# design 1

Figure 1. Wiring by layer (design 1).
Two of the layers only.
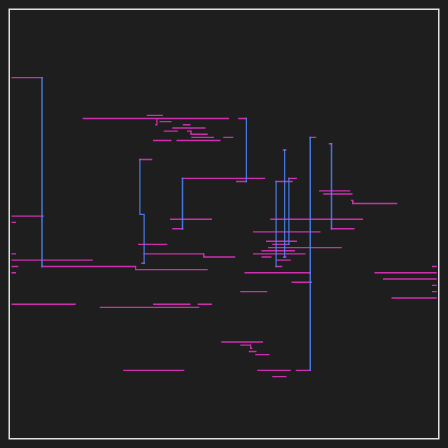

<file path="config.mk">
export PLATFORM = sky130hd
export DESIGN_NAME = radix4_booth_mult
export DESIGN_NICKNAME = d
export VERILOG_FILES = /design/src/rtl/radix4_booth_mult.sv
export SDC_FILE = /design/constraint.sdc
export NUM_CORES = 1
export LEC_CHECK = 0
export ABC_AREA = 1
export CORE_MARGIN = 8
export CORE_UTILIZATION = 45
export CTS_BUF_LIST = sky130_fd_sc_hd__clkbuf_4 sky130_fd_sc_hd__clkbuf_8 sky130_fd_sc_hd__clkbuf_16
export DETAILED_ROUTE_END_ITERATION = 10
export GPL_ROUTABILITY_DRIVEN = 0
export PLACE_DENSITY = 0.76
export SYNTH_ARGS = -nofsm -noshare
export SYNTH_HDL_FRONTEND = slang
export SYNTH_SLANG_ARGS = --single-unit
</file>
<file path="constraint.sdc">
create_clock -name clk -period 2.29 [get_ports clk]
set_input_delay 0.5725 -clock clk [delete_from_list [all_inputs] [get_ports clk]]
set_output_delay 0.5725 -clock clk [all_outputs]
set_load 0.01 [all_outputs]
</file>
<file path="src/rtl/radix4_booth_mult.sv">
// radix4_booth_mult: sequential radix-4 Booth multiplier, two product bits per ITER cycle.
// Ports: clk, rst_n (sync, active-low), start/mcand/mplier (request + operands),
//        busy (iterating), done (1-cycle result pulse), product (held until next done).
// Config: define RADIX4_UNSIGNED_EN for unsigned operands (one extra iteration);
//         default build treats operands as two's-complement signed.
module radix4_booth_mult #(
  parameter int WIDTH = 8
) (
  input  logic                 clk,
  input  logic                 rst_n,
  input  logic                 start,
  input  logic [WIDTH-1:0]     mcand,
  input  logic [WIDTH-1:0]     mplier,
  output logic                 busy,
  output logic                 done,
  output logic [2*WIDTH-1:0]   product
);

`ifdef RADIX4_UNSIGNED_EN
  // Two zero guard bits above the multiplier make the final recode see a
  // positive top digit, so an extra iteration consumes them.
  localparam int QW = WIDTH + 2;
  localparam int N  = WIDTH / 2 + 1;
`else
  localparam int QW = WIDTH;
  localparam int N  = WIDTH / 2;
`endif
  localparam int AW = WIDTH + 2;           // room for +/-2M without overflow
  localparam int CW = $clog2(N + 1);
  localparam int AL = 2 * WIDTH - QW;      // accumulator bits that land in product

  typedef enum logic [1:0] {IDLE, ITER, DONE} state_t;

  state_t          state, state_nxt;
  logic [AW-1:0]   a, m, pp, sum, a_nxt;
  logic [QW-1:0]   q, q_nxt;
  logic            q_m1;
  logic [CW-1:0]   cnt;
  logic            last;
  logic            accept;

  assign last   = (cnt == CW'(N - 1));
  // start only counts outside ITER; a request while iterating is dropped.
  assign accept = start && (state != ITER);
  assign busy   = (state == ITER);
  assign done   = (state == DONE);

  // ---------------- FSM ----------------
  always_ff @(posedge clk) begin
    if (!rst_n) state <= IDLE;
    else        state <= state_nxt;
  end

  always_comb begin
    state_nxt = state;
    case (state)
      IDLE:    if (start) state_nxt = ITER;
      ITER:    if (last)  state_nxt = DONE;
      DONE:    state_nxt = start ? ITER : IDLE;
      default: state_nxt = IDLE;
    endcase
  end

  // ---------------- Booth recode + add + shift ----------------
  always_comb begin
    pp = '0;
    case ({q[1:0], q_m1})
      3'b001, 3'b010: pp = m;
      3'b011:         pp = {m[AW-2:0], 1'b0};
      3'b100:         pp = -{m[AW-2:0], 1'b0};
      3'b101, 3'b110: pp = -m;
      default:        pp = '0;
    endcase
    sum   = a + pp;
    // Arithmetic shift of {A,Q,q_m1} by two: A's sign fills from the top,
    // the two low sum bits drop into Q, and Q[1] becomes the new guard bit.
    a_nxt = {{2{sum[AW-1]}}, sum[AW-1:2]};
    q_nxt = {sum[1:0], q[QW-1:2]};
  end

  always_ff @(posedge clk) begin
    if (!rst_n) begin
      a       <= '0;
      m       <= '0;
      q       <= '0;
      q_m1    <= 1'b0;
      cnt     <= '0;
      product <= '0;
    end else if (accept) begin
      a    <= '0;
      q_m1 <= 1'b0;
      cnt  <= '0;
`ifdef RADIX4_UNSIGNED_EN
      m    <= {2'b00, mcand};
      q    <= {2'b00, mplier};
`else
      m    <= {{2{mcand[WIDTH-1]}}, mcand};
      q    <= mplier;
`endif
    end else if (state == ITER) begin
      a    <= a_nxt;
      q    <= q_nxt;
      q_m1 <= q[1];
      cnt  <= cnt + CW'(1);
      if (last) product <= {a_nxt[AL-1:0], q_nxt};
    end
  end

endmodule

</file>
# design 2

### src/rtl/voxel_pkg.sv
// Shared types and helpers for the voxel fetch path: fetch state encoding,
// default grid sizing and the x/y/z to linear voxel index mapping.
package voxel_pkg;

    typedef enum logic [1:0] {
        ST_IDLE  = 2'd0,
        ST_ISSUE = 2'd1,
        ST_WAIT  = 2'd2,
        ST_RESP  = 2'd3
    } fetch_state_e;

    localparam int COORD_WIDTH_DEF = 16;
    localparam int GX_BITS_DEF     = 5;
    localparam int GY_BITS_DEF     = 5;
    localparam int GZ_BITS_DEF     = 5;
    localparam int WORD_WIDTH_DEF  = 32;
    localparam int RAM_LATENCY_DEF = 2;

    // Packs {z, y, x} into a linear index; callers truncate to their own width.
    function automatic logic [63:0] voxel_index(
        input logic [31:0] x,
        input logic [31:0] y,
        input logic [31:0] z,
        input int          gx,
        input int          gy,
        input int          gz
    );
        logic [63:0] xm;
        logic [63:0] ym;
        logic [63:0] zm;
        xm = {32'd0, x} & ((64'd1 << gx) - 64'd1);
        ym = {32'd0, y} & ((64'd1 << gy) - 64'd1);
        zm = {32'd0, z} & ((64'd1 << gz) - 64'd1);
        return (zm << (gx + gy)) | (ym << gx) | xm;
    endfunction

endpackage

### src/rtl/voxel_bounds_check.sv
// Combinational grid bounds check and linear index for one voxel coordinate.
// Kept standalone so a ray setup stage can reuse the same mapping.
module voxel_bounds_check
    import voxel_pkg::*;
#(
    parameter int COORD_WIDTH = COORD_WIDTH_DEF,
    parameter int GX_BITS     = GX_BITS_DEF,
    parameter int GY_BITS     = GY_BITS_DEF,
    parameter int GZ_BITS     = GZ_BITS_DEF,
    parameter int IDX_W       = GX_BITS + GY_BITS + GZ_BITS
) (
    input  logic [COORD_WIDTH-1:0] x,
    input  logic [COORD_WIDTH-1:0] y,
    input  logic [COORD_WIDTH-1:0] z,
    output logic                   out_of_bounds,
    output logic [IDX_W-1:0]       index
);

    // Any bit at or above the grid width marks the coordinate outside the grid,
    // which also catches a coordinate that wrapped below zero.
    assign out_of_bounds = (x[COORD_WIDTH-1:GX_BITS] != '0) ||
                           (y[COORD_WIDTH-1:GY_BITS] != '0) ||
                           (z[COORD_WIDTH-1:GZ_BITS] != '0);

    assign index = IDX_W'(voxel_index(32'(x), 32'(y), 32'(z), GX_BITS, GY_BITS, GZ_BITS));

endmodule

### src/rtl/voxel_fetch_unit.sv
// Answers per-voxel occupancy requests from the DDA step FSM using a bit-packed
// occupancy SRAM. Optional one-entry word cache enabled by VOXEL_FETCH_CACHE_EN.
//
// state    | meaning
// ---------+------------------------------------------------------------
// ST_IDLE  | waiting for req; accepts, bounds-checks and latches address
// ST_ISSUE | mem_en pulse; wait counter loaded with RAM_LATENCY-1
// ST_WAIT  | counting down; at zero mem_rdata is captured into solid_bit
// ST_RESP  | solid_valid pulse; never accepts, even if req is still high
module voxel_fetch_unit
    import voxel_pkg::*;
#(
    parameter int COORD_WIDTH = COORD_WIDTH_DEF,
    parameter int GX_BITS     = GX_BITS_DEF,
    parameter int GY_BITS     = GY_BITS_DEF,
    parameter int GZ_BITS     = GZ_BITS_DEF,
    parameter int WORD_WIDTH  = WORD_WIDTH_DEF,
    parameter int RAM_LATENCY = RAM_LATENCY_DEF,
    parameter int IDX_W       = GX_BITS + GY_BITS + GZ_BITS,
    parameter int SEL_W       = $clog2(WORD_WIDTH),
    parameter int ADDR_W      = IDX_W - SEL_W
) (
    input  logic                   clock,
    input  logic                   reset,
    input  logic                   req,
    input  logic [COORD_WIDTH-1:0] addr_x,
    input  logic [COORD_WIDTH-1:0] addr_y,
    input  logic [COORD_WIDTH-1:0] addr_z,
    input  logic                   invalidate,
    output logic                   solid_bit,
    output logic                   solid_valid,
    output logic                   out_of_bounds,
    output logic                   mem_en,
    output logic [ADDR_W-1:0]      mem_addr,
    input  logic [WORD_WIDTH-1:0]  mem_rdata
);

    localparam int CNT_W = $clog2(RAM_LATENCY + 1);

    fetch_state_e     state;
    fetch_state_e     state_nxt;
    logic [CNT_W-1:0] wait_cnt;
    logic [SEL_W-1:0] sel_q;
    logic [IDX_W-1:0] index;
    logic [ADDR_W-1:0] word_addr;
    logic [SEL_W-1:0] word_sel;
    logic             accept;
    logic             cache_hit;
    logic             read_done;

    voxel_bounds_check #(
        .COORD_WIDTH (COORD_WIDTH),
        .GX_BITS     (GX_BITS),
        .GY_BITS     (GY_BITS),
        .GZ_BITS     (GZ_BITS),
        .IDX_W       (IDX_W)
    ) u_bounds (
        .x             (addr_x),
        .y             (addr_y),
        .z             (addr_z),
        .out_of_bounds (out_of_bounds),
        .index         (index)
    );

    assign word_addr = index[IDX_W-1:SEL_W];
    assign word_sel  = index[SEL_W-1:0];
    assign read_done = (state == ST_WAIT) && (wait_cnt == '0);

`ifdef VOXEL_FETCH_CACHE_EN
    logic                  cache_valid;
    logic [ADDR_W-1:0]     cache_tag;
    logic [WORD_WIDTH-1:0] cache_data;

    assign cache_hit = cache_valid && (cache_tag == word_addr);

    // An invalidate landing on the same cycle as a fill wins, so a job never
    // starts with a word fetched for the previous job.
    always_ff @(posedge clock or posedge reset) begin
        if (reset) begin
            cache_valid <= 1'b0;
            cache_tag   <= '0;
            cache_data  <= '0;
        end else if (read_done) begin
            cache_valid <= ~invalidate;
            cache_tag   <= mem_addr;
            cache_data  <= mem_rdata;
        end else if (invalidate) begin
            cache_valid <= 1'b0;
        end
    end
`else
    logic unused_invalidate;

    assign unused_invalidate = invalidate;
    assign cache_hit         = 1'b0;
`endif

    always_ff @(posedge clock or posedge reset) begin
        if (reset) begin
            state <= ST_IDLE;
        end else begin
            state <= state_nxt;
        end
    end

    always_comb begin
        state_nxt = state;
        accept    = 1'b0;
        case (state)
            ST_IDLE: begin
                if (req && !solid_valid) begin
                    accept = 1'b1;
                    if (out_of_bounds || cache_hit) begin
                        state_nxt = ST_RESP;
                    end else begin
                        state_nxt = ST_ISSUE;
                    end
                end
            end
            ST_ISSUE: state_nxt = ST_WAIT;
            ST_WAIT: begin
                if (wait_cnt == '0) begin
                    state_nxt = ST_RESP;
                end
            end
            ST_RESP:  state_nxt = ST_IDLE;
            default:  state_nxt = ST_IDLE;
        endcase
    end

    always_ff @(posedge clock or posedge reset) begin
        if (reset) begin
            solid_bit   <= 1'b0;
            solid_valid <= 1'b0;
            mem_en      <= 1'b0;
            mem_addr    <= '0;
            sel_q       <= '0;
            wait_cnt    <= '0;
        end else begin
            mem_en      <= (state_nxt == ST_ISSUE);
            solid_valid <= (state_nxt == ST_RESP);

            if (accept) begin
                if (out_of_bounds) begin
                    solid_bit <= 1'b0;
                end else if (cache_hit) begin
`ifdef VOXEL_FETCH_CACHE_EN
                    solid_bit <= cache_data[word_sel];
`endif
                end else begin
                    mem_addr <= word_addr;
                    sel_q    <= word_sel;
                end
            end

            if (state == ST_ISSUE) begin
                wait_cnt <= CNT_W'(RAM_LATENCY - 1);
            end else if (state == ST_WAIT) begin
                if (wait_cnt != '0) begin
                    wait_cnt <= wait_cnt - 1'b1;
                end else begin
                    solid_bit <= mem_rdata[sel_q];
                end
            end
        end
    end

endmodule

### config.mk
export PLATFORM = sky130hd
export DESIGN_NAME = voxel_fetch_unit
export DESIGN_NICKNAME = d
export VERILOG_FILES = /design/src/rtl/voxel_pkg.sv /design/src/rtl/voxel_bounds_check.sv /design/src/rtl/voxel_fetch_unit.sv
export SDC_FILE = /design/constraint.sdc
export NUM_CORES = 1
export LEC_CHECK = 0
export ABC_AREA = 0
export CAP_MARGIN = 20
export CORE_MARGIN = 2
export CORE_UTILIZATION = 30
export DETAILED_ROUTE_END_ITERATION = 8
export DONT_BUFFER_PORTS = 1
export GPL_ROUTABILITY_DRIVEN = 0
export SYNTH_ARGS = -nofsm -noshare
export SYNTH_HDL_FRONTEND = slang
export SYNTH_SLANG_ARGS = --single-unit
### constraint.sdc
create_clock -name clock -period 1.9 [get_ports clock]
set_clock_uncertainty 0.05 [all_clocks]
set_input_delay 0.19 -clock clock [delete_from_list [all_inputs] [get_ports clock]]
set_output_delay 0.19 -clock clock [all_outputs]
set_load 0.02 [all_outputs]
# design 3

===== src/rtl/csa_accumulate_controller_pkg.sv =====
// Shared constants for the fast-arithmetic datapath: controller state encodings and a clog2 helper.
package fast_arith_pkg;

    localparam logic [1:0] ST_IDLE    = 2'd0;
    localparam logic [1:0] ST_ACCUM   = 2'd1;
    localparam logic [1:0] ST_RESOLVE = 2'd2;
    localparam logic [1:0] ST_DONE    = 2'd3;

    function automatic int unsigned clog2(input int unsigned value);
        int unsigned result;
        result = 0;
        while ((32'd1 << result) < value) begin
            result = result + 1;
        end
        return result;
    endfunction

endpackage


===== src/rtl/csa_accumulate_controller_if.sv =====
// Operand stream, burst control and result stream of the CSA accumulate controller.
interface csa_accumulate_controller_if #(
    parameter int unsigned WIDTH     = 8,
    parameter int unsigned CNT_W     = 5,
    parameter int unsigned ACC_WIDTH = 12
);
    logic                 iStart;
    logic [CNT_W-1:0]     iCount;
    logic                 iValid;
    logic [WIDTH-1:0]     iData;
    logic                 oReady;
    logic                 oValid;
    logic [ACC_WIDTH-1:0] oResult;
    logic                 iReady;
    logic                 oBusy;

    modport master (
        output iStart, iCount, iValid, iData, iReady,
        input  oReady, oValid, oResult, oBusy
    );

    modport slave (
        input  iStart, iCount, iValid, iData, iReady,
        output oReady, oValid, oResult, oBusy
    );
endinterface


===== src/rtl/csa_accumulate_controller_csa.sv =====
// One 3:2 carry-save stage; the carry vector is pre-shifted and its top carry dropped.
module carry_save_adder #(
    parameter int unsigned WIDTH = 8
) (
    input  logic [WIDTH-1:0] iA,
    input  logic [WIDTH-1:0] iB,
    input  logic [WIDTH-1:0] iCin,
    output logic [WIDTH-1:0] oS,
    output logic [WIDTH-1:0] oC
);
    logic [WIDTH-2:0] maj;

    assign oS  = iA ^ iB ^ iCin;
    assign maj = (iA[WIDTH-2:0] & iB[WIDTH-2:0])
               | (iA[WIDTH-2:0] & iCin[WIDTH-2:0])
               | (iB[WIDTH-2:0] & iCin[WIDTH-2:0]);
    assign oC  = {maj, 1'b0};
endmodule


===== src/rtl/csa_accumulate_controller.sv =====
// Folds a burst of operands into carry-save sum/carry registers, then resolves them with one CPA.
// Define CPA_PIPELINE_EN to split the CPA over two cycles (low half, then high half).
module csa_accumulate_controller
    import fast_arith_pkg::*;
#(
    parameter int unsigned WIDTH     = 8,
    parameter int unsigned MAX_OPS   = 16,
    parameter int unsigned CNT_W     = clog2(MAX_OPS + 1),
    parameter int unsigned ACC_WIDTH = WIDTH + clog2(MAX_OPS)
) (
    input logic                       iClk,
    input logic                       iRst,
    csa_accumulate_controller_if.slave bus
);
`ifdef CPA_PIPELINE_EN
    localparam int unsigned HALF = ACC_WIDTH / 2;
    localparam int unsigned HI_W = ACC_WIDTH - HALF;
    logic [HALF:0] lo_q, lo_d;
    logic          phase_q, phase_d;
`endif

    logic [1:0]           state_q, state_d;
    logic [CNT_W-1:0]     cnt_q, cnt_d, cnt_load;
    logic [ACC_WIDTH-1:0] sum_q, sum_d, carry_q, carry_d;
    logic [ACC_WIDTH-1:0] result_q, result_d, csa_s, csa_c;
    logic                 ready_q, ready_d, valid_q, valid_d, busy_q, busy_d;

    carry_save_adder #(.WIDTH(ACC_WIDTH)) u_csa (
        .iA   (sum_q),
        .iB   (carry_q),
        .iCin (ACC_WIDTH'(bus.iData)),
        .oS   (csa_s),
        .oC   (csa_c)
    );

    assign cnt_load = (bus.iCount > CNT_W'(MAX_OPS)) ? CNT_W'(MAX_OPS) : bus.iCount;

    // Next-state and datapath update
    always_comb begin
        state_d  = state_q;
        cnt_d    = cnt_q;
        sum_d    = sum_q;
        carry_d  = carry_q;
        result_d = result_q;
        ready_d  = ready_q;
        valid_d  = valid_q;
        busy_d   = busy_q;
`ifdef CPA_PIPELINE_EN
        lo_d     = lo_q;
        phase_d  = phase_q;
`endif
        case (state_q)
            ST_IDLE: begin
                if (bus.iStart) begin
                    sum_d   = '0;
                    carry_d = '0;
                    cnt_d   = cnt_load;
                    busy_d  = 1'b1;
                    if (cnt_load != '0) begin
                        state_d = ST_ACCUM;
                        ready_d = 1'b1;
                    end else begin
                        state_d = ST_RESOLVE;
                    end
                end
            end
            ST_ACCUM: begin
                if (bus.iValid && ready_q) begin
                    sum_d   = csa_s;
                    carry_d = csa_c;
                    cnt_d   = cnt_q - CNT_W'(1);
                    if (cnt_q == CNT_W'(1)) begin
                        state_d = ST_RESOLVE;
                        ready_d = 1'b0;
                    end
                end
            end
            ST_RESOLVE: begin
`ifdef CPA_PIPELINE_EN
                if (!phase_q) begin
                    lo_d    = {1'b0, sum_q[HALF-1:0]} + {1'b0, carry_q[HALF-1:0]};
                    phase_d = 1'b1;
                end else begin
                    result_d = {sum_q[ACC_WIDTH-1:HALF] + carry_q[ACC_WIDTH-1:HALF] + HI_W'(lo_q[HALF]),
                                lo_q[HALF-1:0]};
                    phase_d  = 1'b0;
                    state_d  = ST_DONE;
                    valid_d  = 1'b1;
                end
`else
                result_d = sum_q + carry_q;
                state_d  = ST_DONE;
                valid_d  = 1'b1;
`endif
            end
            ST_DONE: begin
                if (bus.iReady) begin
                    state_d = ST_IDLE;
                    valid_d = 1'b0;
                    busy_d  = 1'b0;
                end
            end
            default: begin
                state_d = ST_IDLE;
                ready_d = 1'b0;
                valid_d = 1'b0;
                busy_d  = 1'b0;
            end
        endcase
    end

    always_ff @(posedge iClk) begin
        if (iRst) begin
            state_q  <= ST_IDLE;
            cnt_q    <= '0;
            sum_q    <= '0;
            carry_q  <= '0;
            result_q <= '0;
            ready_q  <= 1'b0;
            valid_q  <= 1'b0;
            busy_q   <= 1'b0;
`ifdef CPA_PIPELINE_EN
            lo_q     <= '0;
            phase_q  <= 1'b0;
`endif
        end else begin
            state_q  <= state_d;
            cnt_q    <= cnt_d;
            sum_q    <= sum_d;
            carry_q  <= carry_d;
            result_q <= result_d;
            ready_q  <= ready_d;
            valid_q  <= valid_d;
            busy_q   <= busy_d;
`ifdef CPA_PIPELINE_EN
            lo_q     <= lo_d;
            phase_q  <= phase_d;
`endif
        end
    end

    assign bus.oReady  = ready_q;
    assign bus.oValid  = valid_q;
    assign bus.oResult = result_q;
    assign bus.oBusy   = busy_q;
endmodule


===== src/flat_wrapper.sv =====
// flat-port wrapper written by rule: the top's interface ports become plain ports
module csa_accumulate_controller_flat import fast_arith_pkg::*;
#(
    parameter int unsigned WIDTH     = 8,
    parameter int unsigned MAX_OPS   = 16,
    parameter int unsigned CNT_W     = clog2(MAX_OPS + 1),
    parameter int unsigned ACC_WIDTH = WIDTH + clog2(MAX_OPS)
)
  (iClk, iRst, bus_iStart, bus_iCount, bus_iValid, bus_iData, bus_iReady, bus_oReady, bus_oValid, bus_oResult, bus_oBusy);
  csa_accumulate_controller_if #(.WIDTH(WIDTH), .CNT_W(CNT_W), .ACC_WIDTH(ACC_WIDTH)) bus_i ();
  input logic iClk;
  input logic iRst;
  input wire logic [$bits(bus_i.iStart)-1:0] bus_iStart;
  input wire logic [$bits(bus_i.iCount)-1:0] bus_iCount;
  input wire logic [$bits(bus_i.iValid)-1:0] bus_iValid;
  input wire logic [$bits(bus_i.iData)-1:0] bus_iData;
  input wire logic [$bits(bus_i.iReady)-1:0] bus_iReady;
  output wire logic [$bits(bus_i.oReady)-1:0] bus_oReady;
  output wire logic [$bits(bus_i.oValid)-1:0] bus_oValid;
  output wire logic [$bits(bus_i.oResult)-1:0] bus_oResult;
  output wire logic [$bits(bus_i.oBusy)-1:0] bus_oBusy;
  assign bus_i.iStart = bus_iStart;
  assign bus_i.iCount = bus_iCount;
  assign bus_i.iValid = bus_iValid;
  assign bus_i.iData = bus_iData;
  assign bus_i.iReady = bus_iReady;
  assign bus_oReady = bus_i.oReady;
  assign bus_oValid = bus_i.oValid;
  assign bus_oResult = bus_i.oResult;
  assign bus_oBusy = bus_i.oBusy;
  csa_accumulate_controller #(.WIDTH(WIDTH), .MAX_OPS(MAX_OPS), .CNT_W(CNT_W), .ACC_WIDTH(ACC_WIDTH)) u_core (.iClk(iClk), .iRst(iRst), .bus(bus_i));
endmodule

===== config.mk =====
export PLATFORM = sky130hd
export DESIGN_NAME = csa_accumulate_controller_flat
export DESIGN_NICKNAME = d
export VERILOG_FILES = /design/src/rtl/csa_accumulate_controller_pkg.sv /design/src/rtl/csa_accumulate_controller_if.sv /design/src/rtl/csa_accumulate_controller_csa.sv /design/src/rtl/csa_accumulate_controller.sv /design/src/flat_wrapper.sv
export SDC_FILE = /design/constraint.sdc
export NUM_CORES = 1
export LEC_CHECK = 0
export CAP_MARGIN = 10
export CORE_MARGIN = 2
export CORE_UTILIZATION = 55
export DETAILED_ROUTE_END_ITERATION = 16
export PLACE_DENSITY = 0.92
export SLEW_MARGIN = 25
export SYNTH_ARGS = -nofsm -noshare
export SYNTH_HDL_FRONTEND = slang
export SYNTH_SLANG_ARGS = --single-unit

===== constraint.sdc =====
create_clock -name iClk -period 2.81 [get_ports iClk]
set_input_delay 0.562 -clock iClk [delete_from_list [all_inputs] [get_ports iClk]]
set_output_delay 0.562 -clock iClk [all_outputs]
set_load 0.03 [all_outputs]

Figure 2. Clock wiring as the flow saved it (design 1).
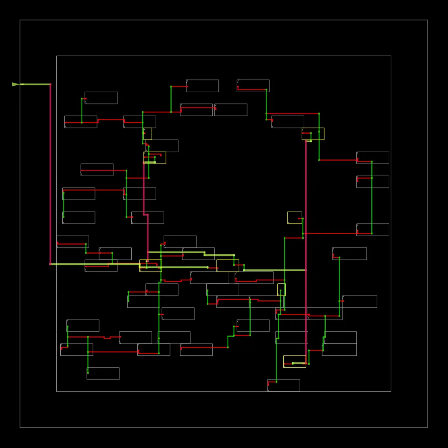
clk sinks: 46
total CTS buffers: 5
Flops: 46

Notes on Figure 1 above:
layer	color	wire length
met4	blue	213 microns
met3	magenta	469 microns
Detailed Route WL: 7661 microns
Via Count: 2736
Tot GR Track Use: 0.1730
DR WL/cell: 14.85 microns

==> flow_summary.toml, design 1 <==
# implementation run metrics
[outcome]
status = "complete, but fails checks"
violations = "negative setup slack"

[synthesis]
ys_seq_frac = 0.3500

[cts]
root_buffer = "clkbuf_8"

[critical_path]
cp-startpoint = "m[1]"
reg2reg_from = "m[1]"
worstPathArrival_ps = 2590

[finish]
antenna_cells = 0
buffer_area_frac = 0.1660
logic_area_sq_um = 1678

[final_timing]
setup_viol = 3
layout_setup_ws_ps = -64.56

[detailed_routing]
wl_met3_microns = 469

[floorplan]
core_sq_um = 5781

[job]
maxCapViolations = 0

[placed_design]
placed_area_sq_um = 3161
[design 1: per-stage QoR]
step | hold slack [ps] | setup TNS (ps) | total power (uW)
floorplan | 442.7 | 0 | 1127
global placement | 452.3 | -116.4 | 1247
detailed placement | 457.8 | -524.6 | 1255
CTS | 470.3 | 0 | 1803
global route | 491.7 | -1460 | 1983
finish | 469.5 | -129.9 | 1901
[design 1: Yosys cell counts, types with 3 or more instances]
master      n  area [sq um]
xnor2_1     3         26.28
nand3_1    30         150.1
o22ai_1     4         25.02
o2111ai_1   3         26.28
dfxtp_1    46         920.9
nand4_1     4         25.02
inv_1      58         217.7
o21ai_1    20         100.1
inv_2       6         22.52
a21oi_1    22         110.1
nand2_1    76         285.3
buf_2       3         15.01
o211ai_1    4         30.03
xor2_1      5         43.79
o21a_1      3         22.52
ha_1       12         150.1
o21ai_0    12         60.06
nor2_2      4         25.02
nor2_1     33         123.9
nor2_4      4         45.04
[design 1: power breakdown]
part	internal (uW)	switching (uW)
sequential	833	36.4
clock	216	324
combinational	218	274
[design 1: flip-flops by register name (all words and copies together), names as in the netlist]
signal	cells
product	16
q	8
a	8
q_m1	1
state	2
cnt	3
m	8
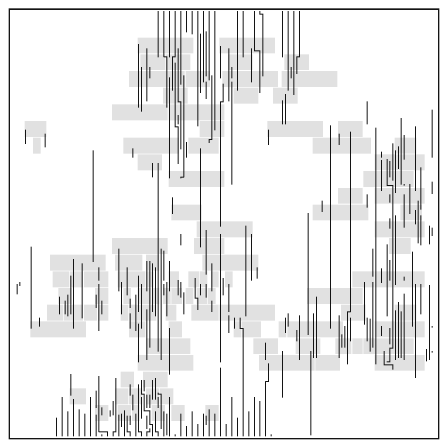
Figure 3: design 2, signal wires on met2.
longest straight run	38.4 microns
nets with wire on the layer	182
share of all routed wire	51%
wire length on this layer	1510 microns
main direction	vertical
Via Count: 866
Detailed Route WL: 2957 microns
met2 usage: 0.2083

==> flow_summary.toml, design 2 <==
# implementation run metrics
[synthesis]
synthXorXnorAreaFrac = 0
synthTopLogicFamily = "multiplexers"
netlist_area_sq_um = 1295

[job]
openroad.warnings = 29

[grt]
busiest_layer = "met2"
grt_pass1_wl_microns = 4678
antenna_found_initial = 0

[final_timing]
relSlewSlack = 0.4151
max_freq_mhz = 586.6
post-route-min-period_ps = 1705

[critical_path]
cp.depth = 5
critPathKind = "reg -> reg"
critPathMaxFanout = 9
critPathLaunchType = "flop"

[power_and_ir_drop]
p_clk_frac = 0.215

[floorplan]
fp.dieW_microns = 69.70
initial_core_util = 0.3169
die_h_microns = 69.70

[cts]
root_buffer = "clkbuf_8"

[outcome]
status = "finished, final reports clean"
[design 2: timing repair]
item                       in CTS  in global routing
setup endpoints to repair       0                  1
resized                         0                  1
hold endpoints to repair       11                  1
hold buffers                    1                  1
[design 2: logic make-up (layout without fill, tap and decap cells)]
group	Yosys count	in the layout
compound gates	9	9
fa+ha+maj	4	4
buf+inv	11	15
flops	22	22
mux	28	28
simple gates	29	29
[design 2: layout by cell type (no fill, tap or decap), types with 3 or more instances in the layout]
cell / n
mux2_2: 3
inv_1: 7
nand3_1: 3
nand2_1: 4
mux2_1: 13
nor4_1: 7
buf_4: 3
dfrtp_1: 21
nor2_1: 3
ha_1: 4
o21ai_0: 3
mux2i_1: 4
clkbuf_8: 3
mux4_2: 8
nor2b_1: 3
[design 2: stage by stage]
stage / worst slack [ps] / utilization / cells
after global routing: 86.08 / 0.3469 / 157
final: 195.3 / 0.3469 / 157
after detailed placement: 15.17 / 0.3316 / 152
after global placement: 59.58 / 0.3316 / 152
after CTS: 38.78 / 0.3442 / 156
after floorplan: 117.6 / - / 103
[design 2: worst register-to-register path: stages (launching register included)]
cell and delay, ps:
dfrtp_2 520, mux4_2 540, mux2i_1 180, mux2i_1 120, nor2_1 100, o32ai_1 90
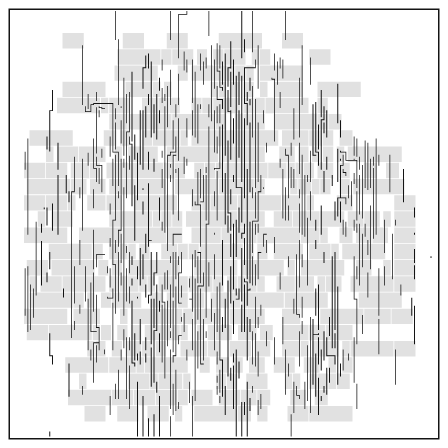
Figure 4: design 3, signal wires on met2.
nets with wire on the layer	305
main direction	vertical
share of all routed wire	49%
wire length on this layer	2610 microns
longest straight run	24.5 microns
Detailed Route WL: 5358 microns
met2 usage: 0.3868
Via Count: 2205

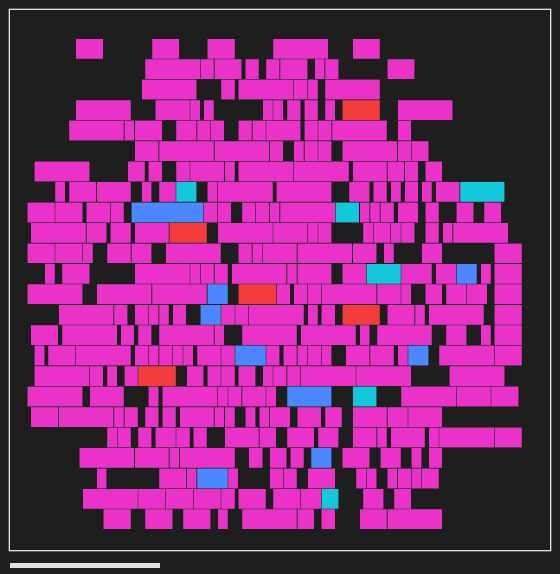
Figure 5: design 3, cells by drive strength.
Scale bar: 20 microns.
size	color	cells	most used
drive 6 and up	red	5	clkbuf_8
drive 1 or less	magenta	301	dfxtp_1
drive 2	cyan	6	a21oi_2
drive 3 to 4	blue	9	buf_4
Synth-to-Final Area Change: 17.08%
min setup slack post-route: 663.8 ps
Plain + repair buffers: 37
final design area excluding fillers: 2959 sq um

==> flow_summary.toml, design 3 <==
# implementation run metrics
[cts]
clock_path_buffers = 2
cts.sinks = 45
cts_resized = 0
hold_buffers = 0

[outcome]
status = "finished, final reports clean"

[synthesis]
avgSynthCellArea_sq_um = 8.685
largest_area_cell = "dfxtp_1"
ys_sh_adder = 0.1475
enable_flop_cells = 0
simple_gate_share = 0.2168
synth_top_cell_by_count = "dfxtp_1"

[placed_design]
io_buffers = 32
place_congestion = 0.8534

[power_and_ir_drop]
powerClk_uw = 391
pwr-share-comb = 0.482

[detailed_routing]
via_per_inst = 5.912

[critical_path]
required_ps = 3020

[floorplan]
core_sq_um = 4384

[final_timing]
fin_setup_tns_ps = 0

[finish]
design.seq.count = 45
[design 3: worst max-delay path: cells and delay by family, from the launching register on]
family | cells | cell delay [ps]
AOI/OAI and AO/OA | 4 | 930
xor gates and xnor gates | 1 | 140
adders and majority gates | 2 | 650
DFF | 1 | 340
[design 3: worst max path at each step]
stage | from | end | cells past startpoint
after CTS | u_core.carry_q[1] | u_core.bus.oResult[11] | 7
after floorplan | u_core.carry_q[1] | u_core.bus.oResult[11] | 7
after detailed placement | bus_iStart | u_core.carry_q[10] | 6
after global routing | u_core.carry_q[1] | u_core.bus.oResult[11] | 7
final | u_core.carry_q[1] | u_core.bus.oResult[9] | 7
after global placement | bus_iStart | u_core.sum_q[5] | 6
[design 3: stage by stage]
| stage | utilization | hold slack [ps] | cells | area, sq um |
|---|---|---|---|---|
| 2_1_floorplan | - | 435.6 | 291 | 2527 |
| 3_3_place_gp | 0.6567 | 443.7 | 365 | 2879 |
| 3_5_place_dp | 0.6567 | 448.9 | 365 | 2879 |
| 4_1_cts | 0.6749 | 460.2 | 373 | 2959 |
| 5_1_grt | 0.6749 | 494.8 | 373 | 2959 |
| 6_report | 0.6749 | 459.7 | 373 | 2959 |

# design 4

Figure 6. Signal wires on met2 (design 4).
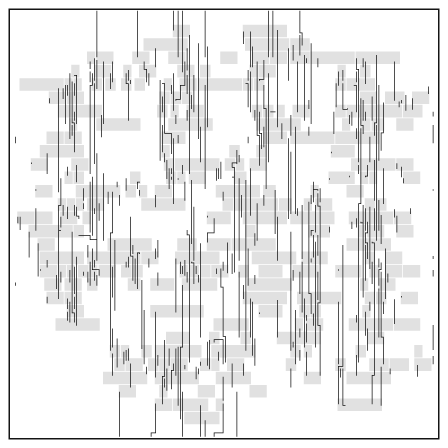

--- src/rtl/ddr_out_serialiser.sv ---
`default_nettype none
// +---------------------------------------------------------------------------+
// | ddr_out_serialiser: multi-lane parallel-to-serial DDR pad transmitter.    |
// | Define DDR_SER_OE_EN to add registered pad enables (oe).      Rev 1.0     |
// +---------------------------------------------------------------------------+
module ddr_out_serialiser #(
  parameter int W_LANES    = 4,
  parameter int BEATS      = 8,
  parameter bit IDLE_LEVEL = 1'b0,
  parameter bit MSB_FIRST  = 1'b1
) (
  input  logic                       clk,
  input  logic                       rst_n,
  input  logic [W_LANES*BEATS-1:0]   in_data,
  input  logic                       in_valid,
  output logic                       in_ready,
  output logic                       busy,
  output logic [W_LANES-1:0]         q
`ifdef DDR_SER_OE_EN
  ,
  output logic [W_LANES-1:0]         oe
`endif
);

  localparam int              c_half     = BEATS / 2;
  localparam int              c_cw       = (c_half > 1) ? $clog2(c_half) : 1;
  localparam logic [c_cw-1:0] c_last     = c_cw'(c_half - 1);
  localparam logic [BEATS-1:0] c_ones     = '1;
  localparam logic [BEATS-1:0] c_fill_msb = ~(c_ones << 2);
  localparam logic [BEATS-1:0] c_fill_lsb = ~(c_ones >> 2);

  typedef enum logic [0:0] {
    S_IDLE  = 1'b0,
    S_SHIFT = 1'b1
  } state_t;

  state_t            r_state, w_state_nxt;
  logic [c_cw-1:0]   r_cnt, w_cnt_nxt;
  logic              w_last;
  logic              w_accept;
  logic              w_shift;

  assign w_last   = (r_cnt == c_last);
  assign in_ready = (r_state == S_IDLE) || w_last;
  assign w_accept = in_valid && in_ready;
  assign w_shift  = (r_state == S_SHIFT);
  assign busy     = w_shift;

  always_ff @(posedge clk or negedge rst_n) begin
    if (!rst_n) begin
      r_state <= S_IDLE;
      r_cnt   <= '0;
    end else begin
      r_state <= w_state_nxt;
      r_cnt   <= w_cnt_nxt;
    end
  end

  always_comb begin
    w_state_nxt = r_state;
    w_cnt_nxt   = r_cnt;
    case (r_state)
      S_IDLE: begin
        w_cnt_nxt = '0;
        if (w_accept) w_state_nxt = S_SHIFT;
      end
      S_SHIFT: begin
        if (w_last) begin
          w_cnt_nxt = '0;
          if (!w_accept) w_state_nxt = S_IDLE;
        end else begin
          w_cnt_nxt = r_cnt + c_cw'(1);
        end
      end
      default: begin
        w_state_nxt = S_IDLE;
        w_cnt_nxt   = '0;
      end
    endcase
  end

  for (genvar l = 0; l < W_LANES; l++) begin : g_lane
    logic [BEATS-1:0] r_sr;
    logic [BEATS-1:0] w_sr_adv;
    logic             w_head_rise, w_head_fall;
    logic             r_rise, r_fall;

    if (MSB_FIRST) begin : g_msb
      assign w_head_rise = r_sr[BEATS-1];
      assign w_head_fall = r_sr[BEATS-2];
      assign w_sr_adv    = (r_sr << 2) | (IDLE_LEVEL ? c_fill_msb : '0);
    end else begin : g_lsb
      assign w_head_rise = r_sr[0];
      assign w_head_fall = r_sr[1];
      assign w_sr_adv    = (r_sr >> 2) | (IDLE_LEVEL ? c_fill_lsb : '0);
    end

    // Both beats of a pair are captured on the same rising edge so the fall
    // beat is stable for the whole cycle.
    always_ff @(posedge clk or negedge rst_n) begin
      if (!rst_n) begin
        r_sr   <= {BEATS{IDLE_LEVEL}};
        r_rise <= IDLE_LEVEL;
        r_fall <= IDLE_LEVEL;
      end else begin
        if (w_accept)     r_sr <= in_data[l*BEATS +: BEATS];
        else if (w_shift) r_sr <= w_sr_adv;
        if (w_shift) begin
          r_rise <= w_head_rise;
          r_fall <= w_head_fall;
        end else begin
          r_rise <= IDLE_LEVEL;
          r_fall <= IDLE_LEVEL;
        end
      end
    end

    // Pad mux: rise beat while clk is high, fall beat while clk is low.
    assign q[l] = clk ? r_rise : r_fall;
  end

`ifdef DDR_SER_OE_EN
  logic [W_LANES-1:0] r_oe;

  always_ff @(posedge clk or negedge rst_n) begin
    if (!rst_n) r_oe <= '0;
    else        r_oe <= {W_LANES{w_shift}};
  end

  assign oe = r_oe;
`endif

endmodule
`default_nettype wire
--- config.mk ---
export PLATFORM = sky130hd
export DESIGN_NAME = ddr_out_serialiser
export DESIGN_NICKNAME = d
export VERILOG_FILES = /design/src/rtl/ddr_out_serialiser.sv
export SDC_FILE = /design/constraint.sdc
export NUM_CORES = 1
export LEC_CHECK = 0
export CAP_MARGIN = 5
export CORE_UTILIZATION = 30
export DETAILED_ROUTE_END_ITERATION = 7
export GPL_ROUTABILITY_DRIVEN = 0
export HOLD_SLACK_MARGIN = 0.03
export PLACE_DENSITY_LB_ADDON = 0.05
export SYNTH_ARGS = -nofsm -noshare
export SYNTH_HDL_FRONTEND = slang
export SYNTH_SLANG_ARGS = --single-unit
export TNS_END_PERCENT = 50
--- constraint.sdc ---
create_clock -name clk -period 1.6 [get_ports clk]
set_input_delay 0.16 -clock clk [delete_from_list [all_inputs] [get_ports clk]]
set_output_delay 0.16 -clock clk [all_outputs]
set_load 0.05 [all_outputs]
# design 5

## config.mk

```make
export PLATFORM = sky130hd
export DESIGN_NAME = icache_dm
export DESIGN_NICKNAME = d
export VERILOG_FILES = /design/src/rtl/icache_pkg.sv /design/src/rtl/icache_refill.sv /design/src/rtl/icache_dm.sv
export SDC_FILE = /design/constraint.sdc
export NUM_CORES = 2
export LEC_CHECK = 0
export ABC_CLOCK_PERIOD_IN_PS = 8600
export CAP_MARGIN = 10
export CORE_MARGIN = 8
export CORE_UTILIZATION = 39
export CTS_CLUSTER_SIZE = 10
export DETAILED_ROUTE_END_ITERATION = 12
export PLACE_DENSITY = 0.56
export SETUP_SLACK_MARGIN = 0.4
export SLEW_MARGIN = 25
export SYNTH_ARGS = -nofsm -noshare
export SYNTH_HDL_FRONTEND = slang
export SYNTH_SLANG_ARGS = --single-unit
export TNS_END_PERCENT = 10
```

## constraint.sdc

```tcl
create_clock -name clk_i -period 8.6 [get_ports clk_i]
set_input_delay 2.15 -clock clk_i [delete_from_list [all_inputs] [get_ports clk_i]]
set_output_delay 2.15 -clock clk_i [all_outputs]
set_load 0.03 [all_outputs]
```

## src/rtl/icache_pkg.sv

```systemverilog
// Shared types, constants and address-field width helpers for the direct-mapped instruction cache.
package icache_pkg;

  typedef enum logic [1:0] {
    StIdle,
    StRefill,
    StRespond
  } state_e;

  localparam int unsigned BYTE       = 8;
  localparam int unsigned WORD       = 32;
  localparam int unsigned WORD_BYTES = 4;

  // Byte-offset-within-line width (byte offset plus word offset).
  function automatic int unsigned off_bits(input int unsigned line_words);
    return $clog2(line_words * WORD_BYTES);
  endfunction

  function automatic int unsigned idx_bits(input int unsigned lines);
    return $clog2(lines);
  endfunction

endpackage

```

## src/rtl/icache_refill.sv

```systemverilog
// Byte-serial line refill engine: one outstanding byte read at a time over a req/ack handshake.
module icache_refill
  import icache_pkg::*;
#(
  parameter int unsigned AddrWidth = 16,
  parameter int unsigned LineWords = 4,
  localparam int unsigned OffW     = off_bits(LineWords)
) (
  input  logic                 clk_i,
  input  logic                 rst_ni,
  input  logic                 start_i,
  input  logic [AddrWidth-1:0] base_i,
  input  logic                 mem_ack_i,
  output logic                 mem_req_o,
  output logic [AddrWidth-1:0] mem_addr_o,
  output logic                 we_o,
  output logic [OffW-1:0]      wr_byte_o,
  output logic                 done_o
);

  logic                 busy_q, busy_d;
  logic [AddrWidth-1:0] addr_q, addr_d;
  logic [OffW-1:0]      cnt_q, cnt_d;
  logic                 ack;

  // Acks with no request outstanding are dropped here.
  assign ack = busy_q & mem_ack_i;

  always_comb begin
    busy_d = busy_q;
    addr_d = addr_q;
    cnt_d  = cnt_q;
    if (start_i) begin
      busy_d = 1'b1;
      addr_d = base_i;
      cnt_d  = '0;
    end else if (ack) begin
      addr_d = addr_q + AddrWidth'(1);
      cnt_d  = cnt_q + OffW'(1);
      if (&cnt_q) busy_d = 1'b0;
    end
  end

  always_ff @(posedge clk_i or negedge rst_ni) begin
    if (!rst_ni) begin
      busy_q <= 1'b0;
      addr_q <= '0;
      cnt_q  <= '0;
    end else begin
      busy_q <= busy_d;
      addr_q <= addr_d;
      cnt_q  <= cnt_d;
    end
  end

  assign mem_req_o  = busy_q;
  assign mem_addr_o = addr_q;
  assign we_o       = ack;
  assign wr_byte_o  = cnt_q;
  assign done_o     = ack & (&cnt_q);

endmodule

```

## src/rtl/icache_dm.sv

```systemverilog
// Direct-mapped instruction cache with byte-serial refill and whole-cache flush.
// Optional hit/miss counters are built when ICACHE_STATS_EN is defined.
module icache_dm
  import icache_pkg::*;
#(
  parameter int unsigned ADDR_WIDTH = 16,
  parameter int unsigned LINES      = 8,
  parameter int unsigned LINE_WORDS = 4
) (
  input  logic                  clk_i,
  input  logic                  rst_ni,
  input  logic                  fetch_req_i,
  input  logic [ADDR_WIDTH-1:0] fetch_addr_i,
  output logic                  fetch_ready_o,
  output logic                  fetch_valid_o,
  output logic [WORD-1:0]       fetch_data_o,
  output logic                  fetch_err_o,
  input  logic                  flush_i,
  output logic                  mem_req_o,
  output logic [ADDR_WIDTH-1:0] mem_addr_o,
  input  logic                  mem_ack_i,
  input  logic [BYTE-1:0]       mem_rdata_i
`ifdef ICACHE_STATS_EN
  ,
  output logic [31:0]           stat_hits_o,
  output logic [31:0]           stat_misses_o
`endif
);

  localparam int unsigned OffW      = off_bits(LINE_WORDS);
  localparam int unsigned IdxW      = idx_bits(LINES);
  localparam int unsigned TagW      = ADDR_WIDTH - OffW - IdxW;
  localparam int unsigned LineBytes = LINE_WORDS * WORD_BYTES;

  logic [BYTE-1:0]      data_q [LINES][LineBytes];
  logic [TagW-1:0]      tag_q  [LINES];
  logic [LINES-1:0]     valid_q, valid_d;
  state_e               state_q, state_d;
  logic [OffW+IdxW-1:0] req_q, req_d;
  logic                 flushed_q, flushed_d;
  logic                 fetch_valid_q, fetch_valid_d;
  logic                 fetch_err_q, fetch_err_d;
  logic [WORD-1:0]      fetch_data_q, fetch_data_d;

  logic [IdxW-1:0]       in_idx, rq_idx;
  logic [TagW-1:0]       in_tag;
  logic [OffW-1:0]       in_off, rq_off, wr_byte;
  logic [ADDR_WIDTH-1:0] line_base;
  logic                  accept, misaligned, hit, miss_start, refill_we, refill_done;
  logic [WORD-1:0]       hit_word, refill_word;

  assign in_off     = fetch_addr_i[OffW-1:0];
  assign in_idx     = fetch_addr_i[OffW +: IdxW];
  assign in_tag     = fetch_addr_i[OffW+IdxW +: TagW];
  assign rq_off     = req_q[OffW-1:0];
  assign rq_idx     = req_q[OffW +: IdxW];
  assign line_base  = {fetch_addr_i[ADDR_WIDTH-1:OffW], {OffW{1'b0}}};
  assign accept     = fetch_req_i && (state_q == StIdle);
  assign misaligned = |fetch_addr_i[1:0];
  // A flush in the acceptance cycle forces the request down the miss path.
  assign hit        = valid_q[in_idx] && (tag_q[in_idx] == in_tag) && !flush_i;
  assign miss_start = accept && !misaligned && !hit;

  icache_refill #(
    .AddrWidth(ADDR_WIDTH),
    .LineWords(LINE_WORDS)
  ) u_refill (
    .clk_i     (clk_i),
    .rst_ni    (rst_ni),
    .start_i   (miss_start),
    .base_i    (line_base),
    .mem_ack_i (mem_ack_i),
    .mem_req_o (mem_req_o),
    .mem_addr_o(mem_addr_o),
    .we_o      (refill_we),
    .wr_byte_o (wr_byte),
    .done_o    (refill_done)
  );

  // The final byte of the line lands in the same cycle as done, so bypass it in.
  always_comb begin
    hit_word    = '0;
    refill_word = '0;
    for (int b = 0; b < WORD_BYTES; b++) begin
      hit_word[b*BYTE +: BYTE]    = data_q[in_idx][in_off + OffW'(b)];
      refill_word[b*BYTE +: BYTE] = (refill_we && (wr_byte == rq_off + OffW'(b))) ?
                                    mem_rdata_i : data_q[rq_idx][rq_off + OffW'(b)];
    end
  end

  always_comb begin
    state_d       = state_q;
    req_d         = req_q;
    flushed_d     = flushed_q;
    fetch_valid_d = 1'b0;
    fetch_err_d   = 1'b0;
    fetch_data_d  = fetch_data_q;
    valid_d       = valid_q;
    if (flush_i) valid_d = '0;
    unique case (state_q)
      StIdle: begin
        if (accept) begin
          if (misaligned) begin
            fetch_valid_d = 1'b1;
            fetch_err_d   = 1'b1;
            fetch_data_d  = '0;
          end else if (hit) begin
            fetch_valid_d = 1'b1;
            fetch_data_d  = hit_word;
          end else begin
            req_d           = fetch_addr_i[OffW+IdxW-1:0];
            flushed_d       = 1'b0;
            valid_d[in_idx] = 1'b0;
            state_d         = StRefill;
          end
        end
      end
      StRefill: begin
        if (flush_i) flushed_d = 1'b1;
        if (refill_done) begin
          fetch_valid_d = 1'b1;
          fetch_data_d  = refill_word;
          if (!flushed_q && !flush_i) valid_d[rq_idx] = 1'b1;
          state_d = StRespond;
        end
      end
      StRespond: state_d = StIdle;
      default:   state_d = StIdle;
    endcase
  end

  always_ff @(posedge clk_i or negedge rst_ni) begin
    if (!rst_ni) begin
      state_q       <= StIdle;
      req_q         <= '0;
      flushed_q     <= 1'b0;
      valid_q       <= '0;
      fetch_valid_q <= 1'b0;
      fetch_err_q   <= 1'b0;
      fetch_data_q  <= '0;
    end else begin
      state_q       <= state_d;
      req_q         <= req_d;
      flushed_q     <= flushed_d;
      valid_q       <= valid_d;
      fetch_valid_q <= fetch_valid_d;
      fetch_err_q   <= fetch_err_d;
      fetch_data_q  <= fetch_data_d;
    end
  end

  always_ff @(posedge clk_i) begin
    if (refill_we) data_q[rq_idx][wr_byte] <= mem_rdata_i;
    if (miss_start) tag_q[in_idx] <= in_tag;
  end

  assign fetch_ready_o = (state_q == StIdle);
  assign fetch_valid_o = fetch_valid_q;
  assign fetch_err_o   = fetch_err_q;
  assign fetch_data_o  = fetch_data_q;

`ifdef ICACHE_STATS_EN
  logic [31:0] hits_q, misses_q;

  always_ff @(posedge clk_i or negedge rst_ni) begin
    if (!rst_ni) begin
      hits_q   <= '0;
      misses_q <= '0;
    end else begin
      if (accept && !misaligned && hit) hits_q <= hits_q + 32'd1;
      if (miss_start) misses_q <= misses_q + 32'd1;
    end
  end

  assign stat_hits_o   = hits_q;
  assign stat_misses_o = misses_q;
`endif

endmodule

```

Figure 7. Cells by drive strength (design 4).
Scale bar: 20 microns.
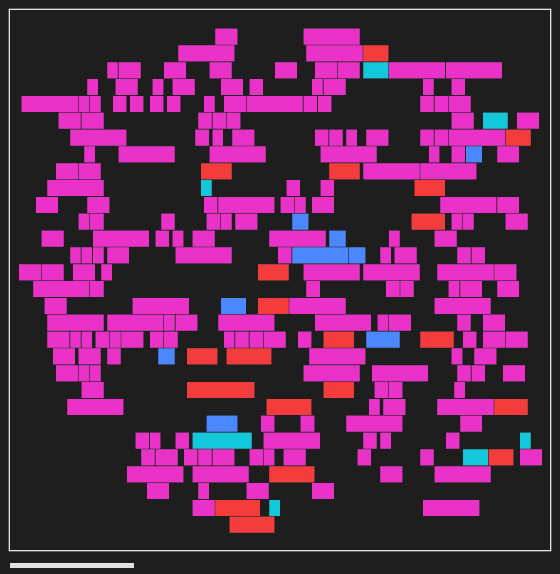
size	color	cells	most used
drive 3 to 4	blue	9	buf_4
drive 2	cyan	7	mux2_2
drive 1 or less	magenta	206	dfrtp_1
drive 6 and up	red	20	clkbuf_8

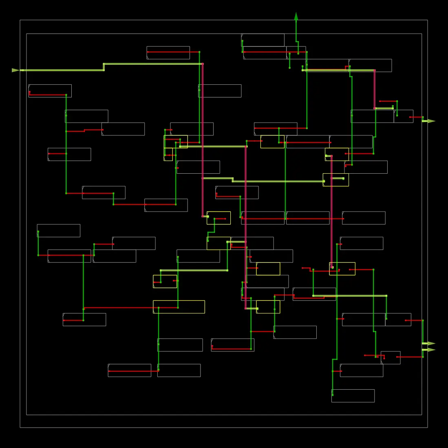
Figure 8: design 4, clock wiring as the flow saved it.
clk latency late pin: 400 ps
Final Skew: 8.008 ps

## Picture notes: Figure 6
nets with wire on the layer	227
longest straight run	34.7 microns
main direction	vertical

==> flow_summary.toml, design 4 <==
# implementation run metrics
[synthesis]
synthXorXnorAreaFrac = 0
avgSynthCellArea_sq_um = 10.90
ys_seq_frac = 0.4934
simple_gate_share = 0.1268

[critical_path]
cpMaxStageDelayCell = "mux2_4"
crit_buf_inv = 3
reg2reg_from = "r_cnt[0]"

[detailed_routing]
via_per_inst = 5.009
routedLengthMet1_microns = 2460

[finish]
fin_nets = 277
lay_top_cells = "dfrtp_1 (42), mux2i_1 (32), clkdlybuf4s50_1 (32), and3_1 (24), a31oi_1 (24)"
area_growth_pct = 32.42
clock_area_frac = 0.07756

[grt]
grt_overflow_total = 0
grt_use_met3 = 0.06351

[outcome]
violations = "negative setup slack"
status = "complete, but fails checks"

[final_timing]
setup_viol = 3
relSlewSlack = 0.7700
layout_setup_ws_ps = -30.74

[placed_design]
numPlacedInstances = 325
-- design 4: Yosys cell counts --
cell type / number / area, sq um
dfrtp_1: 43 / 1076
mux2i_1: 32 / 320.3
a31oi_1: 24 / 150.1
and3_1: 24 / 150.1
o21ai_1: 20 / 100.1
o21ai_0: 12 / 60.06
and2_1: 9 / 56.30
nand3_1: 8 / 40.04
buf_2: 5 / 25.02
clkbuf_1: 5 / 18.77
mux2_2: 4 / 45.04
buf_6: 3 / 33.78
buf_8: 3 / 45.04
clkbuf_2: 2 / 10.01
nand2b_1: 2 / 12.51
buf_4: 1 / 7.510
ha_1: 1 / 12.51
nand2_4: 1 / 11.26
nor2b_1: 1 / 6.260
-- design 4: sequential cells by signal, summed over array words and instances, names as in the netlist --
name,cells
g_lane.r_sr,32
busy,1
g_lane.r_fall,4
g_lane.r_rise,4
r_cnt,2
-- design 4: repair_timing --
item / 4_1_cts / 5_1_grt
endpoints found under the setup margin: 5 / 5
endpoints found under the hold margin: 43 / 0
resized: 31 / 4
setup buffers: 0 / 1
hold buffers: 1 / 0
pin swaps: 1 / 1
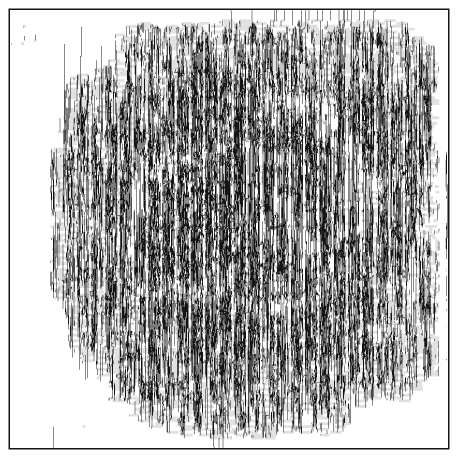
Figure 9: design 5, signal wires on met2.
main direction	vertical
share of all routed wire	42%
wire length on this layer	122 mm

==> flow_summary.toml, design 5 <==
# implementation run metrics
[outcome]
status = "finished, final reports clean"

[placed_design]
io_buffers = 80

[cts]
clkLatencyLatePin_ps = 830
htree_levels = 4

[critical_path]
cpMaxStageDelayCell = "and3_1"
cp-startpoint = "fetch_addr_i[5]"

[worst_hold_path]
min_from = "flushed_q"

[synthesis]
area_leaders = "edfxtp_1 (53%), mux4_2 (11%), mux2i_1 (7.2%), mux2_2 (3.8%), dfrtp_1 (2.9%)"
ys_seq_frac = 0.5547
synthCells = 4495
simple_gate_share = 0.06777

[finish]
lay_top_cells = "edfxtp_1 (1096), mux2i_1 (445), mux4_2 (308), nand2_1 (299), nor2_1 (262)"
regMostFlops = "data_q"
mostFrequentLayoutCell = "edfxtp_1"

[final_timing]
hold_viol_final = 0

[floorplan]
die_h_microns = 416.7
pin_count = 81
fp.dieW_microns = 416.7

[grt]
grt_max_degree = 94
grt_pass1_wl_microns = 389400
antenna_found_initial = 23

[detailed_routing]
drtIter0Drc = 7969
drt_pre_antenna_iters = 10

[power_and_ir_drop]
vdd_drop_max_v = 0.0002053
[design 5: metrics by stage]
stage	std cells	hold WS [ps]	power (uW)	cell area [sq um]	setup WS [ps]
after floorplan	4495	435.2	13070	62620	3062
after global placement	6450	499.9	18530	65800	1823
after detailed placement	6451	498.1	18500	65850	1853
after CTS	6652	514.0	23980	69930	2695
after global routing	6657	533.2	24760	69990	2478
final	6670	516.0	24560	70020	2573
[design 5: layer usage]
metal,GRT usage,vias to the layer above,part of all wire
met1,0.4309,24400,0.38
met2,0.4645,3749,0.42
met3,0.09903,833,0.13
met4,0.1893,20,0.070
met5,0,-,0.00052
li1,-,18280,-
[design 5: final cells by class]
cell class                      instances  area (sq um)  area share
Timing Repair Buffer                  256          2196     0.03136
Multi-Input combinational cell       2911         26210      0.3743
Inverter                               31         127.6    0.001823
Tap cell                             2086          2610     0.03728
Clock buffer                          172          3697     0.05280
Sequential cell                      1169         34750      0.4964
Antenna cell                           16         40.04   0.0005718
Clock inverter                         29         382.9    0.005468
[design 5: power breakdown]
| part | switching, uW | total [uW] | internal, uW |
|---|---|---|---|
| Combinational | 8320 | 12100 | 3760 |
| Clock | 2450 | 5520 | 3070 |
| Sequential | 488 | 6950 | 6470 |

# design 6

Figure 10. Signal wires on met2 (design 6).
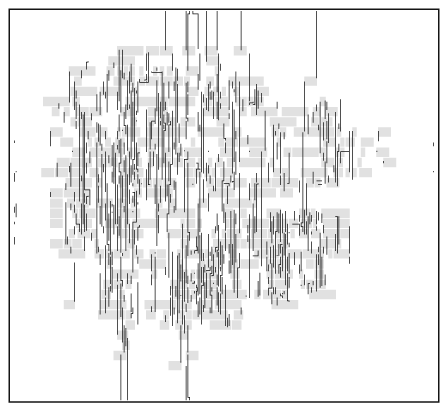

**src/rtl/bsg_tag_tx_pkg.sv**
```systemverilog
// Shared types and elaboration-time helpers for the bsg_tag serial writer.
package bsg_tag_tx_pkg;

    typedef enum logic [2:0] {
        ST_IDLE = 3'd0,
        ST_INIT = 3'd1,
        ST_HDR  = 3'd2,
        ST_PAY  = 3'd3,
        ST_GAP  = 3'd4
    } bsg_tag_tx_state_e;

    // Start bit + node id + data_not_reset + length field.
    function automatic int hdr_bits_f(input int els, input int max_w);
        return 1 + $clog2(els) + 1 + $clog2(max_w + 1);
    endfunction

    // Down-counter must hold the longest single-state bit run.
    function automatic int cnt_width_f(input int init_len, input int max_w,
                                       input int hdr, input int gap);
        int m;
        m = init_len + 1;
        if (max_w > m) m = max_w;
        if (hdr > m) m = hdr;
        if (gap > m) m = gap;
        return $clog2(m + 1);
    endfunction

endpackage

```
**src/rtl/bsg_tag_tx_shifter.sv**
```systemverilog
// Load/shift-right register with a bits-remaining down-counter; bit 0 is the
// registered line value.
module bsg_tag_tx_shifter
    import bsg_tag_tx_pkg::*;
#(
    parameter int width_p     = 16,
    parameter int cnt_width_p = 5
) (
    input  logic                   i_clk,
    input  logic                   i_reset_n,
    input  logic                   i_load_data,
    input  logic [width_p-1:0]     i_data,
    input  logic                   i_load_cnt,
    input  logic [cnt_width_p-1:0] i_cnt,
    input  logic                   i_shift,
    output logic                   o_bit,
    output logic                   o_last,
    output logic [cnt_width_p-1:0] o_cnt
);

    logic [width_p-1:0]     r_sreg;
    logic [cnt_width_p-1:0] r_cnt;

    // Data register and counter; loads win over shifts, zeros fill from the top.
    always_ff @(posedge i_clk) begin
        if (!i_reset_n) begin
            r_sreg <= '0;
            r_cnt  <= '0;
        end else begin
            if (i_load_data) begin
                r_sreg <= i_data;
            end else if (i_shift) begin
                r_sreg <= {1'b0, r_sreg[width_p-1:1]};
            end else begin
                r_sreg <= r_sreg;
            end
            if (i_load_cnt) begin
                r_cnt <= i_cnt;
            end else if (i_shift && (r_cnt != '0)) begin
                r_cnt <= r_cnt - cnt_width_p'(1);
            end else begin
                r_cnt <= r_cnt;
            end
        end
    end

    assign o_bit  = r_sreg[0];
    assign o_last = (r_cnt == cnt_width_p'(1));
    assign o_cnt  = r_cnt;

endmodule

```
**src/rtl/bsg_tag_serial_tx.sv**
```systemverilog
// bsg_tag packet writer: serializes init preambles and tag packets LSB-first
// onto a single registered tag data line.
module bsg_tag_serial_tx
    import bsg_tag_tx_pkg::*;
#(
    parameter int els_p               = 16,
    parameter int max_payload_width_p = 16,
    parameter int init_len_p          = 32,
    parameter int gap_p               = 2,
    localparam int lg_els_lp          = $clog2(els_p),
    localparam int lg_width_lp        = $clog2(max_payload_width_p + 1)
) (
    input  logic                           clk_i,
    input  logic                           reset_n_i,
    input  logic                           init_i,
    input  logic                           v_i,
    input  logic [lg_els_lp-1:0]           node_id_i,
    input  logic                           data_not_reset_i,
    input  logic [lg_width_lp-1:0]         len_i,
    input  logic [max_payload_width_p-1:0] payload_i,
    output logic                           ready_o,
    output logic                           busy_o,
    output logic                           tag_data_o
);

    localparam int hdr_bits_lp  = hdr_bits_f(els_p, max_payload_width_p);
    localparam int sreg_w_lp    = hdr_bits_lp + max_payload_width_p;
    localparam int cnt_w_lp     = cnt_width_f(init_len_p, max_payload_width_p, hdr_bits_lp, gap_p);

    // Header layout depends on the node/length widths, so it is built here.
    typedef struct packed {
        logic [lg_width_lp-1:0] len;
        logic                   data_not_reset;
        logic [lg_els_lp-1:0]   node_id;
    } hdr_s;

    bsg_tag_tx_state_e r_state, w_state_next;
    logic [lg_width_lp-1:0]         r_len, w_len_sat;
    logic [max_payload_width_p-1:0] w_pay_mask;
    hdr_s                           w_hdr;
    logic [sreg_w_lp-1:0]           w_pkt, w_load_data_val;
    logic [cnt_w_lp-1:0]            w_load_cnt_val, w_cnt;
    logic w_load_data, w_load_cnt, w_shift, w_last, w_bit, w_accept;

    // Saturate the length and clear payload bits beyond it so the tail shifts out as 0.
    always_comb begin
        w_len_sat  = len_i;
        w_pay_mask = '0;
        if (int'(len_i) > max_payload_width_p) begin
            w_len_sat = lg_width_lp'(max_payload_width_p);
        end else begin
            w_len_sat = len_i;
        end
        for (int i = 0; i < max_payload_width_p; i++) begin
            w_pay_mask[i] = (i < int'(w_len_sat));
        end
        w_hdr.len            = w_len_sat;
        w_hdr.data_not_reset = data_not_reset_i;
        w_hdr.node_id        = node_id_i;
        w_pkt                = {payload_i & w_pay_mask, w_hdr, 1'b1};
    end

    assign w_accept = (r_state == ST_IDLE) && !init_i && v_i;

    // State register and latched (saturated) length for the header->payload decision.
    always_ff @(posedge clk_i) begin
        if (!reset_n_i) begin
            r_state <= ST_IDLE;
            r_len   <= '0;
        end else begin
            r_state <= w_state_next;
            if (w_accept) begin
                r_len <= w_len_sat;
            end else begin
                r_len <= r_len;
            end
        end
    end

    // Next-state and shifter sequencing.
    always_comb begin
        w_state_next    = r_state;
        w_load_data     = 1'b0;
        w_load_data_val = '0;
        w_load_cnt      = 1'b0;
        w_load_cnt_val  = '0;
        w_shift         = 1'b0;
        case (r_state)
            ST_IDLE: begin
                if (init_i) begin
                    w_state_next    = ST_INIT;
                    w_load_data     = 1'b1;
                    w_load_data_val = '1;
                    w_load_cnt      = 1'b1;
                    w_load_cnt_val  = cnt_w_lp'(init_len_p + 1);
                end else if (v_i) begin
                    w_state_next    = ST_HDR;
                    w_load_data     = 1'b1;
                    w_load_data_val = w_pkt;
                    w_load_cnt      = 1'b1;
                    w_load_cnt_val  = cnt_w_lp'(hdr_bits_lp);
                end else begin
                    w_state_next = ST_IDLE;
                end
            end
            ST_INIT: begin
                w_shift = 1'b1;
                // The preamble is wider than the register; clear it for the closing 0.
                if (w_cnt == cnt_w_lp'(2)) begin
                    w_load_data     = 1'b1;
                    w_load_data_val = '0;
                end else begin
                    w_load_data = 1'b0;
                end
                if (w_last) begin
                    w_state_next   = ST_GAP;
                    w_load_cnt     = 1'b1;
                    w_load_cnt_val = cnt_w_lp'(gap_p);
                end else begin
                    w_state_next = ST_INIT;
                end
            end
            ST_HDR: begin
                w_shift = 1'b1;
                if (w_last) begin
                    w_load_cnt = 1'b1;
                    if (r_len == '0) begin
                        w_state_next   = ST_GAP;
                        w_load_cnt_val = cnt_w_lp'(gap_p);
                    end else begin
                        w_state_next   = ST_PAY;
                        w_load_cnt_val = cnt_w_lp'(r_len);
                    end
                end else begin
                    w_state_next = ST_HDR;
                end
            end
            ST_PAY: begin
                w_shift = 1'b1;
                if (w_last) begin
                    w_state_next   = ST_GAP;
                    w_load_cnt     = 1'b1;
                    w_load_cnt_val = cnt_w_lp'(gap_p);
                end else begin
                    w_state_next = ST_PAY;
                end
            end
            ST_GAP: begin
                w_shift = 1'b1;
                if (w_last) begin
                    w_state_next = ST_IDLE;
                end else begin
                    w_state_next = ST_GAP;
                end
            end
            default: begin
                w_state_next = ST_IDLE;
            end
        endcase
    end

    bsg_tag_tx_shifter #(
        .width_p    (sreg_w_lp),
        .cnt_width_p(cnt_w_lp)
    ) u_shifter (
        .i_clk      (clk_i),
        .i_reset_n  (reset_n_i),
        .i_load_data(w_load_data),
        .i_data     (w_load_data_val),
        .i_load_cnt (w_load_cnt),
        .i_cnt      (w_load_cnt_val),
        .i_shift    (w_shift),
        .o_bit      (w_bit),
        .o_last     (w_last),
        .o_cnt      (w_cnt)
    );

    assign tag_data_o = w_bit;
    assign ready_o    = (r_state == ST_IDLE) && reset_n_i;
    assign busy_o     = (r_state != ST_IDLE);

endmodule

```
**config.mk**
```make
export PLATFORM = sky130hd
export DESIGN_NAME = bsg_tag_serial_tx
export DESIGN_NICKNAME = d
export VERILOG_FILES = /design/src/rtl/bsg_tag_tx_pkg.sv /design/src/rtl/bsg_tag_tx_shifter.sv /design/src/rtl/bsg_tag_serial_tx.sv
export SDC_FILE = /design/constraint.sdc
export NUM_CORES = 1
export LEC_CHECK = 0
export CORE_ASPECT_RATIO = 0.9
export CORE_MARGIN = 8
export CORE_UTILIZATION = 30
export DETAILED_ROUTE_END_ITERATION = 12
export PLACE_DENSITY_LB_ADDON = 0.3
export SLEW_MARGIN = 10
export SYNTH_ARGS = -nofsm -noshare
export SYNTH_HDL_FRONTEND = slang
export SYNTH_HIERARCHICAL = 1
export SYNTH_SLANG_ARGS = --single-unit
```
**constraint.sdc**
```tcl
create_clock -name clk_i -period 1.95 [get_ports clk_i]
set_input_delay 0.39 -clock clk_i [delete_from_list [all_inputs] [get_ports clk_i]]
set_output_delay 0.39 -clock clk_i [all_outputs]
set_load 0.02 [all_outputs]
```
# design 7

**config.mk**
```make
export PLATFORM = sky130hd
export DESIGN_NAME = pc_fetch_unit
export DESIGN_NICKNAME = d
export VERILOG_FILES = /design/src/rtl/pc_fetch_unit.sv
export SDC_FILE = /design/constraint.sdc
export NUM_CORES = 1
export LEC_CHECK = 0
export CAP_MARGIN = 20
export CORE_MARGIN = 4
export CORE_UTILIZATION = 40
export DETAILED_ROUTE_END_ITERATION = 16
export GPL_TIMING_DRIVEN = 0
export PLACE_DENSITY = 0.67
export REMOVE_ABC_BUFFERS = 1
export SYNTH_ARGS = -nofsm -noshare
export SYNTH_HDL_FRONTEND = slang
export SYNTH_SLANG_ARGS = --single-unit
```
**constraint.sdc**
```tcl
create_clock -name clk -period 7.1 [get_ports clk]
set_input_delay 2.13 -clock clk [delete_from_list [all_inputs] [get_ports clk]]
set_output_delay 2.13 -clock clk [all_outputs]
set_load 0.05 [all_outputs]
```
**src/rtl/pc_fetch_unit.sv**
```systemverilog
// Fetch PC register and instruction-fetch front end: issues one word request at a time to
// instruction memory and buffers PC-tagged responses in a small FIFO for decode.
module pc_fetch_unit #(
   parameter logic [31:0] RESET_PC  = 32'h0000_0000,
   parameter int unsigned BUF_DEPTH = 2
) (
   input  logic        clk,
   input  logic        rst,
   input  logic [31:0] npc_i,
   input  logic        redirect_i,
   output logic        imem_req_valid_o,
   output logic [31:0] imem_req_addr_o,
   input  logic        imem_req_ready_i,
   input  logic        imem_rsp_valid_i,
   input  logic [31:0] imem_rsp_data_i,
   output logic        inst_valid_o,
   output logic [31:0] inst_o,
   output logic [31:0] inst_pc_o,
   input  logic        inst_ready_i
);

   localparam int unsigned PtrW = (BUF_DEPTH > 1) ? $clog2(BUF_DEPTH) : 1;
   localparam int unsigned CntW = $clog2(BUF_DEPTH + 1);
   localparam logic [CntW-1:0] Depth = CntW'(BUF_DEPTH);

   typedef enum logic [1:0] {StIdle, StReq, StWait} state_e;

   state_e          state_q, state_d;
   logic [31:0]     fetch_pc_q, fetch_pc_d;
   logic [31:0]     req_pc_q, req_pc_d;
   logic            discard_q, discard_d;
   logic [31:0]     buf_pc_q   [BUF_DEPTH];
   logic [31:0]     buf_inst_q [BUF_DEPTH];
   logic [PtrW-1:0] rd_ptr_q, rd_ptr_d, wr_ptr_q, wr_ptr_d;
   logic [CntW-1:0] count_q, count_d;
   logic            push, pop, req_fire;

   assign imem_req_valid_o = (state_q == StReq);
   assign imem_req_addr_o  = fetch_pc_q;
   assign inst_valid_o     = (count_q != '0);
   assign inst_o           = buf_inst_q[rd_ptr_q];
   assign inst_pc_o        = buf_pc_q[rd_ptr_q];
   assign req_fire         = (state_q == StReq) && imem_req_ready_i;

   always_comb begin
      state_d    = state_q;
      fetch_pc_d = fetch_pc_q;
      req_pc_d   = req_pc_q;
      discard_d  = discard_q;
      // A redirect flushes the FIFO, so neither the response nor the pop takes effect.
      push = (state_q == StWait) && imem_rsp_valid_i && !discard_q && !redirect_i;
      pop  = inst_valid_o && inst_ready_i && !redirect_i;
      count_d  = count_q + CntW'(push) - CntW'(pop);
      rd_ptr_d = rd_ptr_q + PtrW'(pop);
      wr_ptr_d = wr_ptr_q + PtrW'(push);

      unique case (state_q)
         StIdle: begin
            if (count_d < Depth) state_d = StReq;
         end
         StReq: begin
            if (imem_req_ready_i) begin
               req_pc_d   = fetch_pc_q;
               fetch_pc_d = fetch_pc_q + 32'd4;
               state_d    = StWait;
            end
         end
         StWait: begin
            if (imem_rsp_valid_i) begin
               discard_d = 1'b0;
               state_d   = (count_d < Depth) ? StReq : StIdle;
            end
         end
         default: state_d = StIdle;
      endcase

      if (redirect_i) begin
         fetch_pc_d = {npc_i[31:2], 2'b00};
         count_d    = '0;
         rd_ptr_d   = '0;
         wr_ptr_d   = '0;
         // Still owed a response that belongs to the old path: wait for it and drop it.
         if (req_fire || ((state_q == StWait) && !imem_rsp_valid_i)) begin
            discard_d = 1'b1;
            state_d   = StWait;
         end else begin
            discard_d = 1'b0;
            state_d   = StReq;
         end
      end
   end

   always_ff @(posedge clk or posedge rst) begin
      if (rst) begin
         state_q    <= StIdle;
         fetch_pc_q <= RESET_PC;
         req_pc_q   <= '0;
         discard_q  <= 1'b0;
         rd_ptr_q   <= '0;
         wr_ptr_q   <= '0;
         count_q    <= '0;
         for (int i = 0; i < int'(BUF_DEPTH); i++) begin
            buf_pc_q[i]   <= '0;
            buf_inst_q[i] <= '0;
         end
      end else begin
         state_q    <= state_d;
         fetch_pc_q <= fetch_pc_d;
         req_pc_q   <= req_pc_d;
         discard_q  <= discard_d;
         rd_ptr_q   <= rd_ptr_d;
         wr_ptr_q   <= wr_ptr_d;
         count_q    <= count_d;
         if (push) begin
            buf_pc_q[wr_ptr_q]   <= req_pc_q;
            buf_inst_q[wr_ptr_q] <= imem_rsp_data_i;
         end
      end
   end

endmodule

```
# design 8

==> src/rtl/sram_pkg.sv <==
// Shared encodings and defaults for the SRAM access sequencer.
package sram_pkg;

    localparam int unsigned ADDR_W_DEF      = 18;
    localparam int unsigned DATA_W_DEF      = 16;
    localparam int unsigned WAIT_CYCLES_DEF = 2;

    // Access codes understood by the pad stage
    localparam logic [1:0] WE_WRITE = 2'b11;
    localparam logic [1:0] WE_READ  = 2'b00;
    localparam logic [1:0] WE_IDLE  = 2'b01;

    typedef enum logic [1:0] {
        ST_IDLE    = 2'd0,
        ST_SETUP   = 2'd1,
        ST_ACCESS  = 2'd2,
        ST_RECOVER = 2'd3
    } state_t;

    // A zero-length access phase would violate pad timing; clamp to one cycle
    function automatic int unsigned wait_eff(input int unsigned w);
        return (w < 1) ? 1 : w;
    endfunction

endpackage

==> src/rtl/sram_access_ctrl_if.sv <==
// System-side request/response handshake of the SRAM access sequencer.
interface sram_access_ctrl_if
    import sram_pkg::*;
#(
    parameter int unsigned ADDR_W = ADDR_W_DEF,
    parameter int unsigned DATA_W = DATA_W_DEF
);
    logic              req_valid;
    logic              req_ready;
    logic              req_we;
    logic [ADDR_W-1:0] req_addr;
    logic [DATA_W-1:0] req_wdata;
    logic              rsp_valid;
    logic [DATA_W-1:0] rsp_rdata;

    modport master (
        output req_valid, req_we, req_addr, req_wdata,
        input  req_ready, rsp_valid, rsp_rdata
    );

    modport slave (
        input  req_valid, req_we, req_addr, req_wdata,
        output req_ready, rsp_valid, rsp_rdata
    );
endinterface

==> src/rtl/sram_wait_cnt.sv <==
// Loadable down-counter timing the ACCESS phase; saturates at zero.
module sram_wait_cnt #(
    parameter int unsigned CNT_W = 2
) (
    input  logic             clk,
    input  logic             rst,
    input  logic             load,
    input  logic [CNT_W-1:0] load_val,
    input  logic             dec,
    output logic             zero_c
);
    logic [CNT_W-1:0] cnt;

    always_ff @(posedge clk) begin
        if (rst) begin
            cnt <= '0;
        end else if (load) begin
            cnt <= load_val;
        end else if (dec && (cnt != '0)) begin
            cnt <= cnt - CNT_W'(1);
        end
    end

    assign zero_c = (cnt == '0);
endmodule

==> src/rtl/sram_access_ctrl.sv <==
// Sequences single-word SRAM reads/writes through setup, access and turnaround
// phases so the pad access code never jumps between write and read.
module sram_access_ctrl
    import sram_pkg::*;
#(
    parameter int unsigned ADDR_W      = ADDR_W_DEF,
    parameter int unsigned DATA_W      = DATA_W_DEF,
    parameter int unsigned WAIT_CYCLES = WAIT_CYCLES_DEF
) (
    input  logic              clk,
    input  logic              rst,
    sram_access_ctrl_if.slave bus,
    output logic [ADDR_W-1:0] sram_addr,
    output logic [1:0]        write_en,
    output logic [DATA_W-1:0] wr_data,
    input  logic [DATA_W-1:0] rd_data
);
    localparam int unsigned WAIT_EFF = wait_eff(WAIT_CYCLES);
    localparam int unsigned CNT_W    = $clog2(WAIT_EFF + 1);
    localparam logic [CNT_W-1:0] LOAD_VAL = CNT_W'(WAIT_EFF - 1);

    state_t     state;
    state_t     state_nxt;
    logic       we_q;
    logic       accept_c;
    logic       load_c;
    logic       dec_c;
    logic       cnt_zero_c;
    logic       capture_c;
    logic [1:0] write_en_nxt;
    logic       rsp_valid_nxt;

    assign bus.req_ready = (state == ST_IDLE) & ~rst;
    assign accept_c      = bus.req_valid & bus.req_ready;

    sram_wait_cnt #(
        .CNT_W (CNT_W)
    ) u_wait_cnt (
        .clk      (clk),
        .rst      (rst),
        .load     (load_c),
        .load_val (LOAD_VAL),
        .dec      (dec_c),
        .zero_c   (cnt_zero_c)
    );

    // State register
    always_ff @(posedge clk) begin
        if (rst) begin
            state <= ST_IDLE;
        end else begin
            state <= state_nxt;
        end
    end

    // Next-state logic
    always_comb begin
        state_nxt = state;
        case (state)
            ST_IDLE:    if (accept_c) state_nxt = ST_SETUP;
            ST_SETUP:   state_nxt = ST_ACCESS;
            ST_ACCESS:  if (cnt_zero_c) state_nxt = ST_RECOVER;
            ST_RECOVER: state_nxt = ST_IDLE;
            default:    state_nxt = ST_IDLE;
        endcase
    end

    // Output decode; pad-facing outputs are decoded from the next state so they
    // can be registered without adding a cycle of latency.
    always_comb begin
        write_en_nxt  = WE_IDLE;
        rsp_valid_nxt = 1'b0;
        load_c        = 1'b0;
        dec_c         = 1'b0;
        capture_c     = 1'b0;
        case (state_nxt)
            ST_ACCESS:  write_en_nxt  = we_q ? WE_WRITE : WE_READ;
            ST_RECOVER: rsp_valid_nxt = 1'b1;
            default:    write_en_nxt  = WE_IDLE;
        endcase
        case (state)
            ST_SETUP:  load_c = 1'b1;
            ST_ACCESS: begin
                dec_c     = 1'b1;
                capture_c = cnt_zero_c & ~we_q;
            end
            default:   load_c = 1'b0;
        endcase
    end

    // Registered outputs and request capture
    always_ff @(posedge clk) begin
        if (rst) begin
            write_en      <= WE_IDLE;
            bus.rsp_valid <= 1'b0;
            bus.rsp_rdata <= '0;
            sram_addr     <= '0;
            wr_data       <= '0;
            we_q          <= 1'b0;
        end else begin
            write_en      <= write_en_nxt;
            bus.rsp_valid <= rsp_valid_nxt;
            if (accept_c) begin
                we_q      <= bus.req_we;
                sram_addr <= bus.req_addr;
                wr_data   <= bus.req_wdata;
            end
            if (capture_c) begin
                bus.rsp_rdata <= rd_data;
            end
        end
    end
endmodule

==> src/flat_wrapper.sv <==
// flat-port wrapper written by rule: the top's interface ports become plain ports
module sram_access_ctrl_flat import sram_pkg::*;
#(
    parameter int unsigned ADDR_W      = ADDR_W_DEF,
    parameter int unsigned DATA_W      = DATA_W_DEF,
    parameter int unsigned WAIT_CYCLES = WAIT_CYCLES_DEF
)
  (clk, rst, sram_addr, write_en, wr_data, rd_data, bus_req_valid, bus_req_we, bus_req_addr, bus_req_wdata, bus_req_ready, bus_rsp_valid, bus_rsp_rdata);
  sram_access_ctrl_if #(.ADDR_W(ADDR_W), .DATA_W(DATA_W)) bus_i ();
  input  logic clk;
  input  logic rst;
  output logic [ADDR_W-1:0] sram_addr;
  output logic [1:0] write_en;
  output logic [DATA_W-1:0] wr_data;
  input  logic [DATA_W-1:0] rd_data;
  input wire logic [$bits(bus_i.req_valid)-1:0] bus_req_valid;
  input wire logic [$bits(bus_i.req_we)-1:0] bus_req_we;
  input wire logic [$bits(bus_i.req_addr)-1:0] bus_req_addr;
  input wire logic [$bits(bus_i.req_wdata)-1:0] bus_req_wdata;
  output wire logic [$bits(bus_i.req_ready)-1:0] bus_req_ready;
  output wire logic [$bits(bus_i.rsp_valid)-1:0] bus_rsp_valid;
  output wire logic [$bits(bus_i.rsp_rdata)-1:0] bus_rsp_rdata;
  assign bus_i.req_valid = bus_req_valid;
  assign bus_i.req_we = bus_req_we;
  assign bus_i.req_addr = bus_req_addr;
  assign bus_i.req_wdata = bus_req_wdata;
  assign bus_req_ready = bus_i.req_ready;
  assign bus_rsp_valid = bus_i.rsp_valid;
  assign bus_rsp_rdata = bus_i.rsp_rdata;
  sram_access_ctrl #(.ADDR_W(ADDR_W), .DATA_W(DATA_W), .WAIT_CYCLES(WAIT_CYCLES)) u_core (.clk(clk), .rst(rst), .bus(bus_i), .sram_addr(sram_addr), .write_en(write_en), .wr_data(wr_data), .rd_data(rd_data));
endmodule
==> config.mk <==
export PLATFORM = sky130hd
export DESIGN_NAME = sram_access_ctrl_flat
export DESIGN_NICKNAME = d
export VERILOG_FILES = /design/src/rtl/sram_pkg.sv /design/src/rtl/sram_access_ctrl_if.sv /design/src/rtl/sram_wait_cnt.sv /design/src/rtl/sram_access_ctrl.sv /design/src/flat_wrapper.sv
export SDC_FILE = /design/constraint.sdc
export NUM_CORES = 1
export LEC_CHECK = 0
export CAP_MARGIN = 0
export CORE_UTILIZATION = 44
export DETAILED_ROUTE_END_ITERATION = 16
export PLACE_DENSITY = 0.85
export SLEW_MARGIN = 5
export SYNTH_ARGS = -nofsm -noshare
export SYNTH_HDL_FRONTEND = slang
export SYNTH_HIERARCHICAL = 1
export SYNTH_SLANG_ARGS = --single-unit
==> constraint.sdc <==
create_clock -name clk -period 3.3 [get_ports clk]
set_input_delay 0.66 -clock clk [delete_from_list [all_inputs] [get_ports clk]]
set_output_delay 0.66 -clock clk [all_outputs]
set_load 0.1 [all_outputs]
# design 9

--- src/rtl/hazard_pkg.sv ---
// Shared types and encodings for the pipeline hazard controller.
package hazard_pkg;

    typedef enum logic [1:0] {
        IDLE  = 2'b00,
        WAIT  = 2'b01,
        ERROR = 2'b10
    } mem_state_t;

    localparam logic [1:0] RESULT_SRC_LOAD = 2'b01;

    localparam logic [1:0] FWD_REG = 2'b00;
    localparam logic [1:0] FWD_W   = 2'b01;
    localparam logic [1:0] FWD_M   = 2'b10;

endpackage

--- src/rtl/dmem_wait_fsm.sv ---
// Data-memory request/ready tracker: freezes the pipeline while an access is
// outstanding and latches a sticky fault if ready never comes.
module dmem_wait_fsm
    import hazard_pkg::*;
#(
    parameter int MEM_TIMEOUT   = 255,
    parameter int TIMEOUT_WIDTH = 8
) (
    input  logic clk,
    input  logic rst_n,
    input  logic mem_access,
    input  logic dmem_ready,
    output logic mem_stall,
    output logic dmem_req,
    output logic mem_timeout
);

    localparam logic [TIMEOUT_WIDTH-1:0] CNT_LAST = TIMEOUT_WIDTH'(MEM_TIMEOUT - 1);
    localparam logic [TIMEOUT_WIDTH-1:0] CNT_ONE  = TIMEOUT_WIDTH'(1);

    mem_state_t               state_r;
    mem_state_t               state_next_s;
    logic [TIMEOUT_WIDTH-1:0] cnt_r;
    logic [TIMEOUT_WIDTH-1:0] cnt_next_s;
    logic                     mem_timeout_r;
    logic                     mem_stall_s;
    logic                     dmem_req_s;

    // Next-state, wait counter and raw stall/request decode.
    always_comb begin
        state_next_s = state_r;
        cnt_next_s   = cnt_r;
        mem_stall_s  = 1'b0;
        dmem_req_s   = 1'b0;
        case (state_r)
            IDLE: begin
                dmem_req_s = mem_access;
                if (mem_access && !dmem_ready) begin
                    mem_stall_s  = 1'b1;
                    state_next_s = WAIT;
                    cnt_next_s   = '0;
                end else begin
                    state_next_s = IDLE;
                end
            end
            WAIT: begin
                dmem_req_s = 1'b1;
                if (dmem_ready) begin
                    state_next_s = IDLE;
                end else begin
                    mem_stall_s = 1'b1;
                    cnt_next_s  = cnt_r + CNT_ONE;
                    if (cnt_r == CNT_LAST) begin
                        state_next_s = ERROR;
                    end else begin
                        state_next_s = WAIT;
                    end
                end
            end
            ERROR: begin
                mem_stall_s  = 1'b1;
                state_next_s = ERROR;
            end
            default: begin
                state_next_s = IDLE;
                cnt_next_s   = '0;
            end
        endcase
    end

    // State, counter and sticky fault flag registers.
    always_ff @(posedge clk or negedge rst_n) begin
        if (!rst_n) begin
            state_r       <= IDLE;
            cnt_r         <= '0;
            mem_timeout_r <= 1'b0;
        end else begin
            state_r       <= state_next_s;
            cnt_r         <= cnt_next_s;
            mem_timeout_r <= (state_next_s == ERROR);
        end
    end

    // Reset gating makes an aborted access drop its request immediately.
    assign mem_stall   = rst_n & mem_stall_s;
    assign dmem_req    = rst_n & dmem_req_s;
    assign mem_timeout = mem_timeout_r;

endmodule

--- src/rtl/hazard_controller.sv ---
// Stall/flush/forwarding sequencer for the five-stage RV32I pipeline, with a
// data-memory wait tracker that overrides every other hazard while active.
module hazard_controller
    import hazard_pkg::*;
#(
    parameter int REGISTER_ADDRESS_WIDTH = 5,
    parameter int MEM_TIMEOUT            = 255,
    parameter int TIMEOUT_WIDTH          = 8
) (
    input  logic                              clk,
    input  logic                              rst_n,
    input  logic [REGISTER_ADDRESS_WIDTH-1:0] Rs1D,
    input  logic [REGISTER_ADDRESS_WIDTH-1:0] Rs2D,
    input  logic [REGISTER_ADDRESS_WIDTH-1:0] Rs1E,
    input  logic [REGISTER_ADDRESS_WIDTH-1:0] Rs2E,
    input  logic [REGISTER_ADDRESS_WIDTH-1:0] RdE,
    input  logic [1:0]                        ResultSrcE,
    input  logic                              PCSrcE,
    input  logic [REGISTER_ADDRESS_WIDTH-1:0] RdM,
    input  logic [REGISTER_ADDRESS_WIDTH-1:0] RdW,
    input  logic                              RegWriteM,
    input  logic                              RegWriteW,
    input  logic                              MemAccessM,
    input  logic                              dmem_ready,
    output logic                              dmem_req,
    output logic                              StallF,
    output logic                              StallD,
    output logic                              StallE,
    output logic                              StallM,
    output logic                              FlushD,
    output logic                              FlushE,
    output logic                              FlushW,
    output logic [1:0]                        ForwardAE,
    output logic [1:0]                        ForwardBE,
    output logic                              mem_timeout
);

    localparam logic [REGISTER_ADDRESS_WIDTH-1:0] REG_ZERO = '0;

    logic mem_stall_s;
    logic lw_stall_s;

    function automatic logic [1:0] fwd_sel(
        input logic [REGISTER_ADDRESS_WIDTH-1:0] rs,
        input logic [REGISTER_ADDRESS_WIDTH-1:0] rd_m,
        input logic                              wr_m,
        input logic [REGISTER_ADDRESS_WIDTH-1:0] rd_w,
        input logic                              wr_w
    );
        logic [1:0] sel;
        if (wr_m && (rd_m != REG_ZERO) && (rd_m == rs)) begin
            sel = FWD_M;
        end else if (wr_w && (rd_w != REG_ZERO) && (rd_w == rs)) begin
            sel = FWD_W;
        end else begin
            sel = FWD_REG;
        end
        return sel;
    endfunction

    dmem_wait_fsm #(
        .MEM_TIMEOUT   (MEM_TIMEOUT),
        .TIMEOUT_WIDTH (TIMEOUT_WIDTH)
    ) u_dmem_wait_fsm (
        .clk         (clk),
        .rst_n       (rst_n),
        .mem_access  (MemAccessM),
        .dmem_ready  (dmem_ready),
        .mem_stall   (mem_stall_s),
        .dmem_req    (dmem_req),
        .mem_timeout (mem_timeout)
    );

    assign lw_stall_s = (ResultSrcE == RESULT_SRC_LOAD) && (RdE != REG_ZERO) &&
                        ((RdE == Rs1D) || (RdE == Rs2D));

    // Stall/flush priority: memory freeze suppresses load-use and branch
    // flushes so a frozen branch in E is re-resolved once memory releases.
    always_comb begin
        StallF    = 1'b0;
        StallD    = 1'b0;
        StallE    = 1'b0;
        StallM    = 1'b0;
        FlushD    = 1'b0;
        FlushE    = 1'b0;
        FlushW    = 1'b0;
        ForwardAE = FWD_REG;
        ForwardBE = FWD_REG;
        if (!rst_n) begin
            StallF = 1'b0;
        end else begin
            ForwardAE = fwd_sel(Rs1E, RdM, RegWriteM, RdW, RegWriteW);
            ForwardBE = fwd_sel(Rs2E, RdM, RegWriteM, RdW, RegWriteW);
            if (mem_stall_s) begin
                StallF = 1'b1;
                StallD = 1'b1;
                StallE = 1'b1;
                StallM = 1'b1;
                FlushW = 1'b1;
            end else begin
                StallF = lw_stall_s;
                StallD = lw_stall_s;
                FlushD = PCSrcE;
                FlushE = lw_stall_s | PCSrcE;
            end
        end
    end

endmodule

--- config.mk ---
export PLATFORM = sky130hd
export DESIGN_NAME = hazard_controller
export DESIGN_NICKNAME = d
export VERILOG_FILES = /design/src/rtl/hazard_pkg.sv /design/src/rtl/dmem_wait_fsm.sv /design/src/rtl/hazard_controller.sv
export SDC_FILE = /design/constraint.sdc
export NUM_CORES = 1
export LEC_CHECK = 0
export CORE_ASPECT_RATIO = 0.7
export CORE_MARGIN = 8
export CORE_UTILIZATION = 39
export CTS_CLUSTER_SIZE = 25
export DETAILED_ROUTE_END_ITERATION = 12
export GPL_ROUTABILITY_DRIVEN = 0
export PLACE_DENSITY = 0.91
export SKIP_LAST_GASP = 1
export SLEW_MARGIN = 10
export SYNTH_ARGS = -nofsm -noshare
export SYNTH_HDL_FRONTEND = slang
export SYNTH_HIERARCHICAL = 1
export SYNTH_SLANG_ARGS = --single-unit
--- constraint.sdc ---
create_clock -name clk -period 2.6 [get_ports clk]
set_clock_uncertainty 0.05 [all_clocks]
set_input_delay 0.39 -clock clk [delete_from_list [all_inputs] [get_ports clk]]
set_output_delay 0.39 -clock clk [all_outputs]
set_load 0.01 [all_outputs]
Figure 11. Clock wiring as the flow saved it (design 6).
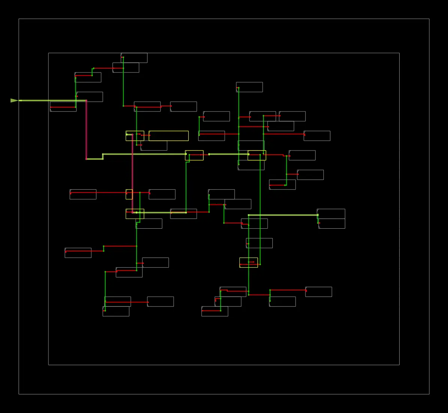
clk latency late pin: 300 ps
Final Skew: 10.97 ps

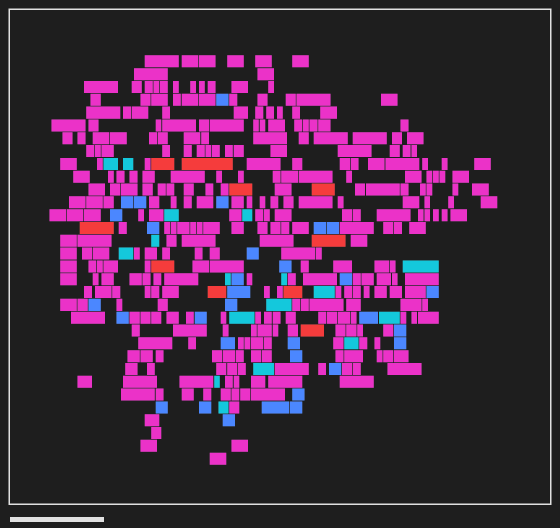
Figure 12: design 6, cells by drive strength.
Scale bar: 20 microns.
size	color	cells
drive 1 or less	magenta	330
drive 6 and up	red	10
drive 2	cyan	17
drive 3 to 4	blue	31
Plain + repair buffers: 63
Synth-to-Final Area Change: 27.93%
min setup slack post-route: 126.5 ps
final design area excluding fillers: 3358 sq um

About Figure 10:
wire length on this layer	3030 microns
share of all routed wire	43%
main direction	vertical
nets with wire on the layer	318

==> flow_summary.toml, design 6 <==
# implementation run metrics
[outcome]
status = "finished, final reports clean"

[finish]
antenna_cells = 0
fin_nets = 421

[critical_path]
worstPathArrival_ps = 1430
crit_end = "busy_o"
crit_chain = "nor3_4 > buf_4 > inv_2 > dlygate4sd2_1"

[power_and_ir_drop]
pwr-share-comb = 0.430
p_sw_frac = 0.3550
seqPwrFrac = 0.350

[floorplan]
die_h_microns = 104.7
fp-row-count = 32

[synthesis]
fp_nets = 376
synthAoiAreaFrac = 0.2240

[cts]
root_buffer = "clkbuf_8"

[worst_hold_path]
hold_path_end = "r_len[4]"

[job]
maxCapViolations = 0

[final_timing]
max_freq_mhz = 548.4
==> design 6: power groups by stage <==
stage               clock [uW]  sequential, uW  combinational [uW]
floorplan                    0            1070                 891
global placement             0            1080                1280
detailed placement           0            1080                1290
CTS                        687            1060                1290
global route               728            1080                1440
finish                     670            1060                1310
==> design 6: through the flow <==
| stage | instance area, sq um | total power (uW) |
|---|---|---|
| 6_report | 3358 | 3039 |
| 5_1_grt | 3358 | 3251 |
| 4_1_cts | 3342 | 3034 |
| 3_5_place_dp | 3241 | 2365 |
| 3_3_place_gp | 3241 | 2357 |
| 2_1_floorplan | 2639 | 1958 |
==> design 6: cell usage after synthesis, types with 4 or more instances <==
master | n | area [sq um]
nor2_1 | 10 | 37.54
buf_2 | 8 | 40.04
clkbuf_1 | 14 | 52.55
nand3_1 | 12 | 60.06
a21boi_0 | 4 | 30.03
a31oi_1 | 4 | 25.02
o21ai_0 | 51 | 255.2
inv_1 | 9 | 33.78
and2_1 | 31 | 193.9
nor2b_1 | 5 | 31.28
a21o_1 | 7 | 52.55
dfxtp_1 | 41 | 820.8
mux2i_1 | 26 | 260.3
a21oi_1 | 7 | 35.03
nand2b_1 | 4 | 25.02
nand2_1 | 54 | 202.7
nand4_1 | 4 | 25.02
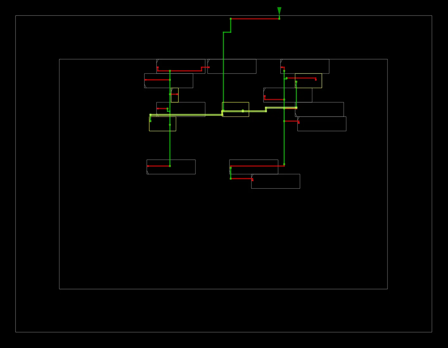
Figure 13: design 9, clock wiring as the flow saved it.
total CTS buffers: 3
Clock Buffer Count: 4
clk latency late pin: 240 ps
Flops: 11
Clk. pwr: 171 uW

==> flow_summary.toml, design 9 <==
# implementation run metrics
[outcome]
status = "complete, but fails checks"
violations = "negative setup slack"

[synthesis]
area_leaders = "dfrtp_1 (26%), xor2_1 (22%), or4_1 (4.9%), xnor2_1 (4.9%), nor2_1 (3.5%)"
yosys_warnings = 6
largest_area_cell = "dfrtp_1"

[job]
maxCapViolations = 0

[detailed_routing]
wl_met3_microns = 222
wl_per_cell_microns = 17.03
postRouteAntennaNets = 0

[finish]
inv_count = 3
mostFrequentLayoutCell = "clkdlybuf4s50_1"

[final_timing]
layout_setup_ws_ps = -11.57
finalClockPeriodUsage = 1.004
setup_viol = 1

[critical_path]
cp_top_family = "buffers and inverters"
crit_chain = "clkdlybuf4s50_1 > buf_4 > xnor2_1 > nand3_1 > nor4_4 > and2_2 > dlygate4sd2_1"
end_kind = "primary output"
crit_buf_inv = 3
rrSetupSlack_ps = 910

[grt]
grt_overflow_total = 0
grt_max_degree = 15

[cts]
clk_pin_slew_ps = 50
hold_buffers = 0

[power_and_ir_drop]
leakage_uw = 0.0008391

[floorplan]
initial_core_util = 0.3981
## design 9: repair_timing
item / CTS / global route
endpoints found under the hold margin: 0 / 0
buffers inserted: 1 / 1
pin swaps: 1 / 6
setup endpoints to repair: 8 / 10
resized: 20 / 8
## design 9: Yosys cell counts, drive strengths merged
master	instances
xor2	27
dfrtp	11
nor2	10
nand2	9
o21ai	8
or4	7
xnor2	6
and2	4
buf	4
nand3	4
nor4	4
a21oi	3
inv	3
o211ai	3
ha	2
nor3	2
o2111ai	2
o22ai	2
or3	2
a21o	1
a22oi	1
a41oi	1
and3b	1
and4	1
clkbuf	1
nand2b	1
nor2b	1
nor3b	1
nor4b	1
o211a	1
o21bai	1
o41ai	1
## design 9: metrics by stage
step	cell area (sq um)	setup TNS [ps]	power, uW	utilization	hold WS [ps]
final	1886	-11.57	597.5	0.6977	509.7
after global routing	1886	-150.7	632.4	0.6977	540.8
after CTS	1849	-97.43	593.4	0.6843	504.5
after detailed placement	1783	-2278	415.0	0.6597	494.2
after global placement	1783	-1518	403.3	0.6597	461.8
after floorplan	1076	0	276.4	-	44.41
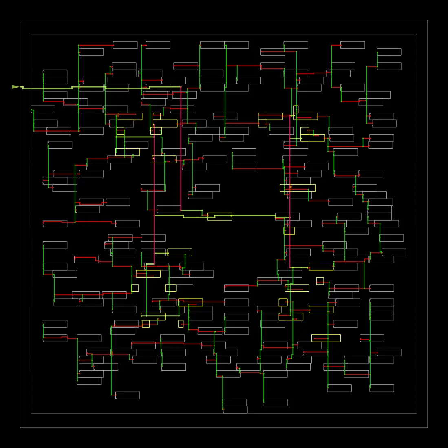
Figure 14: design 7, clock wiring as the flow saved it.
total CTS buffers: 17
clk latency late pin: 420 ps
Clk. pwr: 930 uW
Clock Buffer Count: 17

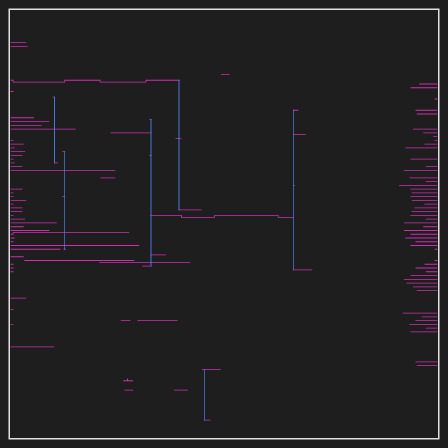
Figure 15: design 7, wiring by layer.
Two of the layers only.
layer	color	wire length
met4	blue	235 microns
met3	magenta	985 microns
Via Count: 5662
DR WL/cell: 18.03 microns
Detailed Route WL: 19370 microns
Tot GR Track Use: 0.1654

==> flow_summary.toml, design 7 <==
# implementation run metrics
[floorplan]
pin_count = 168
taps = 275
dieArea_sq_um = 24010

[synthesis]
synthTopCellsByCount = "mux2_2 (213), dfrtp_1 (191), nand2_1 (30), clkbuf_1 (24)"
largest_area_cell = "dfrtp_1"
enable_flop_cells = 0
ys_seq_frac = 0.5532

[grt]
grt_use_met3 = 0.03894

[finish]
logic_gates = 402
regMostFlops = "buf_inst_q"
comb_share = 0.3265
buffer_area_frac = 0.1564

[critical_path]
cp-startpoint = "rd_ptr_q"
cpMaxStageDelayCell = "clkdlybuf4s50_1"

[final_timing]
layout_setup_ws_ps = 2433
max_slew.worst_pin.slew_ps = 926.8
whs_ps = 503.5
fin_setup_tns_ps = 0
hold_viol_final = 0
post-route-min-period_ps = 4667

[cts]
cts_resized = 0
clk_pin_slew_ps = 70
root_buffer = "clkbuf_16"

[placed_design]
hpwl_microns = 13130
io_buffers = 161

[outcome]
status = "finished, final reports clean"

[power_and_ir_drop]
p_sw_uw = 1601
pg_seq_uw = 1550

[worst_hold_path]
holdPathStages = 1
hold_path_class = "reg -> reg"
design 7: cell families after synthesis:
| group | count (synthesis) | synth area share |
|---|---|---|
| AOI/OAI and AO/OA | 53 | 0.03881 |
| xor gates and xnor gates | 14 | 0.01419 |
| adders and majority gates | 5 | 0.007241 |
| buffers and inverters | 51 | 0.03157 |
| DFF | 191 | 0.5532 |
| muxes | 214 | 0.2788 |
| other | 1 | 0.0004341 |
| and+or+nand+nor | 112 | 0.07574 |
design 7: stage by stage:
stage,utilization,std cells,cell area (sq um)
global placement,0.4899,1037,10360
CTS,0.5248,1074,11100
global route,0.5248,1074,11100
floorplan,-,601,8408
finish,0.5248,1074,11100
detailed placement,0.4976,1042,10530
design 7: layout by cell type, fill, tap and decap left out, types with 5 or more instances in the layout:
cell type / count
nand4_1: 10
xor2_1: 8
a31oi_1: 15
o31ai_1: 13
mux2_2: 213
inv_1: 7
xnor2_1: 6
o21ai_0: 19
dfrtp_1: 190
nand3_1: 9
nor2_1: 19
or4_1: 15
inv_8: 5
nand2_1: 30
clkdlybuf4s50_1: 161
clkinvlp_4: 5
clkbuf_16: 17
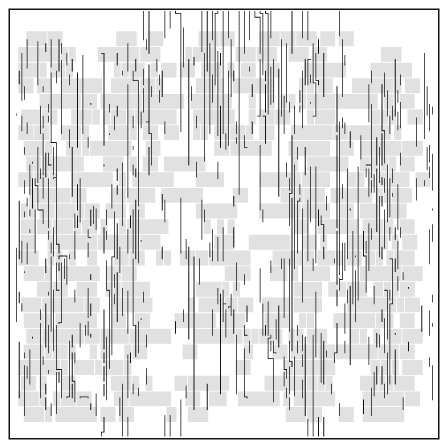
Figure 16: design 8, signal wires on met2.
nets with wire on the layer	339
share of all routed wire	46%
wire length on this layer	2440 microns
main direction	vertical
longest straight run	31.8 microns
met2 usage: 0.3394
Detailed Route WL: 5350 microns
Via Count: 2052

==> flow_summary.toml, design 8 <==
# implementation run metrics
[synthesis]
synthCells = 262
avgSynthCellArea_sq_um = 8.792

[job]
maxCapViolations = 0

[detailed_routing]
wl_per_cell_microns = 12.24
via_per_inst = 4.696

[finish]
final_layout_size_suffix_gt1_frac = 0.2108
fin_area_sq_um = 3366
largest_reg_flops = 18

[cts]
clk_pin_slew_ps = 60
cts-buffers-inserted = 9
htree_levels = 3

[placed_design]
numPlacedInstances = 422
io_buffers = 107

[floorplan]
dieArea_sq_um = 5529

[final_timing]
whs_ps = 457.0

[power_and_ir_drop]
internal_power_uw = 1554
power_density_nw_per_um2 = 955.0
powerClk_uw = 559

[grt]
grt_max_degree = 44

[critical_path]
required_ps = 2640
cp.depth = 4
end_kind = "primary output"
crit_chain = "inv_1 > ha_1 > nor2b_1 > buf_4"

[outcome]
status = "finished, final reports clean"
## design 8: cell usage in the layout, fill, tap and decap left out, types with 3 or more instances in the layout
cell	netlist	routed
a21oi_1	15	15
buf_4	1	56
clkbuf_8	0	11
clkdlybuf4s50_1	0	52
clkinv_2	0	3
dfxtp_1	58	58
ha_1	5	5
inv_1	6	6
nand2_1	104	104
nand3b_1	36	36
nor2_1	4	4
## design 8: cells by family (layout without fill, tap and decap cells)
logic type / after synthesis / in the layout / synth area share
AOI/OAI and AO/OA: 21 / 21 / 0.06084
other: 2 / 2 / 0.003260
adders and majority gates: 5 / 5 / 0.02716
buffers and inverters: 22 / 130 / 0.06953
DFF: 58 / 58 / 0.5041
xor gates and xnor gates: 1 / 1 / 0.003803
and+or+nand+nor: 153 / 153 / 0.3313
## design 8: metal layers
| layer | vias to the layer above | share of wire | global-route usage |
|---|---|---|---|
| met2 | 85 | 0.46 | 0.3394 |
| met1 | 914 | 0.43 | 0.2282 |
| met4 | 0 | 0.0093 | 0.09015 |
| met3 | 7 | 0.10 | 0.08401 |
| met5 | - | 0 | 0 |
| li1 | 1046 | - | - |


==> screenshots <==
Signal wires on met2.
panel A
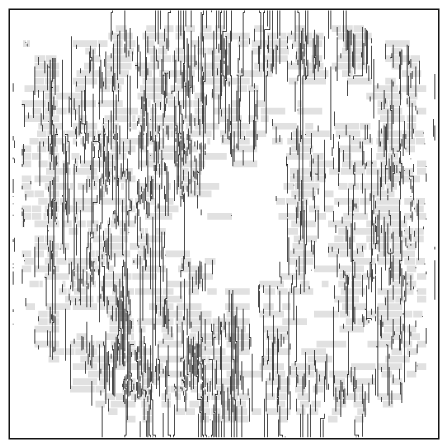
panel B
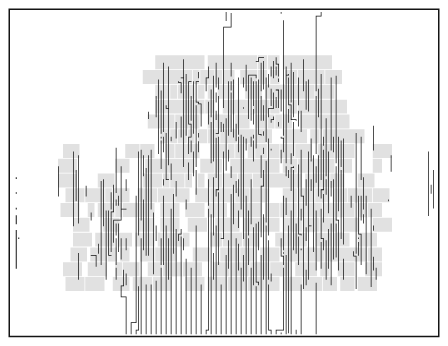
panel C
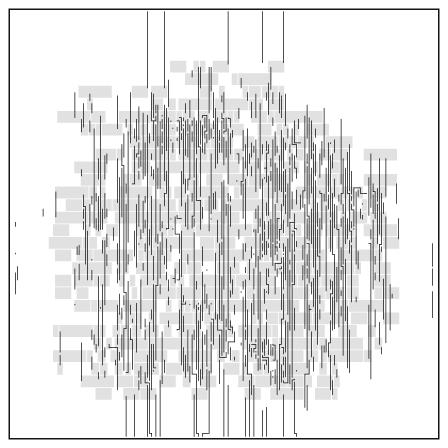
design 1 -> panel C
design 7 -> panel A
design 9 -> panel B


## Gallery

Signal wires on met4.
image #1
Scale bar: 20 microns.
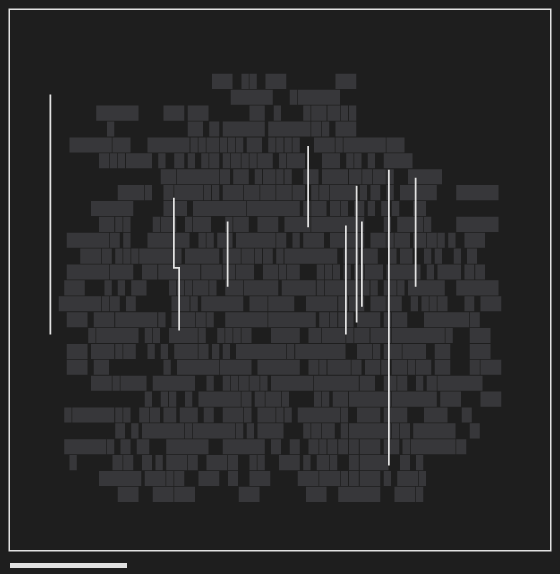
image #2
Scale bar: 50 microns.
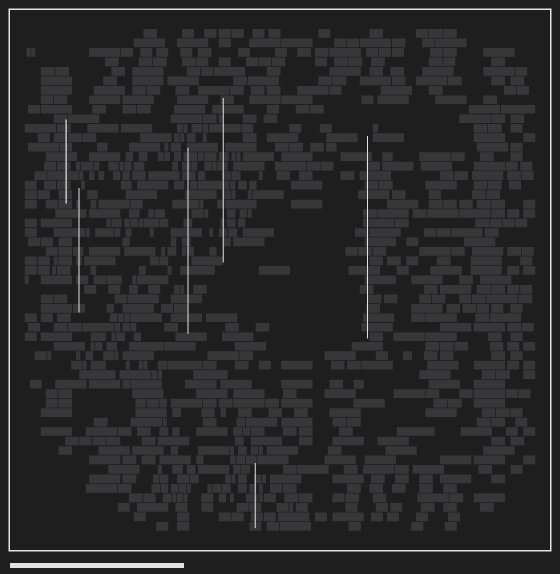
image #3
Scale bar: 100 microns.
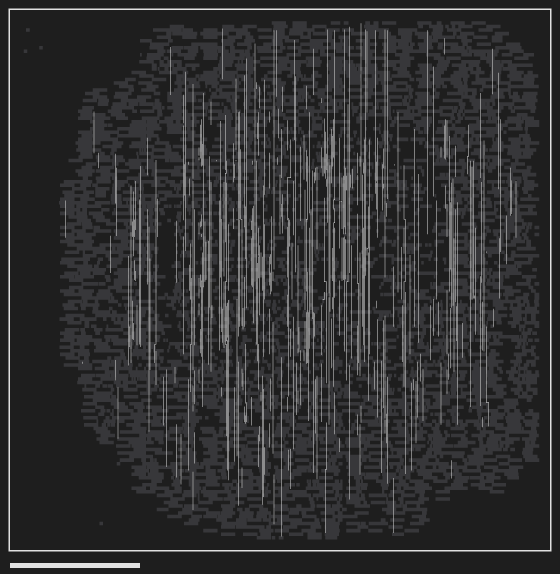
- smallest die: image #1
- largest die: image #3
| from | picture |
|---|---|
| design 1 | image #1 |
| design 5 | image #3 |
| design 7 | image #2 |

No activity file was given, so power comes from the tool's default toggle rates.
